=== design 1 ===
### Cell placement, design 1

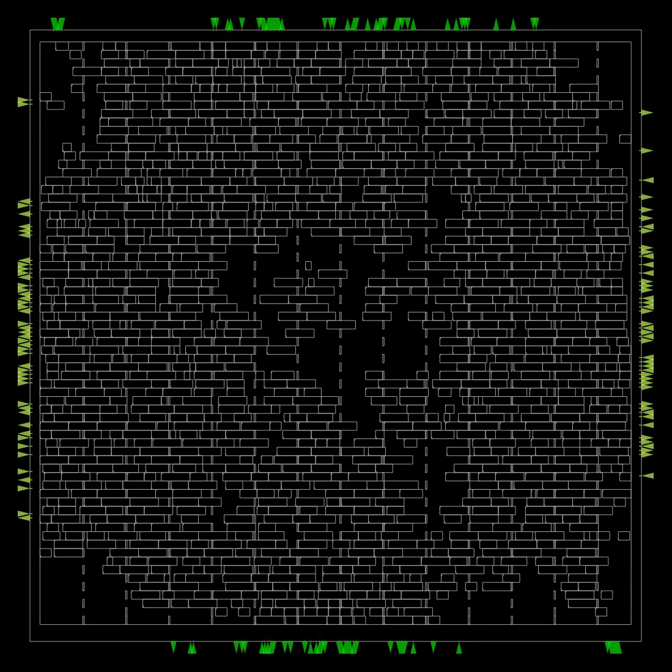
### Placed cells, one colour a class, design 1

Fill, decap, tap and diode cells in grey.
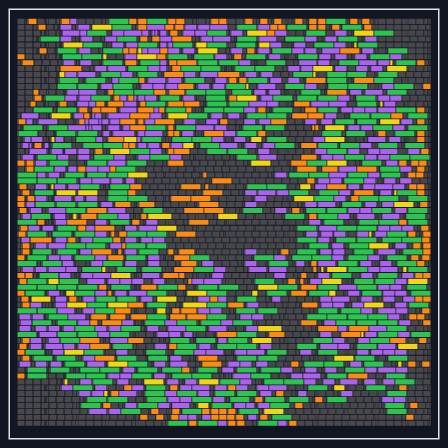
[src/rtl/postoffice_send_queue_if.sv]
// Bundle of the issue-side, commit-safety and network-side signals of the post office send queue.
// Optional flush input present only when XCTCMSG_SEND_FLUSH_EN is defined.
interface postoffice_send_queue_if #(
    parameter int DEPTH  = 4,
    parameter int DATA_W = 64,
    parameter int DEST_W = 8,
    parameter int ID_W   = 8
);
    logic                       in_valid_i;
    logic                       in_ready_o;
    logic [DEST_W-1:0]          in_dest_i;
    logic [DATA_W-1:0]          in_data_i;
    logic [ID_W-1:0]            in_id_i;
    logic                       postoffice_csu_req_valid_o;
    logic [ID_W-1:0]            postoffice_csu_req_id_o;
    logic                       csu_postoffice_grant_i;
    logic                       net_valid_o;
    logic                       net_ready_i;
    logic [DEST_W-1:0]          net_dest_o;
    logic [DATA_W-1:0]          net_data_o;
    logic [$clog2(DEPTH):0]     count_o;
`ifdef XCTCMSG_SEND_FLUSH_EN
    logic                       flush_i;
`endif

    modport slave (
        input  in_valid_i, in_dest_i, in_data_i, in_id_i,
        output in_ready_o,
        output postoffice_csu_req_valid_o, postoffice_csu_req_id_o,
        input  csu_postoffice_grant_i,
        output net_valid_o, net_dest_o, net_data_o,
        input  net_ready_i,
        output count_o
`ifdef XCTCMSG_SEND_FLUSH_EN
        , input flush_i
`endif
    );

    modport master (
        output in_valid_i, in_dest_i, in_data_i, in_id_i,
        input  in_ready_o,
        input  postoffice_csu_req_valid_o, postoffice_csu_req_id_o,
        output csu_postoffice_grant_i,
        input  net_valid_o, net_dest_o, net_data_o,
        output net_ready_i,
        input  count_o
`ifdef XCTCMSG_SEND_FLUSH_EN
        , output flush_i
`endif
    );
endinterface

[src/rtl/postoffice_send_queue.sv]
// Post office send queue: holds sends until the commit-safety unit grants the head, then hands them to the NoC.
// Optional feature: XCTCMSG_SEND_FLUSH_EN adds flush_i, which drops all uncommitted queue entries.
module postoffice_send_queue #(
    parameter int DEPTH  = 4,
    parameter int DATA_W = 64,
    parameter int DEST_W = 8,
    parameter int ID_W   = 8
) (
    input  logic                   clk_i,
    input  logic                   rstn_i,
    postoffice_send_queue_if.slave bus
);
    localparam int AW    = $clog2(DEPTH);
    localparam int CNT_W = AW + 1;

    localparam logic [0:0] S_EMPTY = 1'b0;
    localparam logic [0:0] S_HOLD  = 1'b1;

    logic [DEST_W-1:0] r_dest_mem [DEPTH];
    logic [DATA_W-1:0] r_data_mem [DEPTH];
    logic [ID_W-1:0]   r_id_mem   [DEPTH];

    logic [AW:0]       r_wr_ptr;
    logic [AW:0]       r_rd_ptr;
    logic [CNT_W-1:0]  r_count;

    logic [0:0]        r_out_state;
    logic [DEST_W-1:0] r_out_dest;
    logic [DATA_W-1:0] r_out_data;

    logic              w_flush;
    logic              w_empty;
    logic              w_full;
    logic              w_in_ready;
    logic              w_out_free;
    logic              w_req_valid;
    logic              w_push;
    logic              w_pop;
    logic [AW-1:0]     w_wr_idx;
    logic [AW-1:0]     w_rd_idx;

`ifdef XCTCMSG_SEND_FLUSH_EN
    assign w_flush = bus.flush_i;
`else
    assign w_flush = 1'b0;
`endif

    assign w_wr_idx    = r_wr_ptr[AW-1:0];
    assign w_rd_idx    = r_rd_ptr[AW-1:0];
    assign w_empty     = (r_wr_ptr == r_rd_ptr);
    assign w_full      = (w_wr_idx == w_rd_idx) && (r_wr_ptr[AW] != r_rd_ptr[AW]);
    // No bypass: a full queue refuses input even in a cycle where the head pops.
    assign w_in_ready  = !w_full && !w_flush;
    assign w_out_free  = (r_out_state == S_EMPTY) || bus.net_ready_i;
    assign w_req_valid = !w_empty && w_out_free && !w_flush;
    assign w_push      = bus.in_valid_i && w_in_ready;
    assign w_pop       = w_req_valid && bus.csu_postoffice_grant_i;

    assign bus.in_ready_o                 = w_in_ready;
    assign bus.postoffice_csu_req_valid_o = w_req_valid;
    assign bus.postoffice_csu_req_id_o    = w_empty ? {ID_W{1'b0}} : r_id_mem[w_rd_idx];
    assign bus.net_valid_o                = (r_out_state == S_HOLD);
    assign bus.net_dest_o                 = r_out_dest;
    assign bus.net_data_o                 = r_out_data;
    assign bus.count_o                    = r_count;

    // Queue storage: written at the tail on every accepted push.
    always_ff @(posedge clk_i or negedge rstn_i) begin
        if (!rstn_i) begin
            for (int i = 0; i < DEPTH; i++) begin
                r_dest_mem[i] <= '0;
                r_data_mem[i] <= '0;
                r_id_mem[i]   <= '0;
            end
        end else if (w_push) begin
            r_dest_mem[w_wr_idx] <= bus.in_dest_i;
            r_data_mem[w_wr_idx] <= bus.in_data_i;
            r_id_mem[w_wr_idx]   <= bus.in_id_i;
        end
    end

    // Pointers and occupancy; a flush discards everything between head and tail.
    always_ff @(posedge clk_i or negedge rstn_i) begin
        if (!rstn_i) begin
            r_wr_ptr <= '0;
            r_rd_ptr <= '0;
            r_count  <= '0;
        end else if (w_flush) begin
            r_rd_ptr <= r_wr_ptr;
            r_count  <= '0;
        end else begin
            if (w_push) begin
                r_wr_ptr <= r_wr_ptr + (AW+1)'(1);
            end
            if (w_pop) begin
                r_rd_ptr <= r_rd_ptr + (AW+1)'(1);
            end
            case ({w_push, w_pop})
                2'b10:   r_count <= r_count + CNT_W'(1);
                2'b01:   r_count <= r_count - CNT_W'(1);
                default: r_count <= r_count;
            endcase
        end
    end

    // Output register FSM; a pop while HOLD implies net_ready, giving back-to-back transfers.
    always_ff @(posedge clk_i or negedge rstn_i) begin
        if (!rstn_i) begin
            r_out_state <= S_EMPTY;
            r_out_dest  <= '0;
            r_out_data  <= '0;
        end else begin
            case (r_out_state)
                S_EMPTY: begin
                    if (w_pop) begin
                        r_out_state <= S_HOLD;
                        r_out_dest  <= r_dest_mem[w_rd_idx];
                        r_out_data  <= r_data_mem[w_rd_idx];
                    end
                end
                S_HOLD: begin
                    if (w_pop) begin
                        r_out_state <= S_HOLD;
                        r_out_dest  <= r_dest_mem[w_rd_idx];
                        r_out_data  <= r_data_mem[w_rd_idx];
                    end else if (bus.net_ready_i) begin
                        r_out_state <= S_EMPTY;
                    end
                end
                default: r_out_state <= S_EMPTY;
            endcase
        end
    end
endmodule

[src/flat_wrapper.sv]
// flat-port wrapper written by rule: the top's interface ports become plain ports
module postoffice_send_queue_flat 
#(
    parameter int DEPTH  = 4,
    parameter int DATA_W = 64,
    parameter int DEST_W = 8,
    parameter int ID_W   = 8
)
  (clk_i, rstn_i, bus_in_valid_i, bus_in_dest_i, bus_in_data_i, bus_in_id_i, bus_in_ready_o, bus_postoffice_csu_req_valid_o, bus_postoffice_csu_req_id_o, bus_csu_postoffice_grant_i, bus_net_valid_o, bus_net_dest_o, bus_net_data_o, bus_net_ready_i, bus_count_o);
  postoffice_send_queue_if #(.DEPTH(DEPTH), .DATA_W(DATA_W), .DEST_W(DEST_W), .ID_W(ID_W)) bus_i ();
  input  logic clk_i;
  input  logic rstn_i;
  input wire logic [$bits(bus_i.in_valid_i)-1:0] bus_in_valid_i;
  input wire logic [$bits(bus_i.in_dest_i)-1:0] bus_in_dest_i;
  input wire logic [$bits(bus_i.in_data_i)-1:0] bus_in_data_i;
  input wire logic [$bits(bus_i.in_id_i)-1:0] bus_in_id_i;
  output wire logic [$bits(bus_i.in_ready_o)-1:0] bus_in_ready_o;
  output wire logic [$bits(bus_i.postoffice_csu_req_valid_o)-1:0] bus_postoffice_csu_req_valid_o;
  output wire logic [$bits(bus_i.postoffice_csu_req_id_o)-1:0] bus_postoffice_csu_req_id_o;
  input wire logic [$bits(bus_i.csu_postoffice_grant_i)-1:0] bus_csu_postoffice_grant_i;
  output wire logic [$bits(bus_i.net_valid_o)-1:0] bus_net_valid_o;
  output wire logic [$bits(bus_i.net_dest_o)-1:0] bus_net_dest_o;
  output wire logic [$bits(bus_i.net_data_o)-1:0] bus_net_data_o;
  input wire logic [$bits(bus_i.net_ready_i)-1:0] bus_net_ready_i;
  output wire logic [$bits(bus_i.count_o)-1:0] bus_count_o;
  assign bus_i.in_valid_i = bus_in_valid_i;
  assign bus_i.in_dest_i = bus_in_dest_i;
  assign bus_i.in_data_i = bus_in_data_i;
  assign bus_i.in_id_i = bus_in_id_i;
  assign bus_in_ready_o = bus_i.in_ready_o;
  assign bus_postoffice_csu_req_valid_o = bus_i.postoffice_csu_req_valid_o;
  assign bus_postoffice_csu_req_id_o = bus_i.postoffice_csu_req_id_o;
  assign bus_i.csu_postoffice_grant_i = bus_csu_postoffice_grant_i;
  assign bus_net_valid_o = bus_i.net_valid_o;
  assign bus_net_dest_o = bus_i.net_dest_o;
  assign bus_net_data_o = bus_i.net_data_o;
  assign bus_i.net_ready_i = bus_net_ready_i;
  assign bus_count_o = bus_i.count_o;
  postoffice_send_queue #(.DEPTH(DEPTH), .DATA_W(DATA_W), .DEST_W(DEST_W), .ID_W(ID_W)) u_core (.clk_i(clk_i), .rstn_i(rstn_i), .bus(bus_i));
endmodule
[config.mk]
export PLATFORM = sky130hd
export DESIGN_NAME = postoffice_send_queue_flat
export DESIGN_NICKNAME = d
export VERILOG_FILES = /design/src/rtl/postoffice_send_queue_if.sv /design/src/rtl/postoffice_send_queue.sv /design/src/flat_wrapper.sv
export SDC_FILE = /design/constraint.sdc
export NUM_CORES = 1
export LEC_CHECK = 0
export CAP_MARGIN = 20
export CORE_MARGIN = 3
export CORE_UTILIZATION = 52
export CTS_CLUSTER_DIAMETER = 60
export DETAILED_ROUTE_END_ITERATION = 10
export GPL_TIMING_DRIVEN = 0
export PLACE_DENSITY = 0.87
export SYNTH_ARGS = -nofsm -noshare
export SYNTH_HDL_FRONTEND = slang
export SYNTH_SLANG_ARGS = --single-unit
[constraint.sdc]
create_clock -name clk_i -period 2.2 [get_ports clk_i]
set_clock_uncertainty 0.05 [all_clocks]
set_input_delay 0.22 -clock clk_i [delete_from_list [all_inputs] [get_ports clk_i]]
set_output_delay 0.22 -clock clk_i [all_outputs]
set_load 0.03 [all_outputs]
==> results.sh <==
# yosys + openroad results
export IMPL_outcome="finished with violations"
export IMPL_violations="setup timing"
export IMPL_setup_ws_ps=-165
export IMPL_seqPwrFrac=0.317
export IMPL_worst_hold_slack_ps=186
export IMPL_number_of_global_route_vias_before_repair=10789
export IMPL_finalSetupViolations=331
export IMPL_drtAntennaViolNets=0
export IMPL_reg_to_reg_critical_path_endpoint="u_core.r_data_mem[234]$_DFFE_PN0P_"
export IMPL_hold_path_class="in2async"
export IMPL_met1Wirelength_mm=19.6
export IMPL_worstPathCellList="buf_12, xnor2_4, nand3b_1, buf_6, buf_8, and2_4, buf_6"
export IMPL_cts_root_buf="clkbuf_16"
export IMPL_netlist_cell_type_count=28
export IMPL_detailroute_via_count=9773
export IMPL_timing_reg2reg_worst_path_depth=9
export IMPL_synthAdderAreaFrac=0.00501
export IMPL_antennaDiodeCount=0
export IMPL_clkPwrFrac=0.172
export IMPL_rsz0062_at_grt="true"
export IMPL_iteration_tally_of_the_first_detailed_router_pass=4
export IMPL_cpMostUsedCell="buf_6"
export IMPL_power_density_mw_per_mm2=1770
export IMPL_syn_to_final_growth_pct=27.8
export IMPL_met2WireLength_mm=21.1
export IMPL_peakVddDrop_uv=1070
export IMPL_met3WireLength_mm=2.11
## Picture notes: 'Cell placement' of design 1
number of sequential cells: 402
utilization after layout: 0.678
Core Region: 0.0357 mm2

## Picture notes: 'Placed cells, one colour a class' of design 1
| colour | class | cells |
|---|---|---|
| purple | all other logic | 520 |
| orange | other buffers and delay cells | 302 |
| yellow | clock drivers and dummy loads | 80 |
| green | flip-flops | 402 |
fraction of area in registers: 0.415
cell area after layout: 0.0242 mm2
number of placement rows: 69

[repair_timing]
item,in CTS,in global routing
setup buffers,12,11
cloned,1,41
pin swaps,9,9
hold buffers,1,0
hold endpoints to repair,73,0
endpoints found under the setup margin,34,394
resized,108,21
[through the flow]
| step | total power [mW] | setup TNS, ps | instance area [um2] |
|---|---|---|---|
| final | 42.8 | -28440 | 24200 |
| after global routing | 44.8 | -46900 | 24200 |
| after CTS | 41.3 | -1510 | 23100 |
| after detailed placement | 32.9 | -4140 | 21400 |
| after global placement | 32.3 | -6415270 | 21300 |
| after floorplan | 27.9 | 0 | 19000 |

=== design 2 ===
## src/rtl/pmem_loader.sv

```systemverilog
// Byte-stream program loader: packs three received bytes into one 18-bit pmem word,
// drives the pmem write port, and holds the CPU in reset while a load is in progress.
module pmem_loader #(
    parameter int ADDR_W    = 16,
    parameter int BASE_ADDR = 0,
    parameter int MAX_WORDS = 8192,
    parameter int TIMEOUT   = 100000
) (
    input  logic              clk,
    input  logic              rst,
    input  logic              load_start,
    input  logic              rx_valid,
    input  logic [7:0]        rx_data,
    output logic [ADDR_W-1:0] pmem_addr,
    output logic              pmem_wen,
    output logic [17:0]       pmem_data,
    output logic              cpu_rst,
    output logic              busy,
    output logic              done,
    output logic              err,
    output logic [ADDR_W-1:0] word_count
);

    typedef enum logic [2:0] {IDLE, B0, B1, B2, DONE, ERR} state_t;

    localparam int                TW     = $clog2(TIMEOUT + 1);
    localparam logic [TW-1:0]     T_LAST = TW'(TIMEOUT - 1);
    localparam logic [ADDR_W-1:0] BASE   = ADDR_W'(BASE_ADDR);
    localparam logic [31:0]       MAX_W  = 32'(MAX_WORDS);

    state_t        state, state_nxt;
    logic [TW-1:0] tcnt;
    logic [7:0]    lo, mid;
    logic          accept, wr_go, t_inc, full;

    // Compared at 32 bits so MAX_WORDS == 2**ADDR_W cannot alias to zero.
    assign full = (32'(word_count) == MAX_W);

    assign busy    = (state == B0) || (state == B1) || (state == B2);
    assign done    = (state == DONE);
    assign err     = (state == ERR);
    assign cpu_rst = busy | err;

    always_comb begin
        // NOTE: every signal gets a default before the case so no latch is inferred.
        state_nxt = state;
        accept    = 1'b0;
        wr_go     = 1'b0;
        t_inc     = 1'b0;
        if (load_start) begin
            state_nxt = B0;
        end else begin
            case (state)
                B0: if (rx_valid) begin
                    accept    = 1'b1;
                    state_nxt = B1;
                end
                B1: if (rx_valid) begin
                    accept    = 1'b1;
                    state_nxt = B2;
                end else if (tcnt == T_LAST) begin
                    state_nxt = ERR;
                end else begin
                    t_inc = 1'b1;
                end
                B2: if (rx_valid) begin
                    accept = 1'b1;
                    case (rx_data[7:2])
                        6'b000000: if (full) state_nxt = ERR;
                                   else begin
                                       wr_go     = 1'b1;
                                       state_nxt = B0;
                                   end
                        6'b111111: state_nxt = DONE;
                        default:   state_nxt = ERR;
                    endcase
                end else if (tcnt == T_LAST) begin
                    state_nxt = ERR;
                end else begin
                    t_inc = 1'b1;
                end
                default: state_nxt = state;
            endcase
        end
    end

    // NOTE: all state is updated with non-blocking assignments so every register
    // samples the pre-edge values of the others.
    always_ff @(posedge clk) begin
        if (rst) begin
            state      <= IDLE;
            pmem_addr  <= BASE;
            pmem_wen   <= 1'b0;
            pmem_data  <= '0;
            word_count <= '0;
            tcnt       <= '0;
            lo         <= '0;
            mid        <= '0;
        end else begin
            state    <= state_nxt;
            pmem_wen <= wr_go;
            if (wr_go)
                pmem_data <= {rx_data[1:0], mid, lo};

            // The address advances the cycle after the write pulse; a restart wins.
            if (load_start) begin
                pmem_addr  <= BASE;
                word_count <= '0;
                lo         <= '0;
                mid        <= '0;
            end else begin
                if (pmem_wen) begin
                    pmem_addr  <= pmem_addr + 1'b1;
                    word_count <= word_count + 1'b1;
                end
                if (accept && state == B0) lo  <= rx_data;
                if (accept && state == B1) mid <= rx_data;
            end

            if (load_start || accept)
                tcnt <= '0;
            else if (t_inc)
                tcnt <= tcnt + 1'b1;
        end
    end

endmodule

```

## config.mk

```make
export PLATFORM = sky130hd
export DESIGN_NAME = pmem_loader
export DESIGN_NICKNAME = d
export VERILOG_FILES = /design/src/rtl/pmem_loader.sv
export SDC_FILE = /design/constraint.sdc
export NUM_CORES = 1
export LEC_CHECK = 0
export CELL_PAD_IN_SITES_DETAIL_PLACEMENT = 1
export CELL_PAD_IN_SITES_GLOBAL_PLACEMENT = 1
export CORE_UTILIZATION = 30
export DETAILED_ROUTE_END_ITERATION = 10
export PLACE_DENSITY = 0.64
export SYNTH_ARGS = -nofsm -noshare
export SYNTH_HDL_FRONTEND = slang
export SYNTH_SLANG_ARGS = --single-unit
```

## constraint.sdc

```tcl
create_clock -name clk -period 2.8 [get_ports clk]
set_clock_uncertainty 0.2 [all_clocks]
set_input_delay 0.7 -clock clk [delete_from_list [all_inputs] [get_ports clk]]
set_output_delay 0.7 -clock clk [all_outputs]
set_load 0.01 [all_outputs]
```

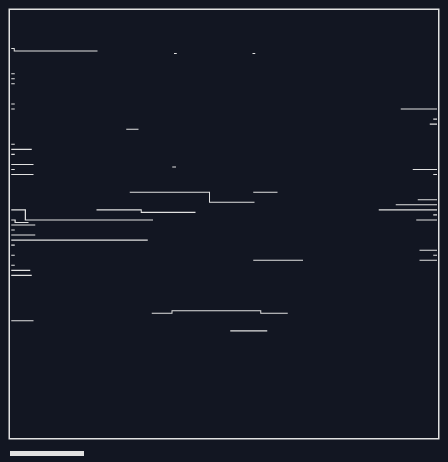
*Met3 routing, design 2*
Bar = 20 um.
wire length on this layer: 359 um
main direction: horizontal
share of all routed wire: 3.4%
Vias: 3585
Routed WL: 10.6 mm
met3 routing resource usage after global routing: 0.0403

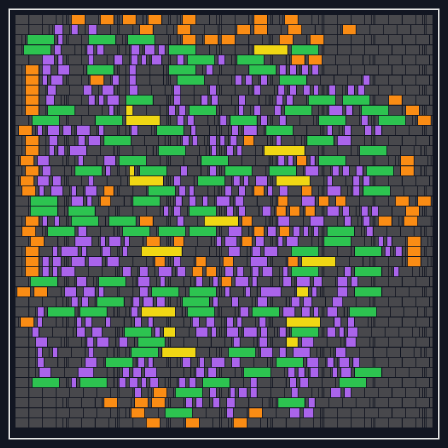
*Placed cells, one colour a class, design 2*
Fill, decap, tap and diode cells in grey.
| colour | class | cells |
|---|---|---|
| green | flip-flops | 87 |
| purple | all other logic | 341 |
| yellow | clock drivers and dummy loads | 16 |
| orange | other buffers and delay cells | 90 |
cell area after layout: 0.00512 mm2
Core Region: 0.0126 mm2
number of placement rows: 41

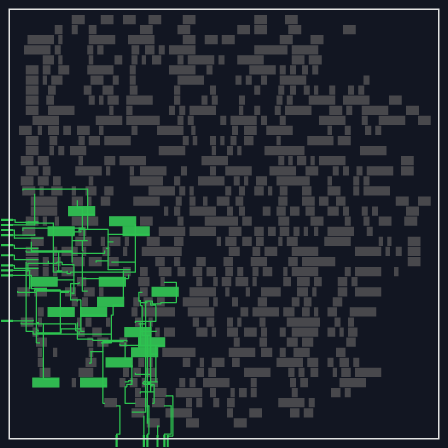
*Wires at chosen ports, followed through buffers, design 2*
| colour | port | bits | direction | edge | end cells | buffers | wire |
|---|---|---|---|---|---|---|---|
| green | word_count | 16 | output | 10 left, 6 bottom | 16 | 16 | 884 um |
total of buffers placed on input and output ports: 66
I/O pin count: 67

==> results.sh <==
# yosys + openroad results
export IMPL_outcome="finished, final reports clean"
export IMPL_critical_path_startpoint_type="register"
export IMPL_yosysCellCount=454
export IMPL_synthAdderAreaFrac=0.0130
export IMPL_chip_area_mm2=0.0133
export IMPL_timing_reg2reg_worst_path_depth=6
export IMPL_antennaDiodeCount=0
export IMPL_cts_inserted_buffers=9
export IMPL_met1Wirelength_mm=5.14
export IMPL_core_util_floorplan=0.307
export IMPL_number_of_synthesized_register_bits=87
export IMPL_area_dominant_class="multi-input combinational cells"
export IMPL_yosys_stat_area_mm2=0.00386
export IMPL_grt_most_used_layer="met2"
export IMPL_detailed_place_area_mm2=0.00480
export IMPL_synth_largest_type_area_fraction=0.451
export IMPL_buffer_area_frac=0.164
export IMPL_tritoncts="built"
export IMPL_synthesis_nets=470
export IMPL_ff_count=87
-- worst max-delay path, cell delays in order (launching register included) --
cell and delay [ps]:
dfxtp_1 540, inv_1 100, nor2_1 150, clkdlybuf4s50_1 550
-- power by group through the flow --
stage	clock network [mW]	registers, mW	logic [mW]
finish	1.28	1.24	0.112
global route	1.40	1.24	0.123
CTS	1.33	1.24	0.114
detailed placement	0	1.27	0.114
global placement	0	1.27	0.112
floorplan	0	1.27	0.0523
-- registers in the layout (all words and copies together), names as in the netlist --
signal	count
mid	8
state	3
pmem_data	18
word_count	16
lo	8
tcnt	17
pmem_wen	1
pmem_addr	16

=== design 3 ===
### Cell placement, design 3

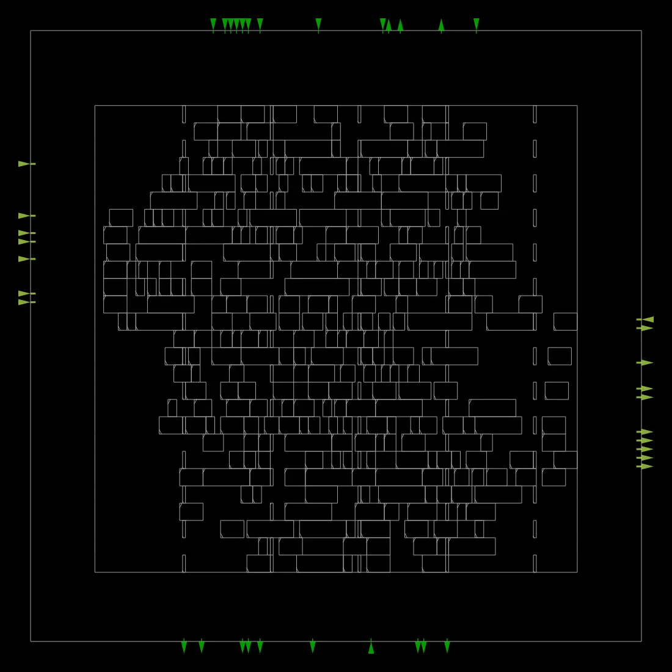
### Wires at chosen ports, followed through buffers, design 3

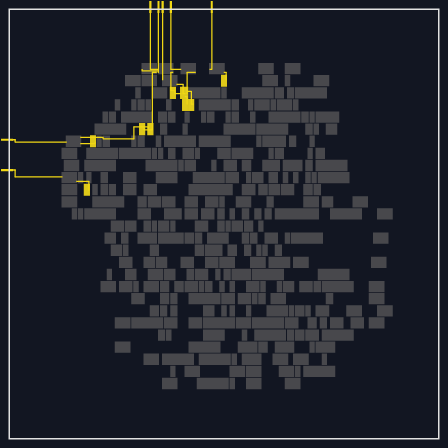
===== src/rtl/drum_sequencer.sv =====
// Drum timing generator for the G-15 memory lines: bit/word-time counters plus a
// command sequencer that produces the word-aligned transfer gate TR.
module drum_sequencer #(
  parameter int unsigned BIT_DIV = 8,
  parameter int unsigned BITS    = 29,
  parameter int unsigned WORDS   = 108
) (
  input  logic       CLOCK,
  input  logic       rst,
  input  logic       ENABLE,
  input  logic       CMD_VALID,
  output logic       CMD_READY,
  input  logic       CMD_DEFER,
  input  logic [6:0] CMD_T,
  input  logic [6:0] CMD_N,
  output logic       BIT_STB,
  output logic [4:0] DT,
  output logic [6:0] WT,
  output logic       T0,
  output logic       T28,
  output logic [1:0] SECTOR,
  output logic       TR,
  output logic       CMD_DONE,
  output logic       CMD_ERR
);

  localparam int unsigned DivW = $clog2(BIT_DIV);
  localparam logic [DivW-1:0] DivMax = DivW'(BIT_DIV - 1);
  localparam logic [4:0] DtMax = 5'(BITS - 1);
  localparam logic [6:0] WtMax = 7'(WORDS - 1);

  typedef enum logic [2:0] {
    StIdle,
    StAlign,
    StWaitT,
    StXfer,
    StWaitN,
    StErr
  } state_e;

  state_e            r_state;
  logic [DivW-1:0]   r_div;
  logic [4:0]        r_dt;
  logic [6:0]        r_wt;
  logic              r_tr;
  logic              r_done;
  logic              r_err;
  logic [6:0]        r_t;
  logic [6:0]        r_n;
  logic              r_defer;

  logic              w_bit_stb;
  logic              w_boundary;
  logic [6:0]        w_wt_next;
  logic              w_accept;
  logic              w_cmd_bad;
  logic              w_end_xfer;
  logic              w_done_at_end;

  assign w_bit_stb  = ENABLE && (r_div == DivMax);
  assign w_boundary = w_bit_stb && (r_dt == DtMax);
  assign w_wt_next  = (r_wt == WtMax) ? 7'd0 : r_wt + 7'd1;
  assign w_accept   = CMD_VALID && CMD_READY;
  assign w_cmd_bad  = (32'(CMD_T) >= WORDS) || (32'(CMD_N) >= WORDS);
  assign w_end_xfer = r_defer || (w_wt_next == r_t);
  // A deferred command with T==N completes on the boundary that ends its single word.
  assign w_done_at_end = (w_wt_next == r_n) || (r_defer && (r_t == r_n));

  always_ff @(posedge CLOCK) begin
    if (rst) begin
      r_div <= '0;
      r_dt  <= '0;
      r_wt  <= '0;
    end else if (ENABLE) begin
      r_div <= (r_div == DivMax) ? '0 : r_div + 1'b1;
      if (w_bit_stb) begin
        if (r_dt == DtMax) begin
          r_dt <= '0;
          r_wt <= w_wt_next;
        end else begin
          r_dt <= r_dt + 5'd1;
        end
      end
    end
  end

  // Handshake states (Idle/Err) run regardless of ENABLE; drum-timed states only
  // advance on boundaries, which cannot occur while ENABLE is low.
  always_ff @(posedge CLOCK) begin
    if (rst) begin
      r_state <= StIdle;
      r_tr    <= 1'b0;
      r_done  <= 1'b0;
      r_err   <= 1'b0;
      r_t     <= '0;
      r_n     <= '0;
      r_defer <= 1'b0;
    end else begin
      r_done <= 1'b0;
      r_err  <= 1'b0;
      unique case (r_state)
        StIdle: begin
          if (w_accept) begin
            r_t     <= CMD_T;
            r_n     <= CMD_N;
            r_defer <= CMD_DEFER;
            if (w_cmd_bad) begin
              r_err   <= 1'b1;
              r_state <= StErr;
            end else begin
              r_state <= CMD_DEFER ? StWaitT : StAlign;
            end
          end
        end
        StErr: r_state <= StIdle;
        StAlign: begin
          if (w_boundary) begin
            r_tr    <= 1'b1;
            r_state <= StXfer;
          end
        end
        StWaitT: begin
          if (w_boundary && (w_wt_next == r_t)) begin
            r_tr    <= 1'b1;
            r_state <= StXfer;
          end
        end
        StXfer: begin
          if (w_boundary && w_end_xfer) begin
            r_tr <= 1'b0;
            if (w_done_at_end) begin
              r_done  <= 1'b1;
              r_state <= StIdle;
            end else begin
              r_state <= StWaitN;
            end
          end
        end
        StWaitN: begin
          if (w_boundary && (w_wt_next == r_n)) begin
            r_done  <= 1'b1;
            r_state <= StIdle;
          end
        end
        default: r_state <= StIdle;
      endcase
    end
  end

  assign CMD_READY = !rst && (r_state == StIdle);
  assign BIT_STB   = w_bit_stb;
  assign DT        = r_dt;
  assign WT        = r_wt;
  assign T0        = (r_dt == 5'd0);
  assign T28       = (r_dt == DtMax);
  assign SECTOR    = r_wt[1:0];
  assign TR        = r_tr;
  assign CMD_DONE  = r_done;
  assign CMD_ERR   = r_err;

endmodule


===== config.mk =====
export PLATFORM = sky130hd
export DESIGN_NAME = drum_sequencer
export DESIGN_NICKNAME = d
export VERILOG_FILES = /design/src/rtl/drum_sequencer.sv
export SDC_FILE = /design/constraint.sdc
export NUM_CORES = 1
export LEC_CHECK = 0
export CAP_MARGIN = 40
export CORE_MARGIN = 10
export CORE_UTILIZATION = 39
export CTS_CLUSTER_DIAMETER = 60
export DETAILED_ROUTE_END_ITERATION = 10
export GPL_TIMING_DRIVEN = 1
export PLACE_DENSITY = 0.7
export SLEW_MARGIN = 20
export SYNTH_ARGS = -nofsm -noshare
export SYNTH_HDL_FRONTEND = slang
export SYNTH_SLANG_ARGS = --single-unit

===== constraint.sdc =====
create_clock -name CLOCK -period 3.7 [get_ports CLOCK]
set_input_delay 0.555 -clock CLOCK [delete_from_list [all_inputs] [get_ports CLOCK]]
set_output_delay 0.555 -clock CLOCK [all_outputs]
set_load 0.03 [all_outputs]

==> results.sh <==
# yosys + openroad results
export IMPL_post_route_min_period_ps=2820
export IMPL_synth_yosys_warnings=0
export IMPL_die_w_um=96.1
export IMPL_cts_inserted_buffers=5
export IMPL_final_clkbuf_count=7
export IMPL_outcome="finished, final reports clean"
export IMPL_finalSetupViolations=0
export IMPL_timing_critical_path_from="WT[2]$_SDFFE_PP0P_"
export IMPL_n_all_buffers=41
export IMPL_post_drt_wl_per_cell_um=14.6
export IMPL_die_y_um=96.1
export IMPL_globalRoute_totalOverflow=0
export IMPL_numClockSinks=36
export IMPL_worstHoldEndpoint="r_n[5]$_SDFFE_PP0P_"
export IMPL_setup_ws_ps=880
export IMPL_groute_layer_met3_usage=0.0304
export IMPL_synthAdderAreaFrac=0.0277
export IMPL_clock_latency_ps=290
export IMPL_h_tree_depth=2
export IMPL_hold_viol=0
export IMPL_count_of_multi_input_combinational_gates=214
export IMPL_most_common_layout_cells="nand2_1, clkdlybuf4s50_1, dfxtp_1, nor2_1, a21oi_1"
export IMPL_postCtsResizedCells=0
export IMPL_hpwlAfterDp_mm=4.19
export IMPL_dp_worst_setup_slack_ps=792
export IMPL_lay_top_count="nand2_1"
export IMPL_iteration_tally_of_the_first_detailed_router_pass=4
export IMPL_final_min_period_over_clock_period=0.762
export IMPL_worst_path_largest_cell_delay_ps=680
export IMPL_placed_cells=372
export IMPL_cts_root_buf="clkbuf_8"
export IMPL_met3WireLength_um=290
export IMPL_met1Wirelength_mm=2.56
export IMPL_post_synth_top_count_cell="nand2_1"
export IMPL_synth_cellmix_compoundShare=0.196
export IMPL_ys_async_sr_fraction=0
export IMPL_core_util_floorplan=0.405
export IMPL_clk_pin_slew_worst_paths_ps=80
export IMPL_synthesis_nets=303
export IMPL_detailed_place_area_mm2=0.00264
export IMPL_critical_path_startpoint_type="register"
About 'Cell placement' of design 3:
fraction of area in registers: 0.264
inserted tap cell count: 72
utilization after layout: 0.490

About 'Wires at chosen ports, followed through buffers' of design 3:
| colour | port | bits | direction | edge | end cells | buffers | wire |
|---|---|---|---|---|---|---|---|
| yellow | CMD_T | 7 | input | 5 top, 2 left | 9 | 7 | 173 um |
I/O pin count: 40
total of buffers placed on input and output ports: 39

## worst max-delay path, delay by kind of cell, from the launching register on
family / cells / cell delay, ps
flops: 1 / 680
compound gates: 5 / 1410
simple gates: 1 / 430
xor+xnor: 1 / 190
## power breakdown
part / internal, mW / switching (mW) / leakage, nW / total (mW)
combinational: 0.0987 / 0.107 / 0.663 / 0.206
sequential: 0.420 / 0.0437 / 0.294 / 0.463
clock: 0.151 / 0.142 / 0.0445 / 0.294

=== design 4 ===
### Placed cells, one colour a class, design 4

Fill, decap, tap and diode cells in grey.
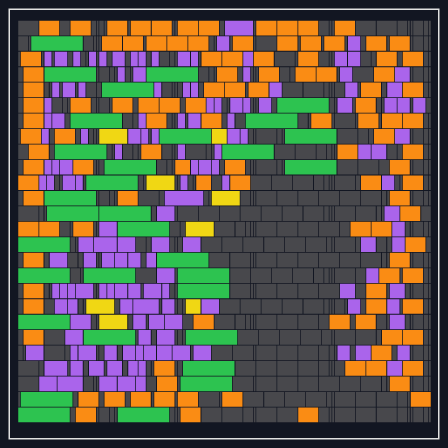
### Met3 routing, design 4

Bar = 20 um.
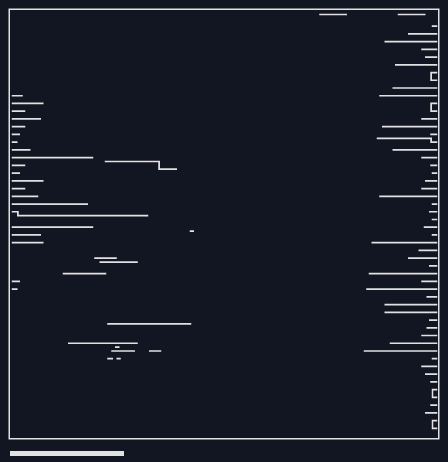
### The metal 2 layer, design 4

Cells faint in the background.
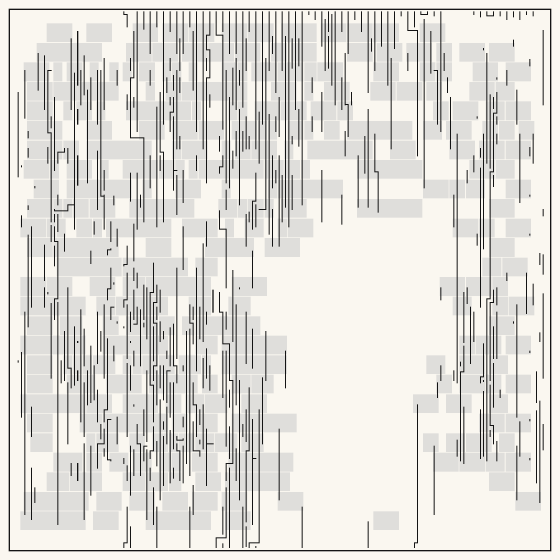
--- src/rtl/mem_arb_pkg.sv ---
// Shared types and helpers for the I/D memory port arbiter.
// Optional feature macro: MEM_ARB_ROUND_ROBIN_EN (round-robin instead of fixed D priority).
package mem_arb_pkg;

    typedef enum logic [1:0] {
        R_IDLE = 2'd0,
        R_I    = 2'd1,
        R_D    = 2'd2,
        R_DOFF = 2'd3
    } rsp_e;

    localparam logic [15:0] DUMMY_DATA = 16'hDEAD;

    // A byte address is in-region when every bit above the word index is zero.
    function automatic logic in_region(input logic [31:0] addr, input int abits);
        return (addr >> (abits + 1)) == 32'd0;
    endfunction

endpackage

--- src/rtl/mem_arb_select.sv ---
// Pure grant logic: resolves I vs in-region D contention for the memory port.
// MEM_ARB_ROUND_ROBIN_EN selects round-robin on contention; otherwise D wins.
module mem_arb_select (
    input  logic i_req,
    input  logic d_req,
    input  logic d_in_region,
    input  logic last_d,
    output logic i_gnt,
    output logic d_gnt
);
    logic contend;

    always_comb begin
        contend = i_req & d_req & d_in_region;
        i_gnt   = i_req;
        d_gnt   = d_req;
        if (contend) begin
`ifdef MEM_ARB_ROUND_ROBIN_EN
            d_gnt = ~last_d;
            i_gnt = last_d;
`else
            i_gnt = 1'b0;
`endif
        end
    end

`ifndef MEM_ARB_ROUND_ROBIN_EN
    logic unused_last;
    assign unused_last = last_d;
`endif

endmodule

--- src/rtl/mem_port_arbiter.sv ---
// Arbitrates the single memory port between fetch (I) and load/store (D),
// returns responses one cycle after grant and counts fetch stall cycles.
// Optional feature macro: MEM_ARB_ROUND_ROBIN_EN.
module mem_port_arbiter
    import mem_arb_pkg::*;
#(
    parameter int DBITS = 16,
    parameter int ABITS = 12
) (
    input  logic             CLK,
    input  logic             RESET,
    input  logic             I_REQ,
    input  logic [DBITS-1:0] I_ADDR,
    output logic             I_GNT,
    output logic             I_VALID,
    output logic [DBITS-1:0] I_DATA,
    input  logic             D_REQ,
    input  logic             D_WE,
    input  logic [DBITS-1:0] D_ADDR,
    input  logic [DBITS-1:0] D_DIN,
    output logic             D_GNT,
    output logic             D_VALID,
    output logic [DBITS-1:0] D_DATA,
    output logic [ABITS-1:0] M_ADDR,
    output logic [DBITS-1:0] M_DIN,
    output logic             M_WE,
    input  logic [DBITS-1:0] M_DOUT,
    output logic [15:0]      I_STALL_CNT
);
    logic             d_in, sel_i, sel_d, i_gnt, d_gnt;
    logic [ABITS-1:0] m_addr_d, m_addr_q;
    rsp_e             i_rsp_d, i_rsp_q, d_rsp_d, d_rsp_q;
    logic             d_st_d, d_st_q, last_d_d, last_d_q;
    logic [15:0]      cnt_d, cnt_q;

    logic unused_bits;
    assign unused_bits = ^{I_ADDR[DBITS-1:ABITS+1], I_ADDR[0], D_ADDR[0]};

    assign d_in = in_region(32'(D_ADDR), ABITS);

    mem_arb_select u_sel (
        .i_req       (I_REQ),
        .d_req       (D_REQ),
        .d_in_region (d_in),
        .last_d      (last_d_q),
        .i_gnt       (sel_i),
        .d_gnt       (sel_d)
    );

    always_comb begin
        i_gnt    = sel_i & ~RESET;
        d_gnt    = sel_d & ~RESET;
        m_addr_d = m_addr_q;
        if (d_gnt && d_in)
            m_addr_d = D_ADDR[ABITS:1];
        else if (i_gnt)
            m_addr_d = I_ADDR[ABITS:1];
        i_rsp_d  = i_gnt ? R_I : R_IDLE;
        d_rsp_d  = !d_gnt ? R_IDLE : (d_in ? R_D : R_DOFF);
        d_st_d   = D_WE;
        last_d_d = last_d_q;
        if (d_gnt && d_in)
            last_d_d = 1'b1;
        else if (i_gnt)
            last_d_d = 1'b0;
        cnt_d = cnt_q;
        if (I_REQ && !i_gnt && cnt_q != 16'hFFFF)
            cnt_d = cnt_q + 16'd1;
    end

    // Response state is split: the I flag and the D state advance independently
    // because an off-region D response can share a cycle with an I response.
    always_ff @(posedge CLK or posedge RESET) begin
        if (RESET) begin
            m_addr_q <= '0;
            i_rsp_q  <= R_IDLE;
            d_rsp_q  <= R_IDLE;
            d_st_q   <= 1'b0;
            last_d_q <= 1'b0;
            cnt_q    <= 16'd0;
        end else begin
            m_addr_q <= m_addr_d;
            i_rsp_q  <= i_rsp_d;
            d_rsp_q  <= d_rsp_d;
            d_st_q   <= d_st_d;
            last_d_q <= last_d_d;
            cnt_q    <= cnt_d;
        end
    end

    always_comb begin
        D_DATA = '0;
        case (d_rsp_q)
            R_D:     D_DATA = d_st_q ? '0 : M_DOUT;
            R_DOFF:  D_DATA = DBITS'(DUMMY_DATA);
            default: D_DATA = '0;
        endcase
    end

    assign I_GNT       = i_gnt;
    assign D_GNT       = d_gnt;
    assign M_ADDR      = m_addr_d;
    assign M_DIN       = D_DIN;
    assign M_WE        = d_gnt & D_WE & d_in;
    assign I_VALID     = (i_rsp_q == R_I);
    assign I_DATA      = M_DOUT;
    assign D_VALID     = (d_rsp_q != R_IDLE);
    assign I_STALL_CNT = cnt_q;

endmodule
--- config.mk ---
export PLATFORM = sky130hd
export DESIGN_NAME = mem_port_arbiter
export DESIGN_NICKNAME = d
export VERILOG_FILES = /design/src/rtl/mem_arb_pkg.sv /design/src/rtl/mem_arb_select.sv /design/src/rtl/mem_port_arbiter.sv
export SDC_FILE = /design/constraint.sdc
export NUM_CORES = 1
export LEC_CHECK = 0
export ABC_CLOCK_PERIOD_IN_PS = 4600
export CORE_UTILIZATION = 37
export DETAILED_ROUTE_END_ITERATION = 7
export PLACE_DENSITY = 0.9
export SLEW_MARGIN = 20
export SYNTH_ARGS = -nofsm -noshare
export SYNTH_HDL_FRONTEND = slang
export SYNTH_SLANG_ARGS = --single-unit
--- constraint.sdc ---
create_clock -name CLK -period 4.6 [get_ports CLK]
set_input_delay 0.92 -clock CLK [delete_from_list [all_inputs] [get_ports CLK]]
set_output_delay 0.92 -clock CLK [all_outputs]
set_load 0.005 [all_outputs]
==> results.sh <==
# yosys + openroad results
export IMPL_cts_root_buf="clkbuf_8"
export IMPL_power_density_mw_per_mm2=284
export IMPL_n_all_buffers=114
export IMPL_power_sequential_total_mw=0.366
export IMPL_seqPwrFrac=0.427
export IMPL_worstHoldEndpoint="I_STALL_CNT[10]$_DFFE_PP0P_"
export IMPL_critPathCapture="M_ADDR[5]"
export IMPL_timing_hold_worst_start="I_STALL_CNT[10]$_DFFE_PP0P_"
export IMPL_ys_flop_type="dfrtp_1"
export IMPL_critical_path_startpoint_type="primary input"
export IMPL_ys_top_cells_by_area="dfrtp_1, buf_4, nand2_1, xnor2_1, nor2b_1"
export IMPL_worst_path_buf_inv=3
export IMPL_antennaDiodeCount=0
export IMPL_cts_post_setup_buffers_inserted=0
export IMPL_power_net_switching_mw=0.239
export IMPL_synth_comb_largest_family="simple AND/OR/NAND/NOR gates"
export IMPL_floorplan_io_pins=150
export IMPL_outcome="finished, final reports clean"
export IMPL_taps=70
export IMPL_ff_count=32
export IMPL_top_power_group="registers"
export IMPL_cellLeakagePower_nw=1.24
export IMPL_post_synth_top_area_cell="dfrtp_1"
export IMPL_met1Wirelength_mm=1.86
export IMPL_path_class="in2out"
About 'Placed cells, one colour a class' of design 4:
| colour | class | cells |
|---|---|---|
| yellow | clock drivers and dummy loads | 8 |
| orange | other buffers and delay cells | 114 |
| purple | all other logic | 146 |
| green | flip-flops | 32 |
number of placement rows: 26
utilization after layout: 0.588
cell area after layout: 0.00302 mm2
Core Region: 0.00514 mm2
fraction of area in registers: 0.265

About 'Met3 routing' of design 4:
wire length on this layer: 399 um
share of all routed wire: 8.0%
longest straight run: 22.8 um
Vias: 1825
Routed WL: 4.99 mm
met3 routing resource usage after global routing: 0.0428

About 'The metal 2 layer' of design 4:
nets with wire on the layer: 317
longest straight run: 34.7 um
wire length on this layer: 2680 um
met2 demand-to-capacity share in global routing: 0.318

[cell families (layout without fill, tap and decap cells)]
logic type               after synthesis  in the layout
AND/OR/NAND/NOR                       94             94
buffers and inverters                 44            125
AND-OR/OR-AND                         32             32
flip-flops                            32             32
XOR/XNOR                              13             13
multiplexers                           3              3
adder cells (fa/ha/maj)                1              1
[through the flow]
step                setup WS (ps)  hold WS [ps]   util  cell area (um2)
detailed placement            503           499  0.569             2930
finish                        513           500  0.588             3020
CTS                           495           511  0.588             3020
floorplan                    1620           482      -             1990
global placement              592           494  0.569             2930
global route                  371           535  0.588             3020

=== design 5 ===
### Wires at chosen ports, followed through buffers, design 5

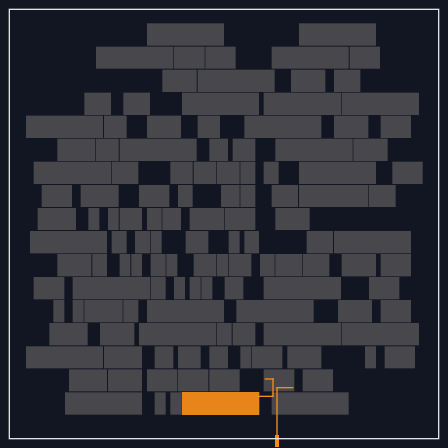
### Placed cells, one colour a class, design 5

Fill, decap, tap and diode cells in grey.
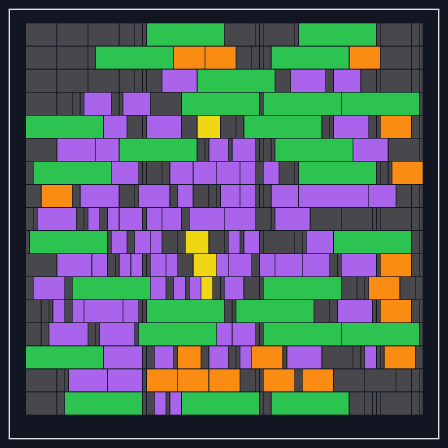
## src/rtl/frame_rx_pkg.sv

```systemverilog
// rtl/frame_rx_pkg.sv - shared constants and configuration checks for frame_receiver_p
package frame_rx_pkg;

    localparam logic [1:0] RX_IDLE   = 2'd0;
    localparam logic [1:0] RX_DATA   = 2'd1;
    localparam logic [1:0] RX_PARITY = 2'd2;
    localparam logic [1:0] RX_STOP   = 2'd3;

    localparam int PAR_NONE = 0;
    localparam int PAR_ODD  = 1;
    localparam int PAR_EVEN = 2;

    function automatic bit cfg_legal(input int data_width, input int parity_mode, input int stop_bits);
        return (data_width >= 2) && (data_width <= 32) &&
               (parity_mode >= PAR_NONE) && (parity_mode <= PAR_EVEN) &&
               ((stop_bits == 1) || (stop_bits == 2));
    endfunction

endpackage

```

## src/rtl/frame_receiver_p_if.sv

```systemverilog
// rtl/frame_receiver_p_if.sv - received-word valid/ready interface
interface frame_receiver_p_if #(
    parameter int DATA_WIDTH = 8
);
    logic                  m_valid;
    logic                  m_ready;
    logic [DATA_WIDTH-1:0] m_data;
    logic                  m_perr;
    logic                  m_ferr;

    modport master (output m_valid, output m_data, output m_perr, output m_ferr, input m_ready);
    modport slave  (input m_valid, input m_data, input m_perr, input m_ferr, output m_ready);
endinterface

```

## src/rtl/frame_receiver_p_bit_sync.sv

```systemverilog
// rtl/frame_receiver_p_bit_sync.sv - two-flop synchroniser for the serial line
module bit_sync (
    input  logic clk,
    input  logic arst,
    input  logic d,
    output logic q
);
    logic meta;

    always_ff @(posedge clk or posedge arst) begin
        if (arst) begin
            meta <= 1'b0;
            q    <= 1'b0;
        end else begin
            meta <= d;
            q    <= meta;
        end
    end
endmodule

```

## src/rtl/frame_receiver_p.sv

```systemverilog
// rtl/frame_receiver_p.sv - strobed serial frame receiver with one-entry output buffer
// RX_SYNC_EN: route the line through bit_sync before the FSM.
module frame_receiver_p
    import frame_rx_pkg::*;
#(
    parameter int DATA_WIDTH  = 8,
    parameter int PARITY_MODE = 1,
    parameter int STOP_BITS   = 1
) (
    input  logic                      clk,
    input  logic                      arst,
    input  logic                      bit_en,
    input  logic                      in,
    frame_receiver_p_if.master        m,
    output logic                      overrun
);
    localparam int              CW        = $clog2(DATA_WIDTH);
    localparam logic [CW-1:0]   LAST_BIT  = CW'(DATA_WIDTH - 1);
    localparam logic            LAST_STOP = 1'(STOP_BITS - 1);

    if (!cfg_legal(DATA_WIDTH, PARITY_MODE, STOP_BITS)) begin : g_bad_cfg
        $error("frame_receiver_p: illegal DATA_WIDTH/PARITY_MODE/STOP_BITS");
    end

    logic line;
`ifdef RX_SYNC_EN
    bit_sync u_sync (
        .clk  (clk),
        .arst (arst),
        .d    (in),
        .q    (line)
    );
`else
    assign line = in;
`endif

    logic [1:0]            state;
    logic [CW-1:0]         bit_cnt;
    logic                  stop_cnt;
    logic [DATA_WIDTH-1:0] shreg;
    logic                  perr_acc;
    logic                  ferr_acc;

    always_ff @(posedge clk or posedge arst) begin
        if (arst) begin
            state    <= RX_IDLE;
            bit_cnt  <= '0;
            stop_cnt <= 1'b0;
            shreg    <= '0;
            perr_acc <= 1'b0;
            ferr_acc <= 1'b0;
        end else if (bit_en) begin
            case (state)
                RX_IDLE: begin
                    if (line) begin
                        state    <= RX_DATA;
                        bit_cnt  <= '0;
                        perr_acc <= 1'b0;
                        ferr_acc <= 1'b0;
                    end
                end
                RX_DATA: begin
                    shreg[bit_cnt] <= line;
                    if (bit_cnt == LAST_BIT) begin
                        state    <= (PARITY_MODE == PAR_NONE) ? RX_STOP : RX_PARITY;
                        stop_cnt <= 1'b0;
                    end else begin
                        bit_cnt <= bit_cnt + 1'b1;
                    end
                end
                RX_PARITY: begin
                    // shreg already holds every data bit at this point
                    perr_acc <= ((^shreg) ^ line) != (PARITY_MODE == PAR_ODD);
                    state    <= RX_STOP;
                    stop_cnt <= 1'b0;
                end
                RX_STOP: begin
                    if (!line) ferr_acc <= 1'b1;
                    if (stop_cnt == LAST_STOP) state <= RX_IDLE;
                    else                       stop_cnt <= stop_cnt + 1'b1;
                end
                default: state <= RX_IDLE;
            endcase
        end
    end

    // The final stop sample is folded in directly so the word loads on that same edge.
    logic done;
    logic frame_ferr;
    assign done       = bit_en && (state == RX_STOP) && (stop_cnt == LAST_STOP);
    assign frame_ferr = ferr_acc | ~line;

    logic                  out_valid;
    logic [DATA_WIDTH-1:0] out_data;
    logic                  out_perr;
    logic                  out_ferr;

    always_ff @(posedge clk or posedge arst) begin
        if (arst) begin
            out_valid <= 1'b0;
            out_data  <= '0;
            out_perr  <= 1'b0;
            out_ferr  <= 1'b0;
            overrun   <= 1'b0;
        end else begin
            overrun <= 1'b0;
            if (done && (!out_valid || m.m_ready)) begin
                out_valid <= 1'b1;
                out_data  <= shreg;
                out_perr  <= perr_acc;
                out_ferr  <= frame_ferr;
            end else if (done) begin
                overrun <= 1'b1;
            end else if (out_valid && m.m_ready) begin
                out_valid <= 1'b0;
            end
        end
    end

    assign m.m_valid = out_valid;
    assign m.m_data  = out_data;
    assign m.m_perr  = out_perr;
    assign m.m_ferr  = out_ferr;

endmodule

```

## src/flat_wrapper.sv

```systemverilog
// flat-port wrapper written by rule: the top's interface ports become plain ports
module frame_receiver_p_flat import frame_rx_pkg::*;
#(
    parameter int DATA_WIDTH  = 8,
    parameter int PARITY_MODE = 1,
    parameter int STOP_BITS   = 1
)
  (clk, arst, bit_en, in, overrun, m_m_valid, m_m_data, m_m_perr, m_m_ferr, m_m_ready);
  frame_receiver_p_if #(.DATA_WIDTH(DATA_WIDTH)) m_i ();
  input  logic clk;
  input  logic arst;
  input  logic bit_en;
  input  logic in;
  output logic overrun;
  output wire logic [$bits(m_i.m_valid)-1:0] m_m_valid;
  output wire logic [$bits(m_i.m_data)-1:0] m_m_data;
  output wire logic [$bits(m_i.m_perr)-1:0] m_m_perr;
  output wire logic [$bits(m_i.m_ferr)-1:0] m_m_ferr;
  input wire logic [$bits(m_i.m_ready)-1:0] m_m_ready;
  assign m_m_valid = m_i.m_valid;
  assign m_m_data = m_i.m_data;
  assign m_m_perr = m_i.m_perr;
  assign m_m_ferr = m_i.m_ferr;
  assign m_i.m_ready = m_m_ready;
  frame_receiver_p #(.DATA_WIDTH(DATA_WIDTH), .PARITY_MODE(PARITY_MODE), .STOP_BITS(STOP_BITS)) u_core (.clk(clk), .arst(arst), .bit_en(bit_en), .in(in), .m(m_i), .overrun(overrun));
endmodule
```

## config.mk

```make
export PLATFORM = sky130hd
export DESIGN_NAME = frame_receiver_p_flat
export DESIGN_NICKNAME = d
export VERILOG_FILES = /design/src/rtl/frame_rx_pkg.sv /design/src/rtl/frame_receiver_p_if.sv /design/src/rtl/frame_receiver_p_bit_sync.sv /design/src/rtl/frame_receiver_p.sv /design/src/flat_wrapper.sv
export SDC_FILE = /design/constraint.sdc
export NUM_CORES = 1
export LEC_CHECK = 0
export CORE_MARGIN = 1.5
export CORE_UTILIZATION = 57
export CTS_CLUSTER_DIAMETER = 150
export DETAILED_ROUTE_END_ITERATION = 8
export PLACE_DENSITY = 0.87
export SETUP_SLACK_MARGIN = 0.15
export SYNTH_ARGS = -nofsm -noshare
export SYNTH_HDL_FRONTEND = slang
export SYNTH_SLANG_ARGS = --single-unit
```

## constraint.sdc

```tcl
create_clock -name clk -period 3 [get_ports clk]
set_clock_uncertainty 0.1 [all_clocks]
set_input_delay 0.3 -clock clk [delete_from_list [all_inputs] [get_ports clk]]
set_output_delay 0.3 -clock clk [all_outputs]
set_load 0.05 [all_outputs]
```

==> results.sh <==
# yosys + openroad results
export IMPL_path_class="reg2reg"
export IMPL_timing_reg2reg_worst_path_depth=6
export IMPL_syn_inst=107
export IMPL_outcome="finished, final reports clean"
export IMPL_detailed_place_area_mm2=0.00148
export IMPL_top_power_group="combinational logic"
export IMPL_worstPathCellList="inv_1, ha_1, inv_2, or3_1, nor3_2, mux2_1"
export IMPL_yosysCellCount=107
export IMPL_route_top_layer_used="met4"
export IMPL_totalWireLength_mm=2.27
export IMPL_yosys_top_cells_count="dfrtp_1, mux2_2, o21ai_0"
export IMPL_met3WireLength_um=49
export IMPL_hold_viol=0
export IMPL_synth_comb_largest_family="AND-OR/OR-AND gates"
export IMPL_groute_usage_overall=0.203
export IMPL_power_frac_comb=0.542
export IMPL_power_density_mw_per_mm2=1160
export IMPL_antenna_found_initial=0
export IMPL_peakVddDrop_uv=678
export IMPL_comb_area_um2=574
export IMPL_rsz0062_at_grt="false"
export IMPL_netlist_cell_type_count=28
export IMPL_power_sequential_total_mw=0.649
export IMPL_timing_critical_path_from="u_core.state[1]$_DFFE_PP0P_"
export IMPL_design_power_total_mw=1.75
export IMPL_synth_cell_area_mm2=0.00129
export IMPL_internal_cell_power_mw=0.986
export IMPL_number_of_synthesized_register_bits=27
export IMPL_setup_ws_ps=976
export IMPL_vias_per_cell=5.63
export IMPL_cts_post_setup_buffers_inserted=0
export IMPL_worst_path_buf_inv=2
export IMPL_post_drt_wl_per_cell_um=14.8
export IMPL_lay_top_count="dfrtp_1"
export IMPL_critical_path_peak_fanout=7
export IMPL_hpwlAfterDp_mm=1.71
export IMPL_worst_hold_slack_ps=404
export IMPL_power_clock_mw=0.153
export IMPL_enable_flop_cells=0
export IMPL_yosys_mux_area_fraction=0.121
About 'Wires at chosen ports, followed through buffers' of design 5:
| colour | port | bits | direction | edge | end cells | buffers | wire |
|---|---|---|---|---|---|---|---|
| orange | overrun | 1 | output | bottom | 1 | 1 | 12.2 um |
total of buffers placed on input and output ports: 16
I/O pin count: 17

About 'Placed cells, one colour a class' of design 5:
| colour | class | cells |
|---|---|---|
| yellow | clock drivers and dummy loads | 4 |
| green | flip-flops | 27 |
| purple | all other logic | 78 |
| orange | other buffers and delay cells | 17 |
number of placement rows: 17
utilization after layout: 0.694

## cell type report
class | count | share of cell area
clock buffer | 4 | 0.0175
timing repair buffer | 17 | 0.111
tap | 28 | 0.0233
inverter | 7 | 0.0175
sequential | 27 | 0.449
multi-input combinational | 71 | 0.382
## layer usage
layer  vias to the layer above  global-route usage
li1                        420                   -
met1                       431               0.272
met2                        12               0.336
met3                         4              0.0268
met4                         0              0.0811
met5                         -                   0
## logic make-up (layout without fill, tap and decap cells)
family	Yosys count	in the layout
flops	27	27
fa+ha+maj	7	7
mux	14	14
simple gates	17	17
xor+xnor	7	7
buf+inv	9	28
compound gates	26	26

=== design 6 ===
--- config.mk ---
export PLATFORM = sky130hd
export DESIGN_NAME = tmds_encoder_multi_flat
export DESIGN_NICKNAME = d
export VERILOG_FILES = /design/src/rtl/tmds_encoder_multi_pkg.sv /design/src/rtl/tmds_encoder_multi_if.sv /design/src/rtl/tmds_encoder_multi_lane_enc.sv /design/src/rtl/tmds_encoder_multi.sv /design/src/flat_wrapper.sv
export SDC_FILE = /design/constraint.sdc
export NUM_CORES = 1
export LEC_CHECK = 0
export ABC_AREA = 1
export CAP_MARGIN = 20
export CORE_UTILIZATION = 64
export DETAILED_ROUTE_END_ITERATION = 7
export PLACE_DENSITY = 0.88
export SYNTH_ARGS = -nofsm -noshare
export SYNTH_HDL_FRONTEND = slang
export SYNTH_SLANG_ARGS = --single-unit
--- constraint.sdc ---
create_clock -name clk_i -period 13.6 [get_ports clk_i]
set_input_delay 2.72 -clock clk_i [delete_from_list [all_inputs] [get_ports clk_i]]
set_output_delay 2.72 -clock clk_i [all_outputs]
set_load 0.01 [all_outputs]
--- src/rtl/tmds_encoder_multi_pkg.sv ---
// Shared constants and helpers for the multi-lane TMDS encoder.
// Covers the control tokens, the 8b->9b transition-minimising encode and the colour-bar LUT.
package tmds_encoder_multi_pkg;

  localparam logic [9:0] TokCtl00 = 10'b1101010100;
  localparam logic [9:0] TokCtl01 = 10'b0010101011;
  localparam logic [9:0] TokCtl10 = 10'b0101010100;
  localparam logic [9:0] TokCtl11 = 10'b1010101011;

  function automatic logic [3:0] popcount8(input logic [7:0] d);
    logic [3:0] n;
    n = '0;
    for (int i = 0; i < 8; i++) n = n + {3'b000, d[i]};
    return n;
  endfunction

  // q_m[8] records which chain was used: 1 = XOR, 0 = XNOR.
  function automatic logic [8:0] encode_qm(input logic [7:0] d);
    logic [3:0] n1;
    logic       use_xnor;
    logic [8:0] q;
    n1       = popcount8(d);
    use_xnor = (n1 > 4'd4) || ((n1 == 4'd4) && !d[0]);
    q        = '0;
    q[0]     = d[0];
    for (int i = 1; i < 8; i++) q[i] = use_xnor ? ~(q[i-1] ^ d[i]) : (q[i-1] ^ d[i]);
    q[8] = ~use_xnor;
    return q;
  endfunction

  function automatic logic [9:0] ctl_token(input logic [1:0] c);
    logic [9:0] t;
    case (c)
      2'b00:   t = TokCtl00;
      2'b01:   t = TokCtl01;
      2'b10:   t = TokCtl10;
      default: t = TokCtl11;
    endcase
    return t;
  endfunction

  // Packed as {R,G,B}, which lines up with lanes {2,1,0}.
  function automatic logic [23:0] bar_colour(input logic [2:0] bar);
    logic [23:0] c;
    case (bar)
      3'd0:    c = 24'hFFFFFF;
      3'd1:    c = 24'hFFFF00;
      3'd2:    c = 24'h00FFFF;
      3'd3:    c = 24'h00FF00;
      3'd4:    c = 24'hFF00FF;
      3'd5:    c = 24'hFF0000;
      3'd6:    c = 24'h0000FF;
      default: c = 24'h000000;
    endcase
    return c;
  endfunction

endpackage

--- src/rtl/tmds_encoder_multi_if.sv ---
// Pixel-side bundle of the TMDS encoder: RGB/DE/sync in, TMDS symbols and aligned DE out.
interface tmds_encoder_multi_if #(
  parameter int NumChannels = 3
);
  logic [8*NumChannels-1:0]     data_i;
  logic                         de_i;
  logic                         hsync_i;
  logic                         vsync_i;
  logic [2*(NumChannels-1)-1:0] ctl_i;
  logic                         tp_en_i;
  logic [10*NumChannels-1:0]    tmds_o;
  logic                         de_o;

  modport master (
    output data_i, de_i, hsync_i, vsync_i, ctl_i, tp_en_i,
    input  tmds_o, de_o
  );

  modport slave (
    input  data_i, de_i, hsync_i, vsync_i, ctl_i, tp_en_i,
    output tmds_o, de_o
  );
endinterface

--- src/rtl/tmds_encoder_multi_lane_enc.sv ---
// One TMDS lane: stage-1 q_m register followed by stage-2 DC-balancing with running disparity.
module tmds_lane_enc
  import tmds_encoder_multi_pkg::*;
(
  input  logic       clk_i,
  input  logic       rst_ni,
  input  logic [7:0] pix,
  input  logic       de_s1,
  input  logic [1:0] ctl_s1,
  output logic [9:0] tmds
);

  logic [8:0]        q_m;
  logic [3:0]        n1;
  logic signed [4:0] cnt;
  logic signed [4:0] cnt_next;
  logic signed [4:0] diff;
  logic signed [4:0] bonus;
  logic signed [4:0] penalty;
  logic [9:0]        sym_next;

  always_ff @(posedge clk_i or negedge rst_ni) begin
    if (!rst_ni) q_m <= '0;
    else         q_m <= encode_qm(pix);
  end

  // diff = N1 - N0 of q_m[7:0]; modulo-32 wrap is harmless since cnt stays in -8..+8.
  always_comb begin
    n1       = popcount8(q_m[7:0]);
    diff     = $signed({n1, 1'b0}) - 5'sd8;
    bonus    = q_m[8] ? 5'sd2 : 5'sd0;
    penalty  = q_m[8] ? 5'sd0 : 5'sd2;
    sym_next = ctl_token(ctl_s1);
    cnt_next = '0;
    if (de_s1) begin
      if ((cnt == 5'sd0) || (n1 == 4'd4)) begin
        sym_next = {~q_m[8], q_m[8], q_m[8] ? q_m[7:0] : ~q_m[7:0]};
        cnt_next = q_m[8] ? (cnt + diff) : (cnt - diff);
      end else if (((cnt > 5'sd0) && (n1 > 4'd4)) || ((cnt < 5'sd0) && (n1 < 4'd4))) begin
        sym_next = {1'b1, q_m[8], ~q_m[7:0]};
        cnt_next = cnt + bonus - diff;
      end else begin
        sym_next = {1'b0, q_m[8], q_m[7:0]};
        cnt_next = cnt - penalty + diff;
      end
    end
  end

  always_ff @(posedge clk_i or negedge rst_ni) begin
    if (!rst_ni) begin
      tmds <= TokCtl00;
      cnt  <= '0;
    end else begin
      tmds <= sym_next;
      cnt  <= cnt_next;
    end
  end

endmodule

--- src/rtl/tmds_encoder_multi.sv ---
// NumChannels-lane TMDS encoder with a fixed 2-cycle pipeline and optional colour-bar source.
module tmds_encoder_multi
  import tmds_encoder_multi_pkg::*;
#(
  parameter int NumChannels = 3,
  parameter int ActiveWidth = 1280,
  parameter int TestPattern = 1
) (
  input logic                 clk_i,
  input logic                 rst_ni,
  tmds_encoder_multi_if.slave bus
);

  if (TestPattern == 1 && (NumChannels != 3 || ActiveWidth < 8)) begin : g_bad_cfg
    $error("tmds_encoder_multi: TestPattern needs NumChannels==3 and ActiveWidth>=8");
  end

  logic [8*NumChannels-1:0]  src;
  logic                      de_s1;
  logic                      de_s2;
  logic [2*NumChannels-1:0]  ctl_s1;
  logic [10*NumChannels-1:0] tmds_all;

  if (TestPattern == 1) begin : g_tp
    localparam int BarWidth = ActiveWidth / 8;
    localparam int PixW     = $clog2(ActiveWidth + 1);

    logic [PixW-1:0] pix_cnt;
    logic [PixW-1:0] bar_idx;
    logic [2:0]      bar;

    // Counts regardless of tp_en_i; parks at ActiveWidth so overlong lines stay on the black bar.
    always_ff @(posedge clk_i or negedge rst_ni) begin
      if (!rst_ni)                          pix_cnt <= '0;
      else if (!bus.de_i)                   pix_cnt <= '0;
      else if (pix_cnt < PixW'(ActiveWidth)) pix_cnt <= pix_cnt + PixW'(1);
    end

    assign bar_idx = pix_cnt / PixW'(BarWidth);
    assign bar     = (bar_idx > PixW'(7)) ? 3'd7 : bar_idx[2:0];
    assign src     = bus.tp_en_i ? bar_colour(bar) : bus.data_i;
  end else begin : g_no_tp
    assign src = bus.data_i;
  end

  // Lane 0 carries {vsync,hsync}; lanes 1.. take their pair from ctl_i.
  always_ff @(posedge clk_i or negedge rst_ni) begin
    if (!rst_ni) begin
      de_s1  <= 1'b0;
      de_s2  <= 1'b0;
      ctl_s1 <= '0;
    end else begin
      de_s1  <= bus.de_i;
      de_s2  <= de_s1;
      ctl_s1 <= {bus.ctl_i, bus.vsync_i, bus.hsync_i};
    end
  end

  for (genvar c = 0; c < NumChannels; c++) begin : g_lane
    tmds_lane_enc u_lane (
      .clk_i  (clk_i),
      .rst_ni (rst_ni),
      .pix    (src[8*c +: 8]),
      .de_s1  (de_s1),
      .ctl_s1 (ctl_s1[2*c +: 2]),
      .tmds   (tmds_all[10*c +: 10])
    );
  end

  assign bus.tmds_o = tmds_all;
  assign bus.de_o   = de_s2;

endmodule

--- src/flat_wrapper.sv ---
// flat-port wrapper written by rule: the top's interface ports become plain ports
module tmds_encoder_multi_flat import tmds_encoder_multi_pkg::*;
#(
  parameter int NumChannels = 3,
  parameter int ActiveWidth = 1280,
  parameter int TestPattern = 1
)
  (clk_i, rst_ni, bus_data_i, bus_de_i, bus_hsync_i, bus_vsync_i, bus_ctl_i, bus_tp_en_i, bus_tmds_o, bus_de_o);
  tmds_encoder_multi_if #(.NumChannels(NumChannels)) bus_i ();
  input logic clk_i;
  input logic rst_ni;
  input wire logic [$bits(bus_i.data_i)-1:0] bus_data_i;
  input wire logic [$bits(bus_i.de_i)-1:0] bus_de_i;
  input wire logic [$bits(bus_i.hsync_i)-1:0] bus_hsync_i;
  input wire logic [$bits(bus_i.vsync_i)-1:0] bus_vsync_i;
  input wire logic [$bits(bus_i.ctl_i)-1:0] bus_ctl_i;
  input wire logic [$bits(bus_i.tp_en_i)-1:0] bus_tp_en_i;
  output wire logic [$bits(bus_i.tmds_o)-1:0] bus_tmds_o;
  output wire logic [$bits(bus_i.de_o)-1:0] bus_de_o;
  assign bus_i.data_i = bus_data_i;
  assign bus_i.de_i = bus_de_i;
  assign bus_i.hsync_i = bus_hsync_i;
  assign bus_i.vsync_i = bus_vsync_i;
  assign bus_i.ctl_i = bus_ctl_i;
  assign bus_i.tp_en_i = bus_tp_en_i;
  assign bus_tmds_o = bus_i.tmds_o;
  assign bus_de_o = bus_i.de_o;
  tmds_encoder_multi #(.NumChannels(NumChannels), .ActiveWidth(ActiveWidth), .TestPattern(TestPattern)) u_core (.clk_i(clk_i), .rst_ni(rst_ni), .bus(bus_i));
endmodule
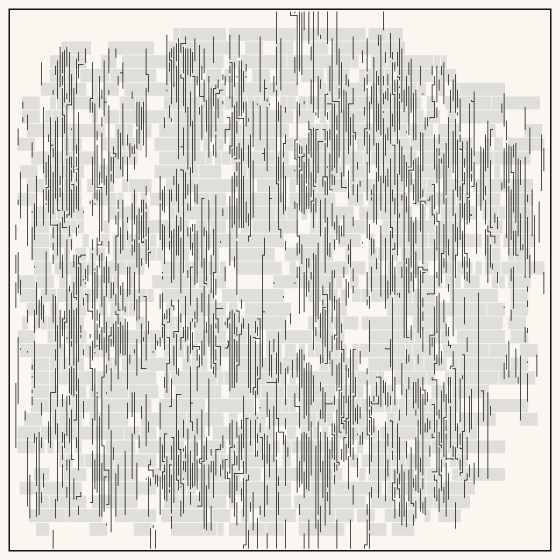
*The metal 2 layer, design 6*
Cells faint in the background.
wire length on this layer: 7170 um
share of all routed wire: 49%
nets with wire on the layer: 834
longest straight run: 36.4 um
main direction: vertical
Vias: 5596
Routed WL: 14.7 mm
met2 demand-to-capacity share in global routing: 0.469

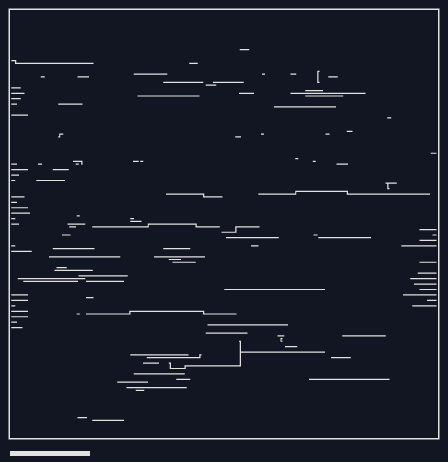
*Met3 routing, design 6*
Bar = 20 um.
nets with wire on the layer: 97
wire length on this layer: 800 um
longest straight run: 24.8 um
main direction: horizontal
share of all routed wire: 5.4%
met3 routing resource usage after global routing: 0.0584

==> results.sh <==
# yosys + openroad results
export IMPL_outcome="finished, final reports clean"
export IMPL_antennaDiodeCount=0
export IMPL_hold_viol=0
export IMPL_cpMostUsedCell="nand2_1"
export IMPL_hold_path_class="reg2reg"
export IMPL_reg2reg_from="u_core.g_tp.pix_cnt[8]$_DFFE_PN0P_"
export IMPL_synth_largest_type_area_fraction=0.260
export IMPL_critPathCapture="u_core.g_lane[2].u_lane.q_m[6]$_DFF_PN0_"
export IMPL_syn_to_final_growth_pct=14.3
export IMPL_critical_path_top_delay_family="adder cells"
export IMPL_hpwlAfterDp_mm=11.6
export IMPL_fraction_of_area_in_clock_buffers_and_inverters=0.0243
export IMPL_timing_hold_worst_start="u_core.g_tp.pix_cnt[3]$_DFFE_PN0P_"
export IMPL_yosysCellCount=799
export IMPL_area_dominant_class="multi-input combinational cells"
export IMPL_worst_hold_slack_ps=552
export IMPL_detailed_place_area_mm2=0.00781
export IMPL_die_y_um=107
export IMPL_drtAntennaViolNets=0
export IMPL_log_warning_count=52
export IMPL_most_common_layout_cells="inv_1, nand2_1, o21ai_0, ha_1, dfrtp_1"
export IMPL_synth_simple_area_share=0.155
## sequential cells by signal, indices dropped and copies added (netlist names)
| name | flops |
|---|---|
| u_core.bus.de_o | 1 |
| u_core.ctl_s1 | 6 |
| u_core.de_s1 | 1 |
| u_core.g_lane.u_lane.cnt | 12 |
| u_core.g_lane.u_lane.q_m | 27 |
| u_core.g_lane.u_lane.tmds | 30 |
| u_core.g_tp.pix_cnt | 11 |

=== design 7 ===
### Met3 routing, design 7

Bar = 10 um.
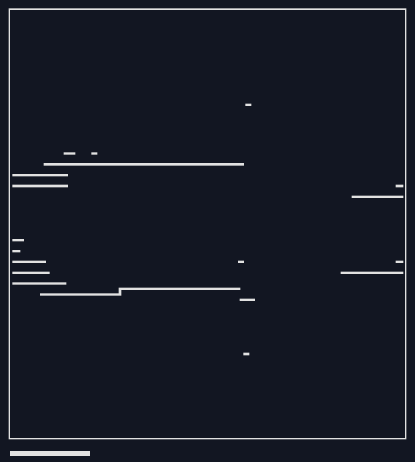
### Cell placement, design 7

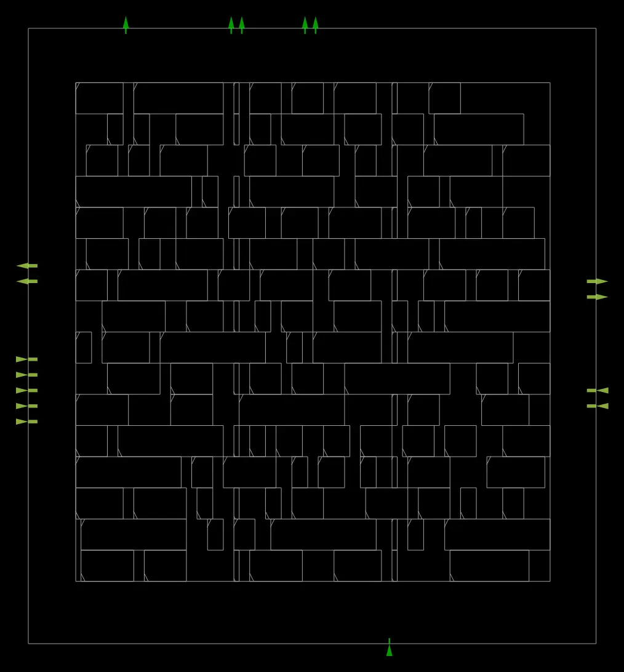
### Wires at chosen ports, followed through buffers, design 7

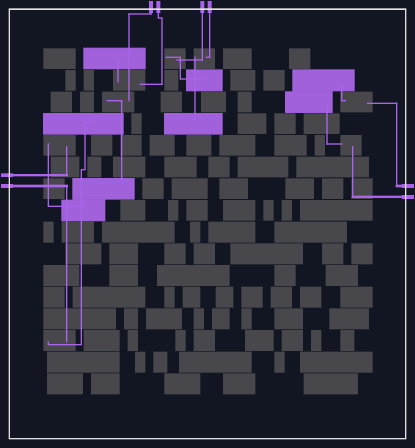
[config.mk]
export PLATFORM = sky130hd
export DESIGN_NAME = keyed_dup_fsm_flat
export DESIGN_NICKNAME = d
export VERILOG_FILES = /design/src/rtl/keyed_dup_fsm_if.sv /design/src/rtl/keyed_dup_fsm.sv /design/src/flat_wrapper.sv
export SDC_FILE = /design/constraint.sdc
export NUM_CORES = 1
export LEC_CHECK = 0
export CELL_PAD_IN_SITES_DETAIL_PLACEMENT = 1
export CELL_PAD_IN_SITES_GLOBAL_PLACEMENT = 1
export CORE_ASPECT_RATIO = 1.1
export CORE_MARGIN = 4
export CORE_UTILIZATION = 34
export DETAILED_ROUTE_END_ITERATION = 7
export GPL_ROUTABILITY_DRIVEN = 1
export PLACE_DENSITY = 0.81
export SLEW_MARGIN = 30
export SYNTH_ARGS = -nofsm -noshare
export SYNTH_HDL_FRONTEND = slang
export SYNTH_SLANG_ARGS = --single-unit
[constraint.sdc]
create_clock -name clk -period 2.3 [get_ports clk]
set_input_delay 0.46 -clock clk [delete_from_list [all_inputs] [get_ports clk]]
set_output_delay 0.46 -clock clk [all_outputs]
set_load 0.02 [all_outputs]
[src/rtl/keyed_dup_fsm_if.sv]
// Handshake bundle for keyed_dup_fsm: sequencer requests and key in,
// one-hot Mealy transition outputs and decoy debug flag out.
interface keyed_dup_fsm_if #(
  parameter int N_STATES = 8,
  parameter int KEY_W    = 4
);
  logic                adv;
  logic                jmp;
  logic [KEY_W-1:0]    keyinput;
  logic [N_STATES-1:0] y;
  logic                dbg_decoy;

  modport master (output adv, jmp, keyinput, input y, dbg_decoy);
  modport slave  (input adv, jmp, keyinput, output y, dbg_decoy);
endinterface

[src/rtl/keyed_dup_fsm.sv]
// Key-locked ring sequencer: wrong keys at lock points divert into a shadow
// decoy ring, and an optional use-counter silences one chosen transition.
module keyed_dup_fsm #(
  parameter int                  N_STATES     = 8,
  parameter int                  KEY_W        = 4,
  parameter logic [KEY_W-1:0]    CORRECT_KEY  = 4'hA,
  parameter logic [N_STATES-1:0] LOCK_MASK    = 8'b0000_0100,
  parameter bit                  TROJAN_EN    = 1'b1,
  parameter int                  TROJAN_STATE = 5,
  parameter int                  TRIG_COUNT   = 5,
  parameter bit                  DBG          = 1'b0
) (
  input logic            clk,
  input logic            rst,
  keyed_dup_fsm_if.slave bus
);

  localparam int IW = (N_STATES > 1) ? $clog2(N_STATES) : 1;
  localparam int TW = (TRIG_COUNT > 0) ? $clog2(TRIG_COUNT + 1) : 1;

  localparam logic [IW-1:0] LAST_IDX   = IW'(N_STATES - 1);
  localparam logic [IW-1:0] TROJAN_IDX = IW'(TROJAN_STATE);
  localparam logic [TW-1:0] TRIG_FIRE  = TW'(TRIG_COUNT - 1);
  localparam logic [TW-1:0] TRIG_MAX   = TW'(TRIG_COUNT);

  typedef enum logic {
    RING_REAL  = 1'b0,
    RING_DECOY = 1'b1
  } ring_t;

  ring_t               ring, ring_nxt;
  logic [IW-1:0]       idx, idx_nxt;
  logic [IW-1:0]       idx_p1, idx_p2;
  logic [TW-1:0]       tcnt, tcnt_nxt;
  logic [N_STATES-1:0] y_c;

  assign idx_p1 = (idx == LAST_IDX) ? '0 : idx + 1'b1;
  assign idx_p2 = (idx_p1 == LAST_IDX) ? '0 : idx_p1 + 1'b1;

  always_ff @(negedge clk or posedge rst) begin
    if (rst) begin
      ring <= RING_REAL;
      idx  <= '0;
      tcnt <= '0;
    end else begin
      ring <= ring_nxt;
      idx  <= idx_nxt;
      tcnt <= tcnt_nxt;
    end
  end

  // Decoy outputs lead the real ring by one position, so a diverted run
  // looks plausible but is shifted; only rst ever leaves the decoy ring.
  always_comb begin
    ring_nxt = ring;
    idx_nxt  = idx;
    tcnt_nxt = tcnt;
    y_c      = '0;
    unique case (ring)
      RING_REAL: begin
        if (bus.jmp) begin
          idx_nxt = '0;
          y_c[0]  = 1'b1;
        end else if (bus.adv) begin
          idx_nxt     = idx_p1;
          y_c[idx_p1] = 1'b1;
          if (LOCK_MASK[idx] && (bus.keyinput != CORRECT_KEY))
            ring_nxt = RING_DECOY;
          if (TROJAN_EN && (idx == TROJAN_IDX)) begin
            if (tcnt >= TRIG_FIRE)
              y_c = '0;
            if (tcnt < TRIG_MAX)
              tcnt_nxt = tcnt + 1'b1;
          end
        end
      end
      RING_DECOY: begin
        if (bus.jmp) begin
          idx_nxt = '0;
          y_c[0]  = 1'b1;
        end else if (bus.adv) begin
          idx_nxt     = idx_p1;
          y_c[idx_p2] = 1'b1;
        end
      end
      default: begin
        ring_nxt = RING_REAL;
        idx_nxt  = '0;
      end
    endcase
  end

  assign bus.y         = y_c;
  assign bus.dbg_decoy = DBG && (ring == RING_DECOY);

endmodule

[src/flat_wrapper.sv]
// flat-port wrapper written by rule: the top's interface ports become plain ports
module keyed_dup_fsm_flat 
#(
  parameter int                  N_STATES     = 8,
  parameter int                  KEY_W        = 4,
  parameter logic [KEY_W-1:0]    CORRECT_KEY  = 4'hA,
  parameter logic [N_STATES-1:0] LOCK_MASK    = 8'b0000_0100,
  parameter bit                  TROJAN_EN    = 1'b1,
  parameter int                  TROJAN_STATE = 5,
  parameter int                  TRIG_COUNT   = 5,
  parameter bit                  DBG          = 1'b0
)
  (clk, rst, bus_adv, bus_jmp, bus_keyinput, bus_y, bus_dbg_decoy);
  keyed_dup_fsm_if #(.N_STATES(N_STATES), .KEY_W(KEY_W)) bus_i ();
  input logic clk;
  input logic rst;
  input wire logic [$bits(bus_i.adv)-1:0] bus_adv;
  input wire logic [$bits(bus_i.jmp)-1:0] bus_jmp;
  input wire logic [$bits(bus_i.keyinput)-1:0] bus_keyinput;
  output wire logic [$bits(bus_i.y)-1:0] bus_y;
  output wire logic [$bits(bus_i.dbg_decoy)-1:0] bus_dbg_decoy;
  assign bus_i.adv = bus_adv;
  assign bus_i.jmp = bus_jmp;
  assign bus_i.keyinput = bus_keyinput;
  assign bus_y = bus_i.y;
  assign bus_dbg_decoy = bus_i.dbg_decoy;
  keyed_dup_fsm #(.N_STATES(N_STATES), .KEY_W(KEY_W), .CORRECT_KEY(CORRECT_KEY), .LOCK_MASK(LOCK_MASK), .TROJAN_EN(TROJAN_EN), .TROJAN_STATE(TROJAN_STATE), .TRIG_COUNT(TRIG_COUNT), .DBG(DBG)) u_core (.clk(clk), .rst(rst), .bus(bus_i));
endmodule
==> results.sh <==
# yosys + openroad results
export IMPL_outcome="finished with violations"
export IMPL_violations="setup timing"
export IMPL_initialDrtViolationCount=5
export IMPL_remaining_drc_errors=0
export IMPL_vias_per_cell=5.68
export IMPL_timing_clock_skew_ps=3.06
export IMPL_post_drt_wl_per_cell_um=20.7
export IMPL_ys_async_sr_fraction=1.00
export IMPL_met3WireLength_um=99
export IMPL_post_synth_top_area_cell="dfrtn_1"
export IMPL_drtAntennaViolNets=0
export IMPL_clock_latency_ps=270
export IMPL_global_route_usage_met1=0.237
export IMPL_antennaDiodeCount=0
export IMPL_enable_flop_cells=0
export IMPL_synth_largest_type_area_fraction=0.271
export IMPL_netlist_cell_type_count=31
export IMPL_grtUsageMet2=0.416
export IMPL_synth_comb_largest_family="simple AND/OR/NAND/NOR gates"
export IMPL_endpoint_kind="primary output"
export IMPL_reg2reg_from="u_core.idx[0]$_DFFE_NP0P_"
export IMPL_yosys_mux_area_fraction=0.0465
export IMPL_setup_ws_ps=-1090
export IMPL_yosys_top_cells_count="nand3_1, nor2_1, dfrtn_1, ha_1, nand2_1"
export IMPL_critical_path_peak_fanout=5
export IMPL_finalSetupViolations=10
export IMPL_finish_net_count=131
export IMPL_tritoncts="built"
export IMPL_design_power_total_mw=0.541
export IMPL_ys_top_cells_by_area="dfrtn_1, ha_1, nand3_1, mux2i_1, nor2_1"
export IMPL_ys_flop_type="dfrtn_1"
export IMPL_totalNegativeSetupSlack_ps=-8730
export IMPL_grt_max_degree=9
export IMPL_timing_hold_worst_start="u_core.tcnt[1]$_DFFE_NP0P_"
export IMPL_lay_top_count="buf_4"
export IMPL_synthesis_nets=92
export IMPL_max_cap_violations=0
export IMPL_die_w_um=49.6
export IMPL_number_of_global_route_vias_before_repair=837
export IMPL_log_warning_count=34
export IMPL_ctsLongestPathBuffers=2
export IMPL_timing_reg2reg_worst_path_depth=6
About 'Met3 routing' of design 7:
wire length on this layer: 99.1 um
main direction: horizontal
nets with wire on the layer: 15
met3 routing resource usage after global routing: 0.0554
Routed WL: 2.76 mm

About 'Cell placement' of design 7:
utilization after layout: 0.696
fillcell total: 177
inserted tap cell count: 18

About 'Wires at chosen ports, followed through buffers' of design 7:
| colour | port | bits | direction | edge | end cells | buffers | wire |
|---|---|---|---|---|---|---|---|
| purple | bus_y | 8 | output | 4 top, 2 right, 2 left | 8 | 8 | 191 um |
total of buffers placed on input and output ports: 15
I/O pin count: 17

where the power goes:
group	switching (mW)	total [mW]	leakage, nW	internal, mW
Clock	0.0502	0.117	0.0150	0.0665
Sequential	0.0146	0.151	0.0936	0.136
Combinational	0.148	0.273	0.449	0.125
final cells by class:
class,instances,area (um2)
clock buffer,4,26.3
fill,177,548
inverter,5,18.8
multi-input combinational,63,691
sequential,7,175
tap,18,22.5
timing repair buffer,36,320
worst max-delay path: stages, from the launching register on:
cell and delay [ps]:
dfrtn_1 510, ha_4 200, ha_4 200, or2_4 200, nand2_4 70, o31ai_4 180, buf_6 150

=== design 8 ===
### Placed cells, one colour a class, design 8

Fill, decap, tap and diode cells in grey.
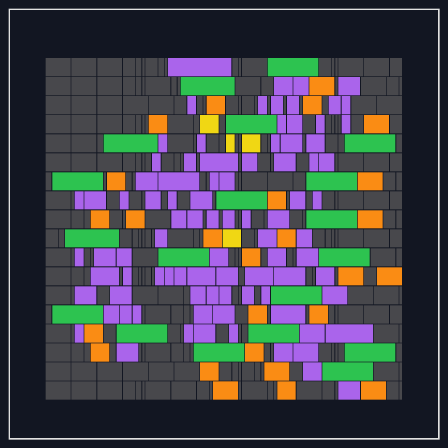
### Met3 routing, design 8

Bar = 20 um.
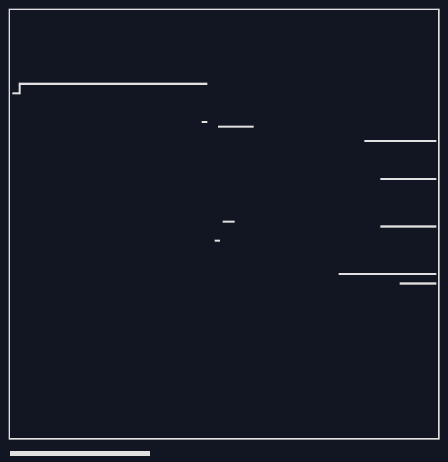
### Wires at chosen ports, followed through buffers, design 8

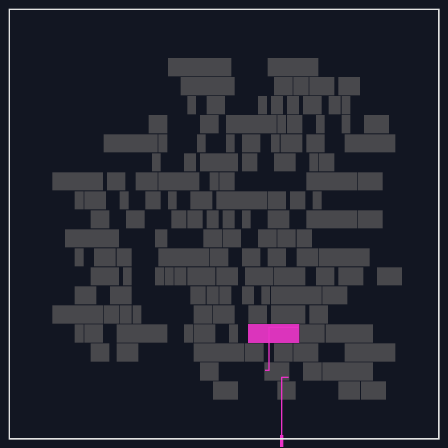
**src/rtl/data_crc_status_tx_pkg.sv**
```systemverilog
// data_crc_status_tx_pkg: shared status codes, token width and state encoding
package data_crc_status_tx_pkg;
  localparam int TOKEN_W = 5;
  localparam logic [2:0] ST_ACCEPTED = 3'b010;
  localparam logic [2:0] ST_CRC_ERR = 3'b101;
  localparam logic [2:0] ST_WR_ERR = 3'b110;
  typedef enum logic [2:0] {S_IDLE, S_WAIT, S_START, S_STATUS, S_END, S_BUSY, S_DONE} state_e;
  function automatic logic [2:0] status_code(input logic crc_ok, input logic wr_err);
    return wr_err ? ST_WR_ERR : (!crc_ok ? ST_CRC_ERR : ST_ACCEPTED);
  endfunction
endpackage

```
**src/rtl/data_crc_status_tx_if.sv**
```systemverilog
// data_crc_status_tx_if: host-side control and DAT0 line signals of the status token sender
interface data_crc_status_tx_if;
  logic ena;
  logic crc_ok;
  logic wr_err;
  logic dat0_out;
  logic dat0_oe;
  logic busy;
  logic complt;
  logic error;
  modport master (output ena, crc_ok, wr_err, input dat0_out, dat0_oe, busy, complt, error);
  modport slave (input ena, crc_ok, wr_err, output dat0_out, dat0_oe, busy, complt, error);
endinterface

```
**src/rtl/data_crc_status_tx_counter.sv**
```systemverilog
// sd_phase_counter: loadable 8-bit down counter that holds at zero
module sd_phase_counter (
  input  logic       clk_i,
  input  logic       rst_i,
  input  logic       load_i,
  input  logic [7:0] load_val_i,
  input  logic       dec_i,
  output logic [7:0] cnt_o,
  output logic       zero_o
);
  logic [7:0] cnt_q, cnt_d;
  // next count: load wins, decrement stops at zero
  always_comb cnt_d = load_i ? load_val_i : (dec_i && cnt_q != 8'd0) ? cnt_q - 8'd1 : cnt_q;
  // count register
  always_ff @(posedge clk_i)
    if (rst_i) cnt_q <= 8'd0;
    else cnt_q <= cnt_d;
  assign cnt_o = cnt_q;
  assign zero_o = cnt_q == 8'd0;
endmodule

```
**src/rtl/data_crc_status_tx.sv**
```systemverilog
// data_crc_status_tx: drives the SD write CRC status token and busy phase on DAT0
module data_crc_status_tx
  import data_crc_status_tx_pkg::*;
#(
  parameter int NCRC_DELAY  = 2,
  parameter int BUSY_CYCLES = 8
) (
  input logic clk_i,
  input logic rst_i,
  data_crc_status_tx_if.slave bus
);
  state_e state_q, state_d;
  logic [2:0] status_q, status_d;
  logic dat0_q, dat0_d, oe_q, oe_d, busy_q, busy_d, complt_q, complt_d, error_q, error_d;
  logic load, dec, zero;
  logic [7:0] load_val, cnt;
  logic [1:0] idx;
  sd_phase_counter u_cnt (
    .clk_i(clk_i), .rst_i(rst_i), .load_i(load), .load_val_i(load_val),
    .dec_i(dec), .cnt_o(cnt), .zero_o(zero)
  );
  // state, latched status and registered outputs
  always_ff @(posedge clk_i)
    if (rst_i) begin
      state_q <= S_IDLE;
      status_q <= ST_ACCEPTED;
      dat0_q <= 1'b1;
      oe_q <= 1'b0;
      busy_q <= 1'b0;
      complt_q <= 1'b0;
      error_q <= 1'b0;
    end else begin
      state_q <= state_d;
      status_q <= status_d;
      dat0_q <= dat0_d;
      oe_q <= oe_d;
      busy_q <= busy_d;
      complt_q <= complt_d;
      error_q <= error_d;
    end
  // next state; phase lengths are loaded as length-1 and end when the counter reads zero
  always_comb begin
    state_d = state_q;
    status_d = status_q;
    load = 1'b0;
    load_val = 8'd0;
    dec = 1'b0;
    if (!bus.ena) state_d = S_IDLE;
    else
      case (state_q)
        S_IDLE: begin
          status_d = status_code(bus.crc_ok, bus.wr_err);
          state_d = (NCRC_DELAY == 0) ? S_START : S_WAIT;
          load = NCRC_DELAY != 0;
          load_val = 8'(NCRC_DELAY - 1);
        end
        S_WAIT: begin
          state_d = zero ? S_START : S_WAIT;
          dec = 1'b1;
        end
        S_START: begin
          state_d = S_STATUS;
          load = 1'b1;
          load_val = 8'd2;
        end
        S_STATUS: begin
          state_d = zero ? S_END : S_STATUS;
          dec = 1'b1;
        end
        S_END: begin
          state_d = (status_q == ST_ACCEPTED) ? S_BUSY : S_DONE;
          load = status_q == ST_ACCEPTED;
          load_val = 8'(BUSY_CYCLES - 1);
        end
        S_BUSY: begin
          state_d = zero ? S_DONE : S_BUSY;
          dec = 1'b1;
        end
        default: state_d = S_DONE;
      endcase
  end
  // outputs follow the state being entered so they line up with it after the edge
  always_comb begin
    idx = (state_q == S_STATUS) ? 2'(cnt - 8'd1) : 2'd2;
    oe_d = state_d inside {S_START, S_STATUS, S_END, S_BUSY};
    dat0_d = (state_d == S_START || state_d == S_BUSY) ? 1'b0 : (state_d == S_STATUS) ? status_q[idx] : 1'b1;
    busy_d = state_d == S_BUSY;
    complt_d = state_d == S_DONE;
    error_d = complt_d && status_d != ST_ACCEPTED;
  end
  assign bus.dat0_out = dat0_q;
  assign bus.dat0_oe = oe_q;
  assign bus.busy = busy_q;
  assign bus.complt = complt_q;
  assign bus.error = error_q;
endmodule

```
**src/flat_wrapper.sv**
```systemverilog
// flat-port wrapper written by rule: the top's interface ports become plain ports
module data_crc_status_tx_flat import data_crc_status_tx_pkg::*;
#(
  parameter int NCRC_DELAY  = 2,
  parameter int BUSY_CYCLES = 8
)
  (clk_i, rst_i, bus_ena, bus_crc_ok, bus_wr_err, bus_dat0_out, bus_dat0_oe, bus_busy, bus_complt, bus_error);
  data_crc_status_tx_if bus_i ();
  input logic clk_i;
  input logic rst_i;
  input wire logic [$bits(bus_i.ena)-1:0] bus_ena;
  input wire logic [$bits(bus_i.crc_ok)-1:0] bus_crc_ok;
  input wire logic [$bits(bus_i.wr_err)-1:0] bus_wr_err;
  output wire logic [$bits(bus_i.dat0_out)-1:0] bus_dat0_out;
  output wire logic [$bits(bus_i.dat0_oe)-1:0] bus_dat0_oe;
  output wire logic [$bits(bus_i.busy)-1:0] bus_busy;
  output wire logic [$bits(bus_i.complt)-1:0] bus_complt;
  output wire logic [$bits(bus_i.error)-1:0] bus_error;
  assign bus_i.ena = bus_ena;
  assign bus_i.crc_ok = bus_crc_ok;
  assign bus_i.wr_err = bus_wr_err;
  assign bus_dat0_out = bus_i.dat0_out;
  assign bus_dat0_oe = bus_i.dat0_oe;
  assign bus_busy = bus_i.busy;
  assign bus_complt = bus_i.complt;
  assign bus_error = bus_i.error;
  data_crc_status_tx #(.NCRC_DELAY(NCRC_DELAY), .BUSY_CYCLES(BUSY_CYCLES)) u_core (.clk_i(clk_i), .rst_i(rst_i), .bus(bus_i));
endmodule
```
**config.mk**
```make
export PLATFORM = sky130hd
export DESIGN_NAME = data_crc_status_tx_flat
export DESIGN_NICKNAME = d
export VERILOG_FILES = /design/src/rtl/data_crc_status_tx_pkg.sv /design/src/rtl/data_crc_status_tx_if.sv /design/src/rtl/data_crc_status_tx_counter.sv /design/src/rtl/data_crc_status_tx.sv /design/src/flat_wrapper.sv
export SDC_FILE = /design/constraint.sdc
export NUM_CORES = 1
export LEC_CHECK = 0
export CORE_MARGIN = 5
export CORE_UTILIZATION = 38
export DETAILED_ROUTE_END_ITERATION = 6
export PLACE_DENSITY_LB_ADDON = 0.15
export SLEW_MARGIN = 20
export SYNTH_ARGS = -nofsm -noshare
export SYNTH_HDL_FRONTEND = slang
export SYNTH_SLANG_ARGS = --single-unit
```
**constraint.sdc**
```tcl
create_clock -name clk_i -period 1.9 [get_ports clk_i]
set_input_delay 0.38 -clock clk_i [delete_from_list [all_inputs] [get_ports clk_i]]
set_output_delay 0.38 -clock clk_i [all_outputs]
set_load 0.01 [all_outputs]
```
==> results.sh <==
# yosys + openroad results
export IMPL_count_of_multi_input_combinational_gates=84
export IMPL_synth_comb_largest_family="simple AND/OR/NAND/NOR gates"
export IMPL_worst_endpoint_required_ps=2160
export IMPL_first_pass_grt_wire_length_mm=3.90
export IMPL_worst_path_buf_inv=0
export IMPL_setup_ws_ps=-12.2
export IMPL_iteration_tally_of_the_first_detailed_router_pass=4
export IMPL_initialDrtViolationCount=23
export IMPL_hpwlAfterDp_mm=1.70
export IMPL_top_power_group="registers"
export IMPL_drtAntennaViolNets=0
export IMPL_yosys_stat_area_um2=997
export IMPL_synth_cellmix_compoundShare=0.157
export IMPL_area_dominant_class="multi-input combinational cells"
export IMPL_groute_usage_overall=0.136
export IMPL_ff_count=19
export IMPL_outcome="finished with violations"
export IMPL_yosysCellCount=113
export IMPL_remaining_drc_errors=0
export IMPL_worstPathCellList="or4_4, or3_4, nor2b_4, nor3b_4, and3_1"
export IMPL_seqPwrFrac=0.508
export IMPL_chip_area_mm2=0.00375
export IMPL_power_clock_mw=0.220
export IMPL_violations="setup timing"
export IMPL_finalSetupViolations=2
export IMPL_syn_to_final_growth_pct=28.1
export IMPL_most_common_layout_cells="nor2_1, buf_4, dfxtp_1, clkdlybuf4s50_1"
About 'Placed cells, one colour a class' of design 8:
| colour | class | cells |
|---|---|---|
| orange | other buffers and delay cells | 26 |
| purple | all other logic | 88 |
| green | flip-flops | 19 |
| yellow | clock drivers and dummy loads | 4 |
fraction of area in registers: 0.301
utilization after layout: 0.511
cell area after layout: 0.00128 mm2
number of placement rows: 18
Core Region: 0.00250 mm2

About 'Met3 routing' of design 8:
wire length on this layer: 79.6 um
longest straight run: 26.7 um
met3 routing resource usage after global routing: 0.0273
Routed WL: 2.30 mm
Vias: 904

About 'Wires at chosen ports, followed through buffers' of design 8:
| colour | port | bits | direction | edge | end cells | buffers | wire |
|---|---|---|---|---|---|---|---|
| magenta | bus_dat0_out | 1 | output | bottom | 1 | 1 | 20.0 um |
I/O pin count: 10
total of buffers placed on input and output ports: 9

==> metal layers <==
layer | global-route usage | vias to the layer above | wire length (um)
met5 | 0 | - | 0
met4 | 0.0372 | 0 | 21
met3 | 0.0273 | 4 | 79
met2 | 0.234 | 11 | 1110
met1 | 0.172 | 440 | 1080
li1 | - | 449 | -
==> flip-flops by register name (all words and copies together) (netlist names) <==
signal               count
u_core.bus.busy          1
u_core.bus.complt        1
u_core.bus.dat0_oe       1
u_core.bus.dat0_out      1
u_core.bus.error         1
u_core.state_q           3
u_core.status_q          3
u_core.u_cnt.cnt_o       8

=== design 9 ===
### The metal 2 layer, design 9

Cells faint in the background.
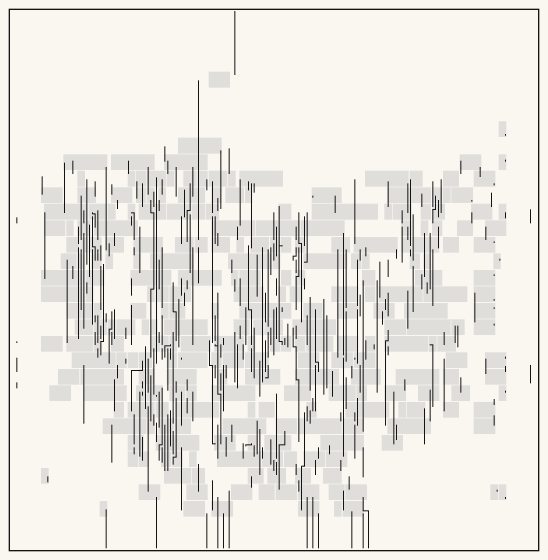
### Met3 routing, design 9

Bar = 20 um.
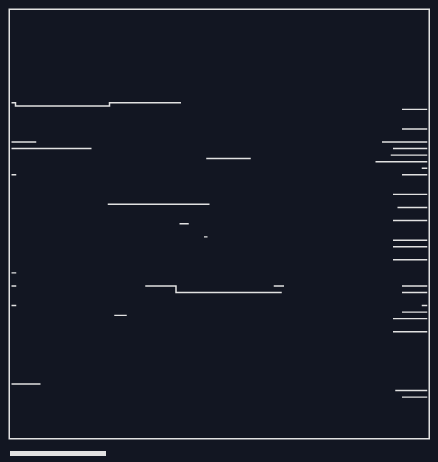
## src/rtl/mdc_fft_pkg.sv

```systemverilog
// mdc_fft_pkg: shared state type and elaboration-time helpers for the
// radix-2 MDC FFT sequencer (stage start times, output latency, bit reversal).
package mdc_fft_pkg;

    typedef enum logic [1:0] {
        IDLE  = 2'd0,
        RUN   = 2'd1,
        FLUSH = 2'd2
    } state_t;

    // Advance index at which stage s first sees valid data:
    // N - B_s plus the butterfly pipeline registers of the earlier stages.
    function automatic int stage_start(input int s, input int log2n, input int bf_lat);
        int n;
        n = 1 << log2n;
        return n - (n >> (s + 1)) + s * bf_lat;
    endfunction

    // Advance index of the first output pair (last stage start plus its own latency).
    function automatic int t_out(input int log2n, input int bf_lat);
        return stage_start(log2n - 1, log2n, bf_lat) + bf_lat;
    endfunction

    // Reverse the low log2n bits of x (log2n <= 10).
    function automatic logic [9:0] bitrev(input logic [9:0] x, input int log2n);
        logic [9:0] r;
        r = {<<{x}};
        return r >> (10 - log2n);
    endfunction

endpackage

```

## src/rtl/mdc_stage_seq.sv

```systemverilog
// mdc_stage_seq: sequencing for one butterfly stage S of the MDC pipeline.
// Arms the stage enable when the global advance index reaches the stage start,
// then runs a wrapping local counter that drives the twiddle address lane and
// the commutator select following this stage.
module mdc_stage_seq
    import mdc_fft_pkg::*;
#(
    parameter int LOG2N  = 5,
    parameter int BF_LAT = 0,
    parameter int S      = 0
) (
    input  logic             clk,
    input  logic             rst,
    input  logic             i_ce,
    input  logic             i_clr,
    input  logic [LOG2N+1:0] i_k,
    output logic             o_stage_en,
    output logic             o_com_sel,
    output logic [LOG2N-2:0] o_tw_addr
);

    localparam int KW = LOG2N + 2;
    localparam int TS = stage_start(S, LOG2N, BF_LAT);
    localparam int BS = (1 << LOG2N) >> (S + 1);
    // The enable is set by the ce that moves k from TS-1 to TS.
    localparam logic [KW-1:0]    K_ARM     = KW'(TS - 1);
    localparam logic [LOG2N-1:0] LANE_MASK = LOG2N'(BS - 1);

    logic             r_en;
    logic [LOG2N-1:0] r_lcnt;
    logic [LOG2N-1:0] w_lane;

    // Sticky enable and local counter (k - TS) mod N; both cleared at drain end.
    always_ff @(posedge clk) begin
        if (rst || i_clr) begin
            r_en   <= 1'b0;
            r_lcnt <= '0;
        end else if (i_ce) begin
            if (r_en) begin
                r_lcnt <= r_lcnt + LOG2N'(1);
            end
            if (i_k == K_ARM) begin
                r_en <= 1'b1;
            end
        end
    end

    assign w_lane     = r_lcnt & LANE_MASK;
    assign o_stage_en = r_en;
    // Twiddle step for stage S is 2^S, so lane value is (lcnt mod B_s) << S.
    assign o_tw_addr  = r_en ? (LOG2N-1)'(w_lane << S) : '0;

    generate
        if (S < LOG2N - 1) begin : g_com
            // Toggles every B_(S+1) advances.
            assign o_com_sel = r_en & r_lcnt[LOG2N-2-S];
        end else begin : g_no_com
            assign o_com_sel = 1'b0;
        end
    endgenerate

endmodule

```

## src/rtl/mdc_fft_ctrl.sv

```systemverilog
// mdc_fft_ctrl: control sequencer for an N = 2^LOG2N point radix-2 MDC FFT.
// Produces the advance strobe, per-stage enables, commutator selects, twiddle
// addresses and output valid/index/frame_done. FLUSH drains the last frame.
// Valid/ready: a sample pair transfers on a cycle where in_valid and in_ready
// are both 1; in_ready is 0 only while draining, when in_valid is ignored.
// Build option: BITREV_ADDR_EN makes out_idx the bit-reversed output count
// (natural frequency bin); otherwise out_idx is the arrival order.
module mdc_fft_ctrl
    import mdc_fft_pkg::*;
#(
    parameter int LOG2N  = 5,
    parameter int BF_LAT = 0
) (
    input  logic                       clk,
    input  logic                       rst,
    input  logic                       in_valid,
    output logic                       in_ready,
    input  logic                       flush,
    output logic                       ce,
    output logic                       busy,
    output logic [LOG2N-1:0]           stage_en,
    output logic [LOG2N-2:0]           com_sel,
    output logic [LOG2N*(LOG2N-1)-1:0] tw_addr,
    output logic                       out_valid,
    output logic [LOG2N-1:0]           out_idx,
    output logic                       frame_done
);

    localparam int N       = 1 << LOG2N;
    localparam int KW      = LOG2N + 2;
    localparam int T_OUT_I = t_out(LOG2N, BF_LAT);
    localparam logic [KW-1:0]    K_OUT  = KW'(T_OUT_I);
    localparam logic [KW-1:0]    F_LAST = KW'(T_OUT_I - 1);
    localparam logic [LOG2N-1:0] O_LAST = LOG2N'(N - 1);

    state_t           r_state;
    state_t           w_next;
    logic [KW-1:0]    r_k;
    logic [KW-1:0]    r_fcnt;
    logic [LOG2N-1:0] r_ipos;
    logic [LOG2N-1:0] r_ocnt;
    logic             w_accept;
    logic             w_ce;
    logic             w_drain_done;
    logic             w_out_valid;

    assign in_ready     = rst | (r_state != FLUSH);
    assign w_accept     = in_valid & (r_state != FLUSH);
    assign w_ce         = ~rst & (w_accept | (r_state == FLUSH));
    assign w_drain_done = w_ce & (r_state == FLUSH) & (r_fcnt == F_LAST);
    assign w_out_valid  = w_ce & (r_k >= K_OUT);

    // State register.
    always_ff @(posedge clk) begin
        if (rst) begin
            r_state <= IDLE;
        end else begin
            r_state <= w_next;
        end
    end

    // Next state: flush is honoured only on an idle input cycle at a frame boundary.
    always_comb begin
        w_next = r_state;
        case (r_state)
            IDLE:    if (in_valid) w_next = RUN;
            RUN:     if (!in_valid && flush && (r_ipos == '0)) w_next = FLUSH;
            FLUSH:   if (w_drain_done) w_next = IDLE;
            default: w_next = IDLE;
        endcase
    end

    // Advance index (saturating), input position, drain length and output count.
    always_ff @(posedge clk) begin
        if (rst || w_drain_done) begin
            r_k    <= '0;
            r_ipos <= '0;
            r_fcnt <= '0;
            r_ocnt <= '0;
        end else begin
            if (w_ce && (r_k != K_OUT)) r_k <= r_k + KW'(1);
            if (w_ce && (r_state != FLUSH)) r_ipos <= r_ipos + LOG2N'(1);
            if (w_ce && (r_state == FLUSH)) r_fcnt <= r_fcnt + KW'(1);
            if (w_out_valid) r_ocnt <= r_ocnt + LOG2N'(1);
        end
    end

    assign ce         = w_ce;
    assign busy       = (r_state != IDLE);
    assign out_valid  = w_out_valid;
    assign frame_done = w_out_valid & (r_ocnt == O_LAST);

`ifdef BITREV_ADDR_EN
    assign out_idx = LOG2N'(bitrev(10'(r_ocnt), LOG2N));
`else
    assign out_idx = r_ocnt;
`endif

    generate
        for (genvar s = 0; s < LOG2N; s++) begin : g_stage
            logic w_cs;
            mdc_stage_seq #(
                .LOG2N (LOG2N),
                .BF_LAT(BF_LAT),
                .S     (s)
            ) u_stage (
                .clk       (clk),
                .rst       (rst),
                .i_ce      (w_ce),
                .i_clr     (w_drain_done),
                .i_k       (r_k),
                .o_stage_en(stage_en[s]),
                .o_com_sel (w_cs),
                .o_tw_addr (tw_addr[s*(LOG2N-1) +: LOG2N-1])
            );
            if (s < LOG2N - 1) begin : g_cs
                assign com_sel[s] = w_cs;
            end else begin : g_last
                logic w_cs_unused;
                assign w_cs_unused = w_cs;
            end
        end
    endgenerate

endmodule

```

## config.mk

```make
export PLATFORM = sky130hd
export DESIGN_NAME = mdc_fft_ctrl
export DESIGN_NICKNAME = d
export VERILOG_FILES = /design/src/rtl/mdc_fft_pkg.sv /design/src/rtl/mdc_stage_seq.sv /design/src/rtl/mdc_fft_ctrl.sv
export SDC_FILE = /design/constraint.sdc
export NUM_CORES = 1
export LEC_CHECK = 0
export CORE_AREA = 5 5 82 84
export DETAILED_ROUTE_END_ITERATION = 8
export DIE_AREA = 0 0 87 89
export PLACE_DENSITY = 0.71
export SYNTH_ARGS = -nofsm -noshare
export SYNTH_HDL_FRONTEND = slang
export SYNTH_HIERARCHICAL = 1
export SYNTH_SLANG_ARGS = --single-unit
```

## constraint.sdc

```tcl
create_clock -name clk -period 6.3 [get_ports clk]
set_input_delay 1.575 -clock clk [delete_from_list [all_inputs] [get_ports clk]]
set_output_delay 1.575 -clock clk [all_outputs]
set_load 0.02 [all_outputs]
```

==> results.sh <==
# yosys + openroad results
export IMPL_outcome="finished, final reports clean"
export IMPL_taps=75
export IMPL_seqPwrFrac=0.519
export IMPL_endpoint_kind="primary output"
export IMPL_first_pass_grt_wire_length_mm=7.00
export IMPL_die_y_um=89
export IMPL_detailed_place_area_mm2=0.00253
export IMPL_dp_worst_setup_slack_ps=1120
export IMPL_worst_path_largest_cell_delay_ps=530
export IMPL_totalNegativeSetupSlack_ps=0
export IMPL_timing_critical_path_from="rst"
export IMPL_final_clkbuf_count=7
export IMPL_iteration_tally_of_the_first_detailed_router_pass=4
export IMPL_hold_path_depth=2
export IMPL_timing_fmax_mhz=193
export IMPL_top_power_group="registers"
export IMPL_power_net_switching_mw=0.111
export IMPL_post_drt_wl_per_cell_um=11.4
export IMPL_syn_inst=253
export IMPL_met2WireLength_mm=1.76
export IMPL_critical_path_top_delay_family="buffers and inverters"
export IMPL_comb_area_mm2=0.00124
export IMPL_cts_post_setup_buffers_inserted=0
## Picture notes: 'The metal 2 layer' of design 9
wire length on this layer: 1760 um
nets with wire on the layer: 233
share of all routed wire: 44%
main direction: vertical
met2 demand-to-capacity share in global routing: 0.182
Routed WL: 4.01 mm
Vias: 1695

## Picture notes: 'Met3 routing' of design 9
wire length on this layer: 260 um
share of all routed wire: 6.5%
longest straight run: 21.8 um
main direction: horizontal
met3 routing resource usage after global routing: 0.0406

## worst reg2reg max path: stages (launching register included)
cell	delay, ps
dfxtp_1	450
nand2b_4	120
or4_1	570
nor2_1	830
or2_2	310
nor2_1	60
## registers in the layout, indices dropped and copies added (netlist names)
signal                      flops
r_ipos                          5
r_k                             7
r_state                         2
out_idx                         5
g_stage.u_stage/r_lcnt         10
r_fcnt                          7
g_stage.u_stage/o_stage_en      5

=== design 10 ===
<file path="config.mk">
export PLATFORM = sky130hd
export DESIGN_NAME = spy_host_port
export DESIGN_NICKNAME = d
export VERILOG_FILES = /design/src/rtl/spy_pkg.sv /design/src/rtl/spy_addr_decode.sv /design/src/rtl/spy_host_port.sv
export SDC_FILE = /design/constraint.sdc
export NUM_CORES = 1
export LEC_CHECK = 0
export ABC_CLOCK_PERIOD_IN_PS = 4650
export CAP_MARGIN = 10
export CORE_ASPECT_RATIO = 0.75
export CORE_MARGIN = 4
export CORE_UTILIZATION = 49
export CTS_CLUSTER_DIAMETER = 30
export CTS_CLUSTER_SIZE = 12
export DETAILED_ROUTE_END_ITERATION = 10
export PLACE_DENSITY = 0.8
export SYNTH_ARGS = -nofsm -noshare
export SYNTH_HDL_FRONTEND = slang
export SYNTH_HIERARCHICAL = 1
export SYNTH_SLANG_ARGS = --single-unit
</file>
<file path="constraint.sdc">
create_clock -name clk -period 4.65 [get_ports clk]
set_clock_uncertainty 0.2 [all_clocks]
set_input_delay 0.93 -clock clk [delete_from_list [all_inputs] [get_ports clk]]
set_output_delay 0.93 -clock clk [all_outputs]
set_load 0.05 [all_outputs]
</file>
<file path="src/rtl/spy_pkg.sv">
// Shared definitions for the spy bus host port: address width, read-select
// and write-strobe bit indices, and the host port FSM state encodings.
package spy_pkg;

   localparam int unsigned SPY_ADDR_W = 5;
   localparam int unsigned SPY_DATA_W = 16;
   localparam int unsigned SPY_RSEL_W = 24;
   localparam int unsigned SPY_WSEL_W = 8;

   // Read-select bit positions (one-hot into the spy read mux)
   localparam int unsigned SPY_IRL     = 0;
   localparam int unsigned SPY_IRM     = 1;
   localparam int unsigned SPY_IRH     = 2;
   localparam int unsigned SPY_SCRATCH = 3;
   localparam int unsigned SPY_OPC     = 4;
   localparam int unsigned SPY_PC      = 5;
   localparam int unsigned SPY_OBL_N   = 6;
   localparam int unsigned SPY_OBH_N   = 7;
   localparam int unsigned SPY_OBL     = 8;
   localparam int unsigned SPY_OBH     = 9;
   localparam int unsigned SPY_FLAG1   = 10;
   localparam int unsigned SPY_FLAG2   = 11;
   localparam int unsigned SPY_ML      = 12;
   localparam int unsigned SPY_MH      = 13;
   localparam int unsigned SPY_AL      = 14;
   localparam int unsigned SPY_AH      = 15;
   localparam int unsigned SPY_STL     = 16;
   localparam int unsigned SPY_STH     = 17;
   localparam int unsigned SPY_MDL     = 18;
   localparam int unsigned SPY_MDH     = 19;
   localparam int unsigned SPY_VMAL    = 20;
   localparam int unsigned SPY_VMAH    = 21;
   localparam int unsigned SPY_BD      = 22;
   localparam int unsigned SPY_DISK    = 23;

   // Write-strobe bit positions (one-hot into the loadable registers)
   localparam int unsigned SPY_LDIRL    = 0;
   localparam int unsigned SPY_LDIRM    = 1;
   localparam int unsigned SPY_LDIRH    = 2;
   localparam int unsigned SPY_LDSCRATCH = 3;
   localparam int unsigned SPY_LDMODE   = 4;
   localparam int unsigned SPY_LDCLK    = 5;
   localparam int unsigned SPY_LDOPC    = 6;
   localparam int unsigned SPY_LDMD     = 7;

   // Address that returns the transaction counter when that option is built in
   localparam logic [SPY_ADDR_W-1:0] SPY_CNT_ADDR = 5'd31;

   // Host port FSM states
   localparam logic [2:0] ST_IDLE = 3'd0;
   localparam logic [2:0] ST_SEL  = 3'd1;
   localparam logic [2:0] ST_WAIT = 3'd2;
   localparam logic [2:0] ST_XFER = 3'd3;
   localparam logic [2:0] ST_ACK  = 3'd4;

endpackage

</file>
<file path="src/rtl/spy_addr_decode.sv">
// Combinational spy address decoder: {we, addr} -> one-hot read selects
// (reads) or one-hot write strobes (writes). Unmapped addresses decode to 0.
module spy_addr_decode
   import spy_pkg::*;
(
   input  logic                  we_i,
   input  logic [SPY_ADDR_W-1:0] addr_i,
   output logic [SPY_RSEL_W-1:0] rsel_o,
   output logic [SPY_WSEL_W-1:0] wsel_o
);

   // One-hot decode; only the vector matching the direction can be non-zero
   always_comb begin
      // NOTE: every output gets a default before any conditional assignment, so no latch is inferred.
      rsel_o = '0;
      wsel_o = '0;
      for (int i = 0; i < SPY_RSEL_W; i++) begin
         rsel_o[i] = !we_i && (addr_i == SPY_ADDR_W'(i));
      end
      for (int i = 0; i < SPY_WSEL_W; i++) begin
         wsel_o[i] = we_i && (addr_i == SPY_ADDR_W'(i));
      end
   end

endmodule

</file>
<file path="src/rtl/spy_host_port.sv">
// Host-side front end of the spy bus. Latches a single-word host request,
// drives registered read selects / dbread (reads) or write data plus a
// one-cycle write strobe (writes) after a programmable settle time, then
// returns a one-cycle ack (with captured read data for reads).
// Optional build macro SPY_XACT_CNT_EN: 16-bit transaction counter, readable
// at spy address 31.
module spy_host_port
   import spy_pkg::*;
#(
   parameter int unsigned SETTLE   = 2,
   parameter int unsigned SETTLE_W = 4
) (
   input  logic                  clk,
   input  logic                  reset,
   input  logic                  host_req,
   input  logic                  host_we,
   input  logic [SPY_ADDR_W-1:0] host_addr,
   input  logic [SPY_DATA_W-1:0] host_wdata,
   output logic                  host_ack,
   output logic [SPY_DATA_W-1:0] host_rdata,
   input  logic [SPY_DATA_W-1:0] spy_in,
   output logic                  dbread,
   output logic [SPY_RSEL_W-1:0] spy_rsel,
   output logic [SPY_WSEL_W-1:0] spy_wsel,
   output logic [SPY_DATA_W-1:0] spy_wdata
);

   logic [2:0]            state_q, state_d;
   logic                  we_q, we_d;
   logic [SPY_ADDR_W-1:0] addr_q, addr_d;
   logic [SPY_DATA_W-1:0] wdata_q, wdata_d;
   logic [SETTLE_W-1:0]   cnt_q, cnt_d;
   logic                  ack_q, ack_d;
   logic                  dbread_q, dbread_d;
   logic [SPY_RSEL_W-1:0] rsel_q, rsel_d;
   logic [SPY_WSEL_W-1:0] wsel_q, wsel_d;
   logic [SPY_DATA_W-1:0] rdata_q, rdata_d;
   logic [SPY_DATA_W-1:0] spy_wdata_q, spy_wdata_d;
   logic [SPY_RSEL_W-1:0] dec_rsel;
   logic [SPY_WSEL_W-1:0] dec_wsel;
   logic                  rd_enable;
   logic [SPY_DATA_W-1:0] rd_value;

   // Decode from the latched request so mid-transaction host changes are ignored
   spy_addr_decode u_decode (
      .we_i   (we_q),
      .addr_i (addr_q),
      .rsel_o (dec_rsel),
      .wsel_o (dec_wsel)
   );

`ifdef SPY_XACT_CNT_EN
   logic [SPY_DATA_W-1:0] xact_q, xact_d;

   // Count completed transactions; address 31 reads the count, not the mux
   always_comb begin
      xact_d    = (state_q == ST_ACK) ? xact_q + 16'd1 : xact_q;
      rd_enable = (addr_q != SPY_CNT_ADDR);
      rd_value  = rd_enable ? spy_in : xact_q;
   end

   // Transaction counter register
   always_ff @(posedge clk or posedge reset) begin
      if (reset) xact_q <= '0;
      else       xact_q <= xact_d;
   end
`else
   // Without the counter every read goes through the spy mux
   always_comb begin
      rd_enable = 1'b1;
      rd_value  = spy_in;
   end
`endif

   // Next-state and next-output logic for the request sequencer
   always_comb begin
      state_d     = state_q;
      we_d        = we_q;
      addr_d      = addr_q;
      wdata_d     = wdata_q;
      cnt_d       = cnt_q;
      ack_d       = 1'b0;
      dbread_d    = dbread_q;
      rsel_d      = rsel_q;
      wsel_d      = wsel_q;
      rdata_d     = rdata_q;
      spy_wdata_d = spy_wdata_q;
      case (state_q)
         ST_IDLE: begin
            if (host_req) begin
               we_d    = host_we;
               addr_d  = host_addr;
               wdata_d = host_wdata;
               state_d = ST_SEL;
            end
         end
         ST_SEL: begin
            cnt_d = SETTLE_W'(SETTLE - 1);
            if (we_q) begin
               spy_wdata_d = wdata_q;
            end else begin
               rsel_d   = dec_rsel;
               dbread_d = rd_enable;
            end
            state_d = ST_WAIT;
         end
         ST_WAIT: begin
            if (cnt_q == '0) begin
               // Write strobe covers exactly the XFER cycle
               wsel_d  = dec_wsel;
               state_d = ST_XFER;
            end else begin
               cnt_d = cnt_q - 1'b1;
            end
         end
         ST_XFER: begin
            if (!we_q) rdata_d = rd_value;
            wsel_d   = '0;
            rsel_d   = '0;
            dbread_d = 1'b0;
            ack_d    = 1'b1;
            state_d  = ST_ACK;
         end
         ST_ACK: begin
            state_d = ST_IDLE;
         end
         default: begin
            state_d = ST_IDLE;
         end
      endcase
   end

   // State and registered outputs; reset aborts any transaction immediately
   always_ff @(posedge clk or posedge reset) begin
      // NOTE: sequential state uses non-blocking assignments so every register samples pre-edge values.
      if (reset) begin
         state_q     <= ST_IDLE;
         we_q        <= 1'b0;
         addr_q      <= '0;
         wdata_q     <= '0;
         cnt_q       <= '0;
         ack_q       <= 1'b0;
         dbread_q    <= 1'b0;
         rsel_q      <= '0;
         wsel_q      <= '0;
         rdata_q     <= 16'hFFFF;
         spy_wdata_q <= '0;
      end else begin
         state_q     <= state_d;
         we_q        <= we_d;
         addr_q      <= addr_d;
         wdata_q     <= wdata_d;
         cnt_q       <= cnt_d;
         ack_q       <= ack_d;
         dbread_q    <= dbread_d;
         rsel_q      <= rsel_d;
         wsel_q      <= wsel_d;
         rdata_q     <= rdata_d;
         spy_wdata_q <= spy_wdata_d;
      end
   end

   assign host_ack   = ack_q;
   assign host_rdata = rdata_q;
   assign dbread     = dbread_q;
   assign spy_rsel   = rsel_q;
   assign spy_wsel   = wsel_q;
   assign spy_wdata  = spy_wdata_q;

endmodule

</file>
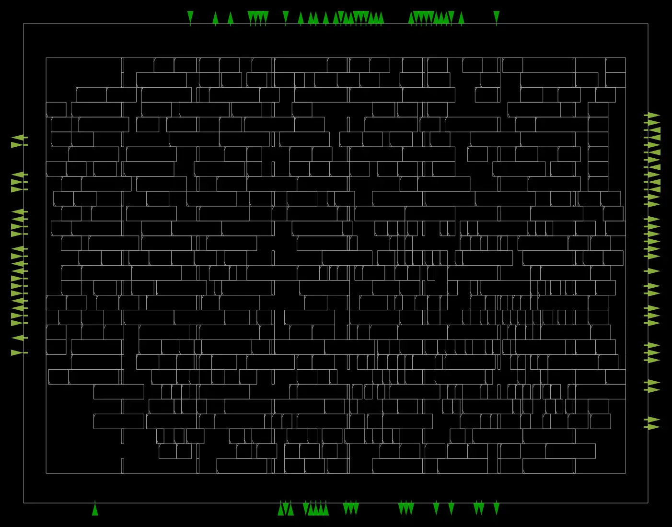
*Cell placement, design 10*
inserted tap cell count: 105
number of sequential cells: 95
number of placement rows: 28
Core Region: 0.00809 mm2
utilization after layout: 0.690

==> results.sh <==
# yosys + openroad results
export IMPL_post_synth_top_area_cell="dfrtp_1"
export IMPL_detailroute_via_count=2909
export IMPL_netlist_cell_type_count=41
export IMPL_outcome="finished, final reports clean"
export IMPL_h_tree_depth=3
export IMPL_power_density_mw_per_mm2=717
export IMPL_max_cap_violations=0
export IMPL_tritoncts="built"
export IMPL_met3WireLength_um=542
export IMPL_grtUsageMet2=0.286
export IMPL_timing_fmax_mhz=357
export IMPL_most_common_layout_cells="clkdlybuf4s50_1, dfrtp_1, nand2_1, mux2_2, nor2_1"
export IMPL_die_w_um=114
export IMPL_yosys_mux_area_fraction=0.155
export IMPL_comb_area_mm2=0.00161
export IMPL_power_switching_share=0.409
export IMPL_finish_net_count=492
export IMPL_synth_comb_largest_family="simple AND/OR/NAND/NOR gates"
export IMPL_placed_cells=542
export IMPL_n_all_buffers=111
export IMPL_yosys_stat_area_mm2=0.00417
export IMPL_buffer_area_frac=0.197
export IMPL_syn_to_final_growth_pct=34.1
export IMPL_hold_viol=0
export IMPL_synth_simple_area_share=0.159
export IMPL_enable_flop_cells=0
export IMPL_synthesis_nets=396
export IMPL_n_all_inverters=7
[stage by stage]
| step | setup slack [ps] | hold slack (ps) | area, um2 |
|---|---|---|---|
| after global placement | 2030 | 263 | 5250 |
| final | 1850 | 285 | 5590 |
| after detailed placement | 2000 | 273 | 5250 |
| after CTS | 1820 | 291 | 5580 |
| after floorplan | 1070 | 252 | 4170 |
| after global routing | 1810 | 314 | 5590 |
[sequential cells by signal, summed over array words and instances, names as in the netlist]
signal / flops
we_q: 1
host_ack: 1
host_rdata: 16
spy_wdata: 16
state_q: 3
addr_q: 5
spy_rsel: 24
dbread: 1
spy_wsel: 8
cnt_q: 4
wdata_q: 16

=== design 11 ===
File: config.mk
export PLATFORM = sky130hd
export DESIGN_NAME = rle_decoder_8
export DESIGN_NICKNAME = d
export VERILOG_FILES = /design/src/rtl/rle_decoder_8.sv
export SDC_FILE = /design/constraint.sdc
export NUM_CORES = 1
export LEC_CHECK = 0
export CORE_UTILIZATION = 40
export CTS_CLUSTER_DIAMETER = 80
export CTS_CLUSTER_SIZE = 14
export DETAILED_ROUTE_END_ITERATION = 6
export GPL_TIMING_DRIVEN = 0
export PLACE_DENSITY = 0.8
export SLEW_MARGIN = 40
export SYNTH_ARGS = -nofsm -noshare
export SYNTH_HDL_FRONTEND = slang
export SYNTH_SLANG_ARGS = --single-unit
File: constraint.sdc
create_clock -name clk -period 2 [get_ports clk]
set_input_delay 0.4 -clock clk [delete_from_list [all_inputs] [get_ports clk]]
set_output_delay 0.4 -clock clk [all_outputs]
set_load 0.05 [all_outputs]
File: src/rtl/rle_decoder_8.sv
// Run-length decoder: expands (pixel, run) tokens into a raster pixel stream,
// tracking the pixel position inside fixed-size blocks and counting completed blocks.
//
// Handshake contract (both ports): a beat transfers on a rising clk edge where
// valid and ready are both high. The output side holds out_pixel/out_pos/out_last
// steady while out_valid=1 and out_ready=0. in_ready is combinational and is
// never raised during reset.
module rle_decoder_8 #(
  parameter int DATA_W    = 8,
  parameter int RUN_W     = 8,
  parameter int BLOCK_LEN = 64,
  parameter int POS_W     = 6,
  parameter int BLK_W     = 16
) (
  input  logic              clk,
  input  logic              rst,
  input  logic              in_valid,
  output logic              in_ready,
  input  logic [DATA_W-1:0] in_pixel,
  input  logic [RUN_W-1:0]  in_run,
  output logic              out_valid,
  input  logic              out_ready,
  output logic [DATA_W-1:0] out_pixel,
  output logic [POS_W-1:0]  out_pos,
  output logic              out_last,
  output logic [BLK_W-1:0]  blocks_done,
  output logic              busy
);

  typedef enum logic [0:0] {
    IDLE = 1'b0,
    EMIT = 1'b1
  } state_t;

  localparam logic [POS_W-1:0] LAST_POS = POS_W'(BLOCK_LEN - 1);

  state_t             state;
  logic [RUN_W-1:0]   remaining;
  logic               run_done;
  logic               in_xfer;
  logic               out_xfer;
  logic [POS_W-1:0]   pos_next;

  // remaining counts pixels still owed after the one currently presented.
  assign run_done = (remaining == '0);
  assign out_xfer = out_valid & out_ready;
  assign in_xfer  = in_valid & in_ready;
  assign busy     = (state == EMIT);

  // A new token may only enter as the final pixel of the current run leaves.
  always_comb begin
    in_ready = 1'b0;
    if (!rst) begin
      if (state == IDLE) begin
        in_ready = 1'b1;
      end else begin
        in_ready = out_ready & run_done;
      end
    end
  end

  always_comb begin
    pos_next = out_pos + POS_W'(1);
    if (out_pos == LAST_POS) begin
      pos_next = '0;
    end
  end

  always_ff @(posedge clk) begin
    if (rst) begin
      state       <= IDLE;
      out_valid   <= 1'b0;
      out_pixel   <= '0;
      out_pos     <= '0;
      out_last    <= 1'b0;
      blocks_done <= '0;
      remaining   <= '0;
    end else begin
      // Position advances per delivered pixel, independent of token boundaries.
      if (out_xfer) begin
        out_pos  <= pos_next;
        out_last <= (pos_next == LAST_POS);
        if (out_last) begin
          blocks_done <= blocks_done + BLK_W'(1);
        end
      end

      case (state)
        IDLE: begin
          if (in_xfer) begin
            state     <= EMIT;
            out_pixel <= in_pixel;
            remaining <= in_run;
            out_valid <= 1'b1;
          end
        end
        EMIT: begin
          if (out_xfer) begin
            if (!run_done) begin
              remaining <= remaining - RUN_W'(1);
            end else if (in_xfer) begin
              out_pixel <= in_pixel;
              remaining <= in_run;
            end else begin
              state     <= IDLE;
              out_valid <= 1'b0;
            end
          end
        end
        default: begin
          state     <= IDLE;
          out_valid <= 1'b0;
        end
      endcase
    end
  end

endmodule

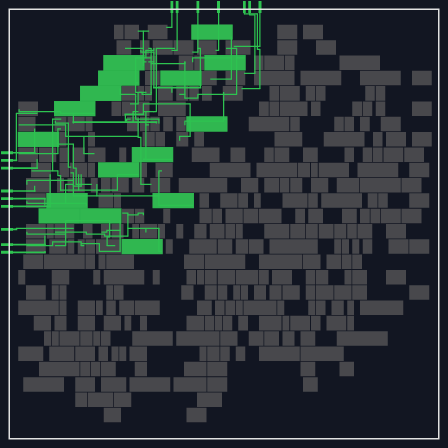
*Wires at chosen ports, followed through buffers, design 11*
| colour | port | bits | direction | edge | end cells | buffers | wire |
|---|---|---|---|---|---|---|---|
| green | blocks_done | 16 | output | 9 left, 7 top | 16 | 16 | 650 um |
I/O pin count: 54
total of buffers placed on input and output ports: 51

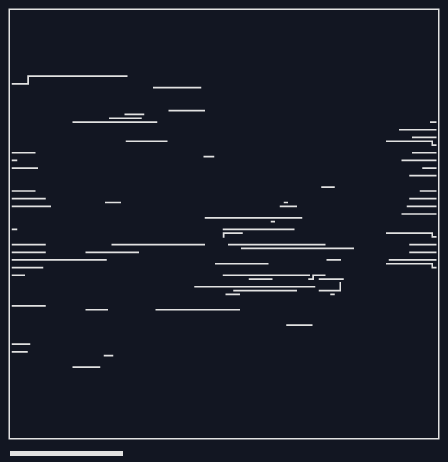
*Met3 routing, design 11*
Bar = 20 um.
nets with wire on the layer: 60
share of all routed wire: 7.4%
longest straight run: 21.2 um
main direction: horizontal
wire length on this layer: 443 um
Routed WL: 6.01 mm
met3 routing resource usage after global routing: 0.0419

## timing repair
action / 4_1_cts / 5_1_grt
buffers inserted: 11 / 2
pin swaps: 5 / 4
endpoints found under the setup margin: 17 / 22
resized: 30 / 12
## cell type report
type	instances	area (um2)	area share
Clock buffer	6	82.6	0.0269
Sequential cell	41	832	0.271
Tap cell	70	87.6	0.0285
Timing Repair Buffer	64	624	0.204
Multi-Input combinational cell	206	1340	0.436
Inverter	8	30.0	0.00979
Buffer	14	58.8	0.0192
Clock inverter	2	13.8	0.00449
==> results.sh <==
# yosys + openroad results
export IMPL_outcome="finished with violations"
export IMPL_violations="setup timing"
export IMPL_worst_endpoint_required_ps=1600
export IMPL_h_tree_depth=2
export IMPL_critical_path_peak_fanout=2
export IMPL_first_pass_grt_wire_length_mm=10.2
export IMPL_nFillCells=468
export IMPL_setup_ws_ps=-176
export IMPL_avgSynthCellArea_um2=8.05
export IMPL_hold_path_class="reg2reg"
export IMPL_timing_fmax_mhz=460
export IMPL_final_min_period_over_clock_period=1.09
export IMPL_synth_cell_area_mm2=0.00219
export IMPL_placed_cells=393
export IMPL_timing_reg2reg_worst_path_depth=5
export IMPL_reg2reg_from="remaining[3]$_SDFFE_PP0N_"
export IMPL_finalSetupViolations=1
export IMPL_path_class="reg2out"
export IMPL_synthAdderAreaFrac=0.0228
export IMPL_tritoncts="built"
export IMPL_synth_largest_type_area_fraction=0.375
export IMPL_die_w_um=76.0
export IMPL_worst_hold_slack_ps=474
export IMPL_met1Wirelength_mm=2.70
export IMPL_yosys_mux_area_fraction=0.00457
export IMPL_power_clock_mw=0.574
export IMPL_finish_net_count=364
export IMPL_core_mm2=0.00520
export IMPL_groute_usage_overall=0.212
export IMPL_ys_flop_type="dfxtp_1"
export IMPL_lay_top_count="clkdlybuf4s50_1"
export IMPL_endpoint_kind="primary output"
export IMPL_post_synth_top_count_cell="dfxtp_1"
export IMPL_post_route_min_period_ps=2180
export IMPL_hpwlAfterDp_mm=4.06
export IMPL_netlist_cell_type_count=50
export IMPL_crit_path_dat_ps=1780
export IMPL_hold_viol=0
export IMPL_ctsLongestPathBuffers=2
export IMPL_reg_to_reg_critical_path_endpoint="remaining[3]$_SDFFE_PP0N_"
export IMPL_detailed_place_area_mm2=0.00281
export IMPL_worst_path_largest_cell_delay_ps=390
export IMPL_die_y_um=76.0


==> screenshots <==
Met3 routing.
shot_01.png
Bar = 50 um.
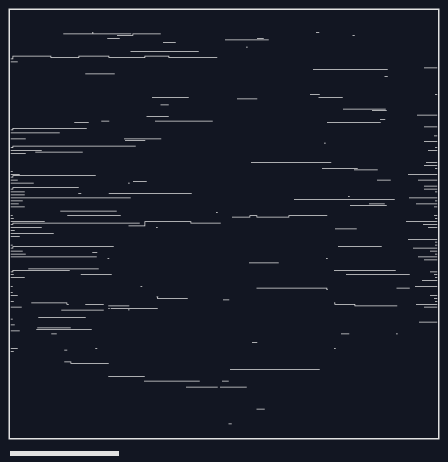
shot_02.png
Bar = 20 um.
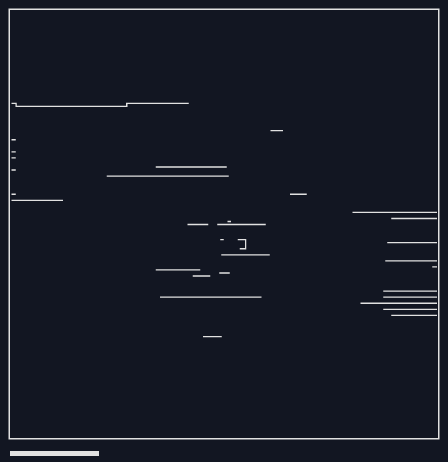
shot_03.png
Bar = 20 um.
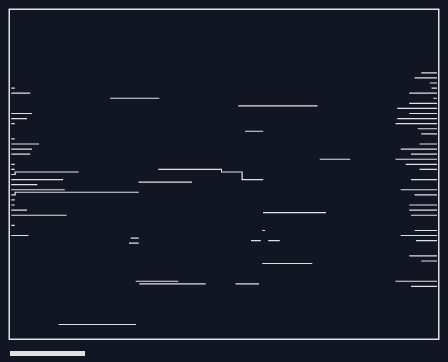
shot_04.png
Bar = 20 um.
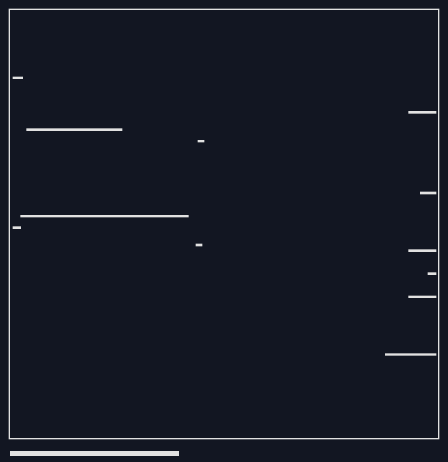
| picture | from |
|---|---|
| shot_01.png | design 1 |
| shot_02.png | design 3 |
| shot_03.png | design 10 |
| shot_04.png | design 5 |
The one with the largest die is shot_01.png.
The one with the smallest die is shot_04.png.

Key to shot_03.png:
main direction: horizontal
share of all routed wire: 6.2%
longest straight run: 32.9 um
nets with wire on the layer: 64
wire length on this layer: 542 um


==> layout pictures side by side <==
The metal 2 layer.
Cells faint in the background.
picture 1
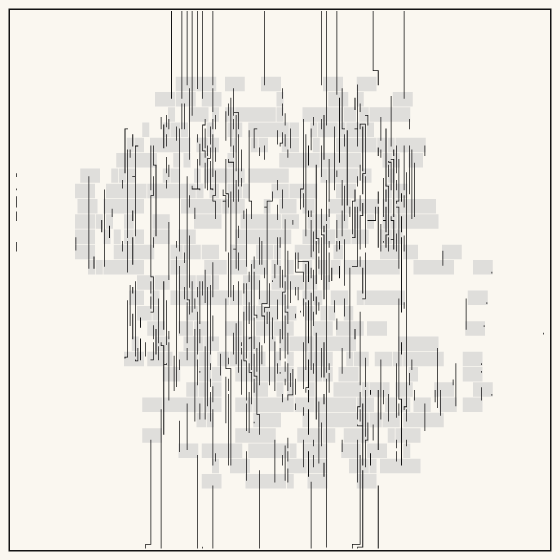
picture 2
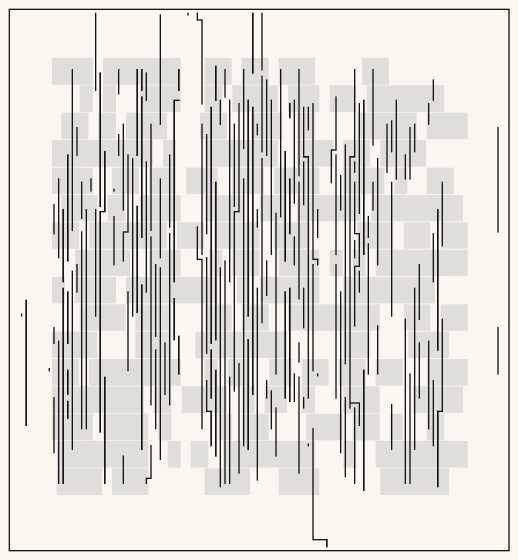
picture 3
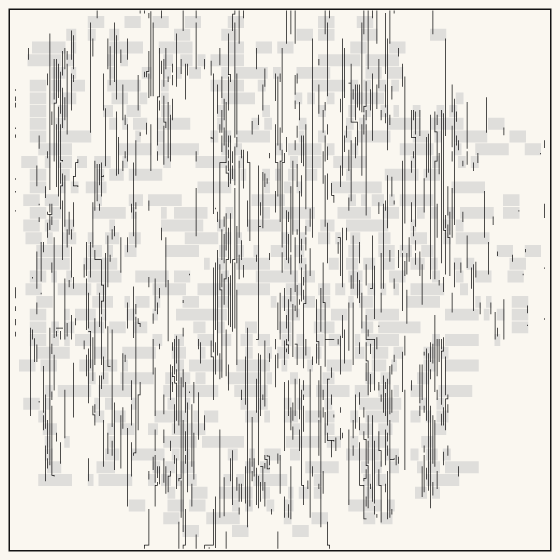
picture 4
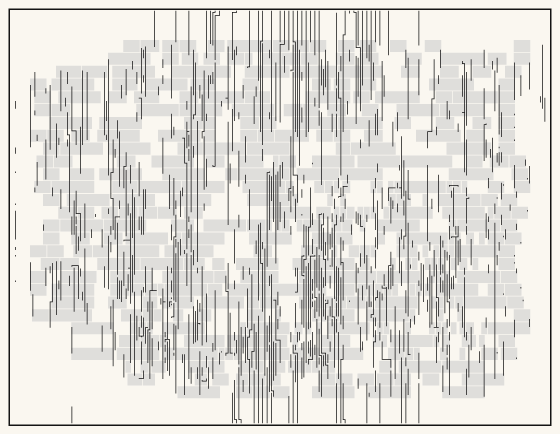
picture 5
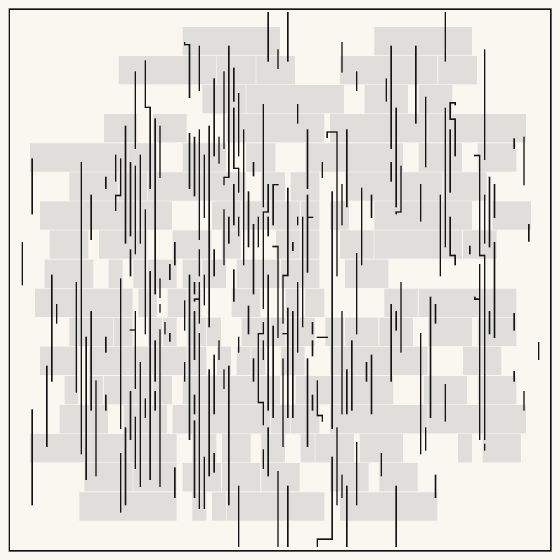
picture 6
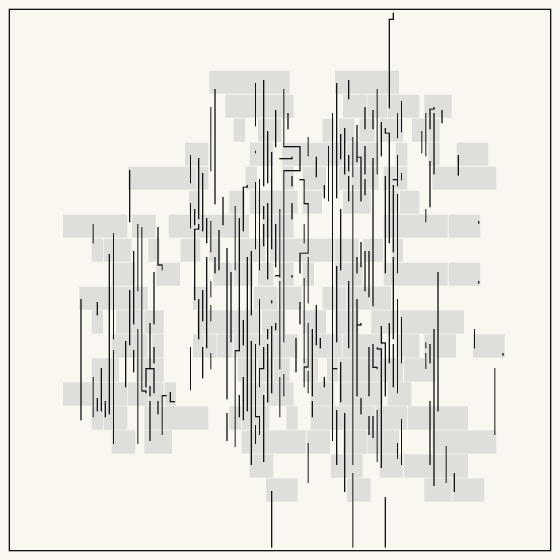
| picture | from |
|---|---|
| picture 2 | design 7 |
| picture 6 | design 8 |
| picture 5 | design 5 |
| picture 1 | design 3 |
| picture 3 | design 2 |
| picture 4 | design 10 |

Key to picture 4:
main direction: vertical
longest straight run: 33.0 um
share of all routed wire: 47%
wire length on this layer: 4150 um

No activity file was given, so power comes from the tool's default toggle rates.
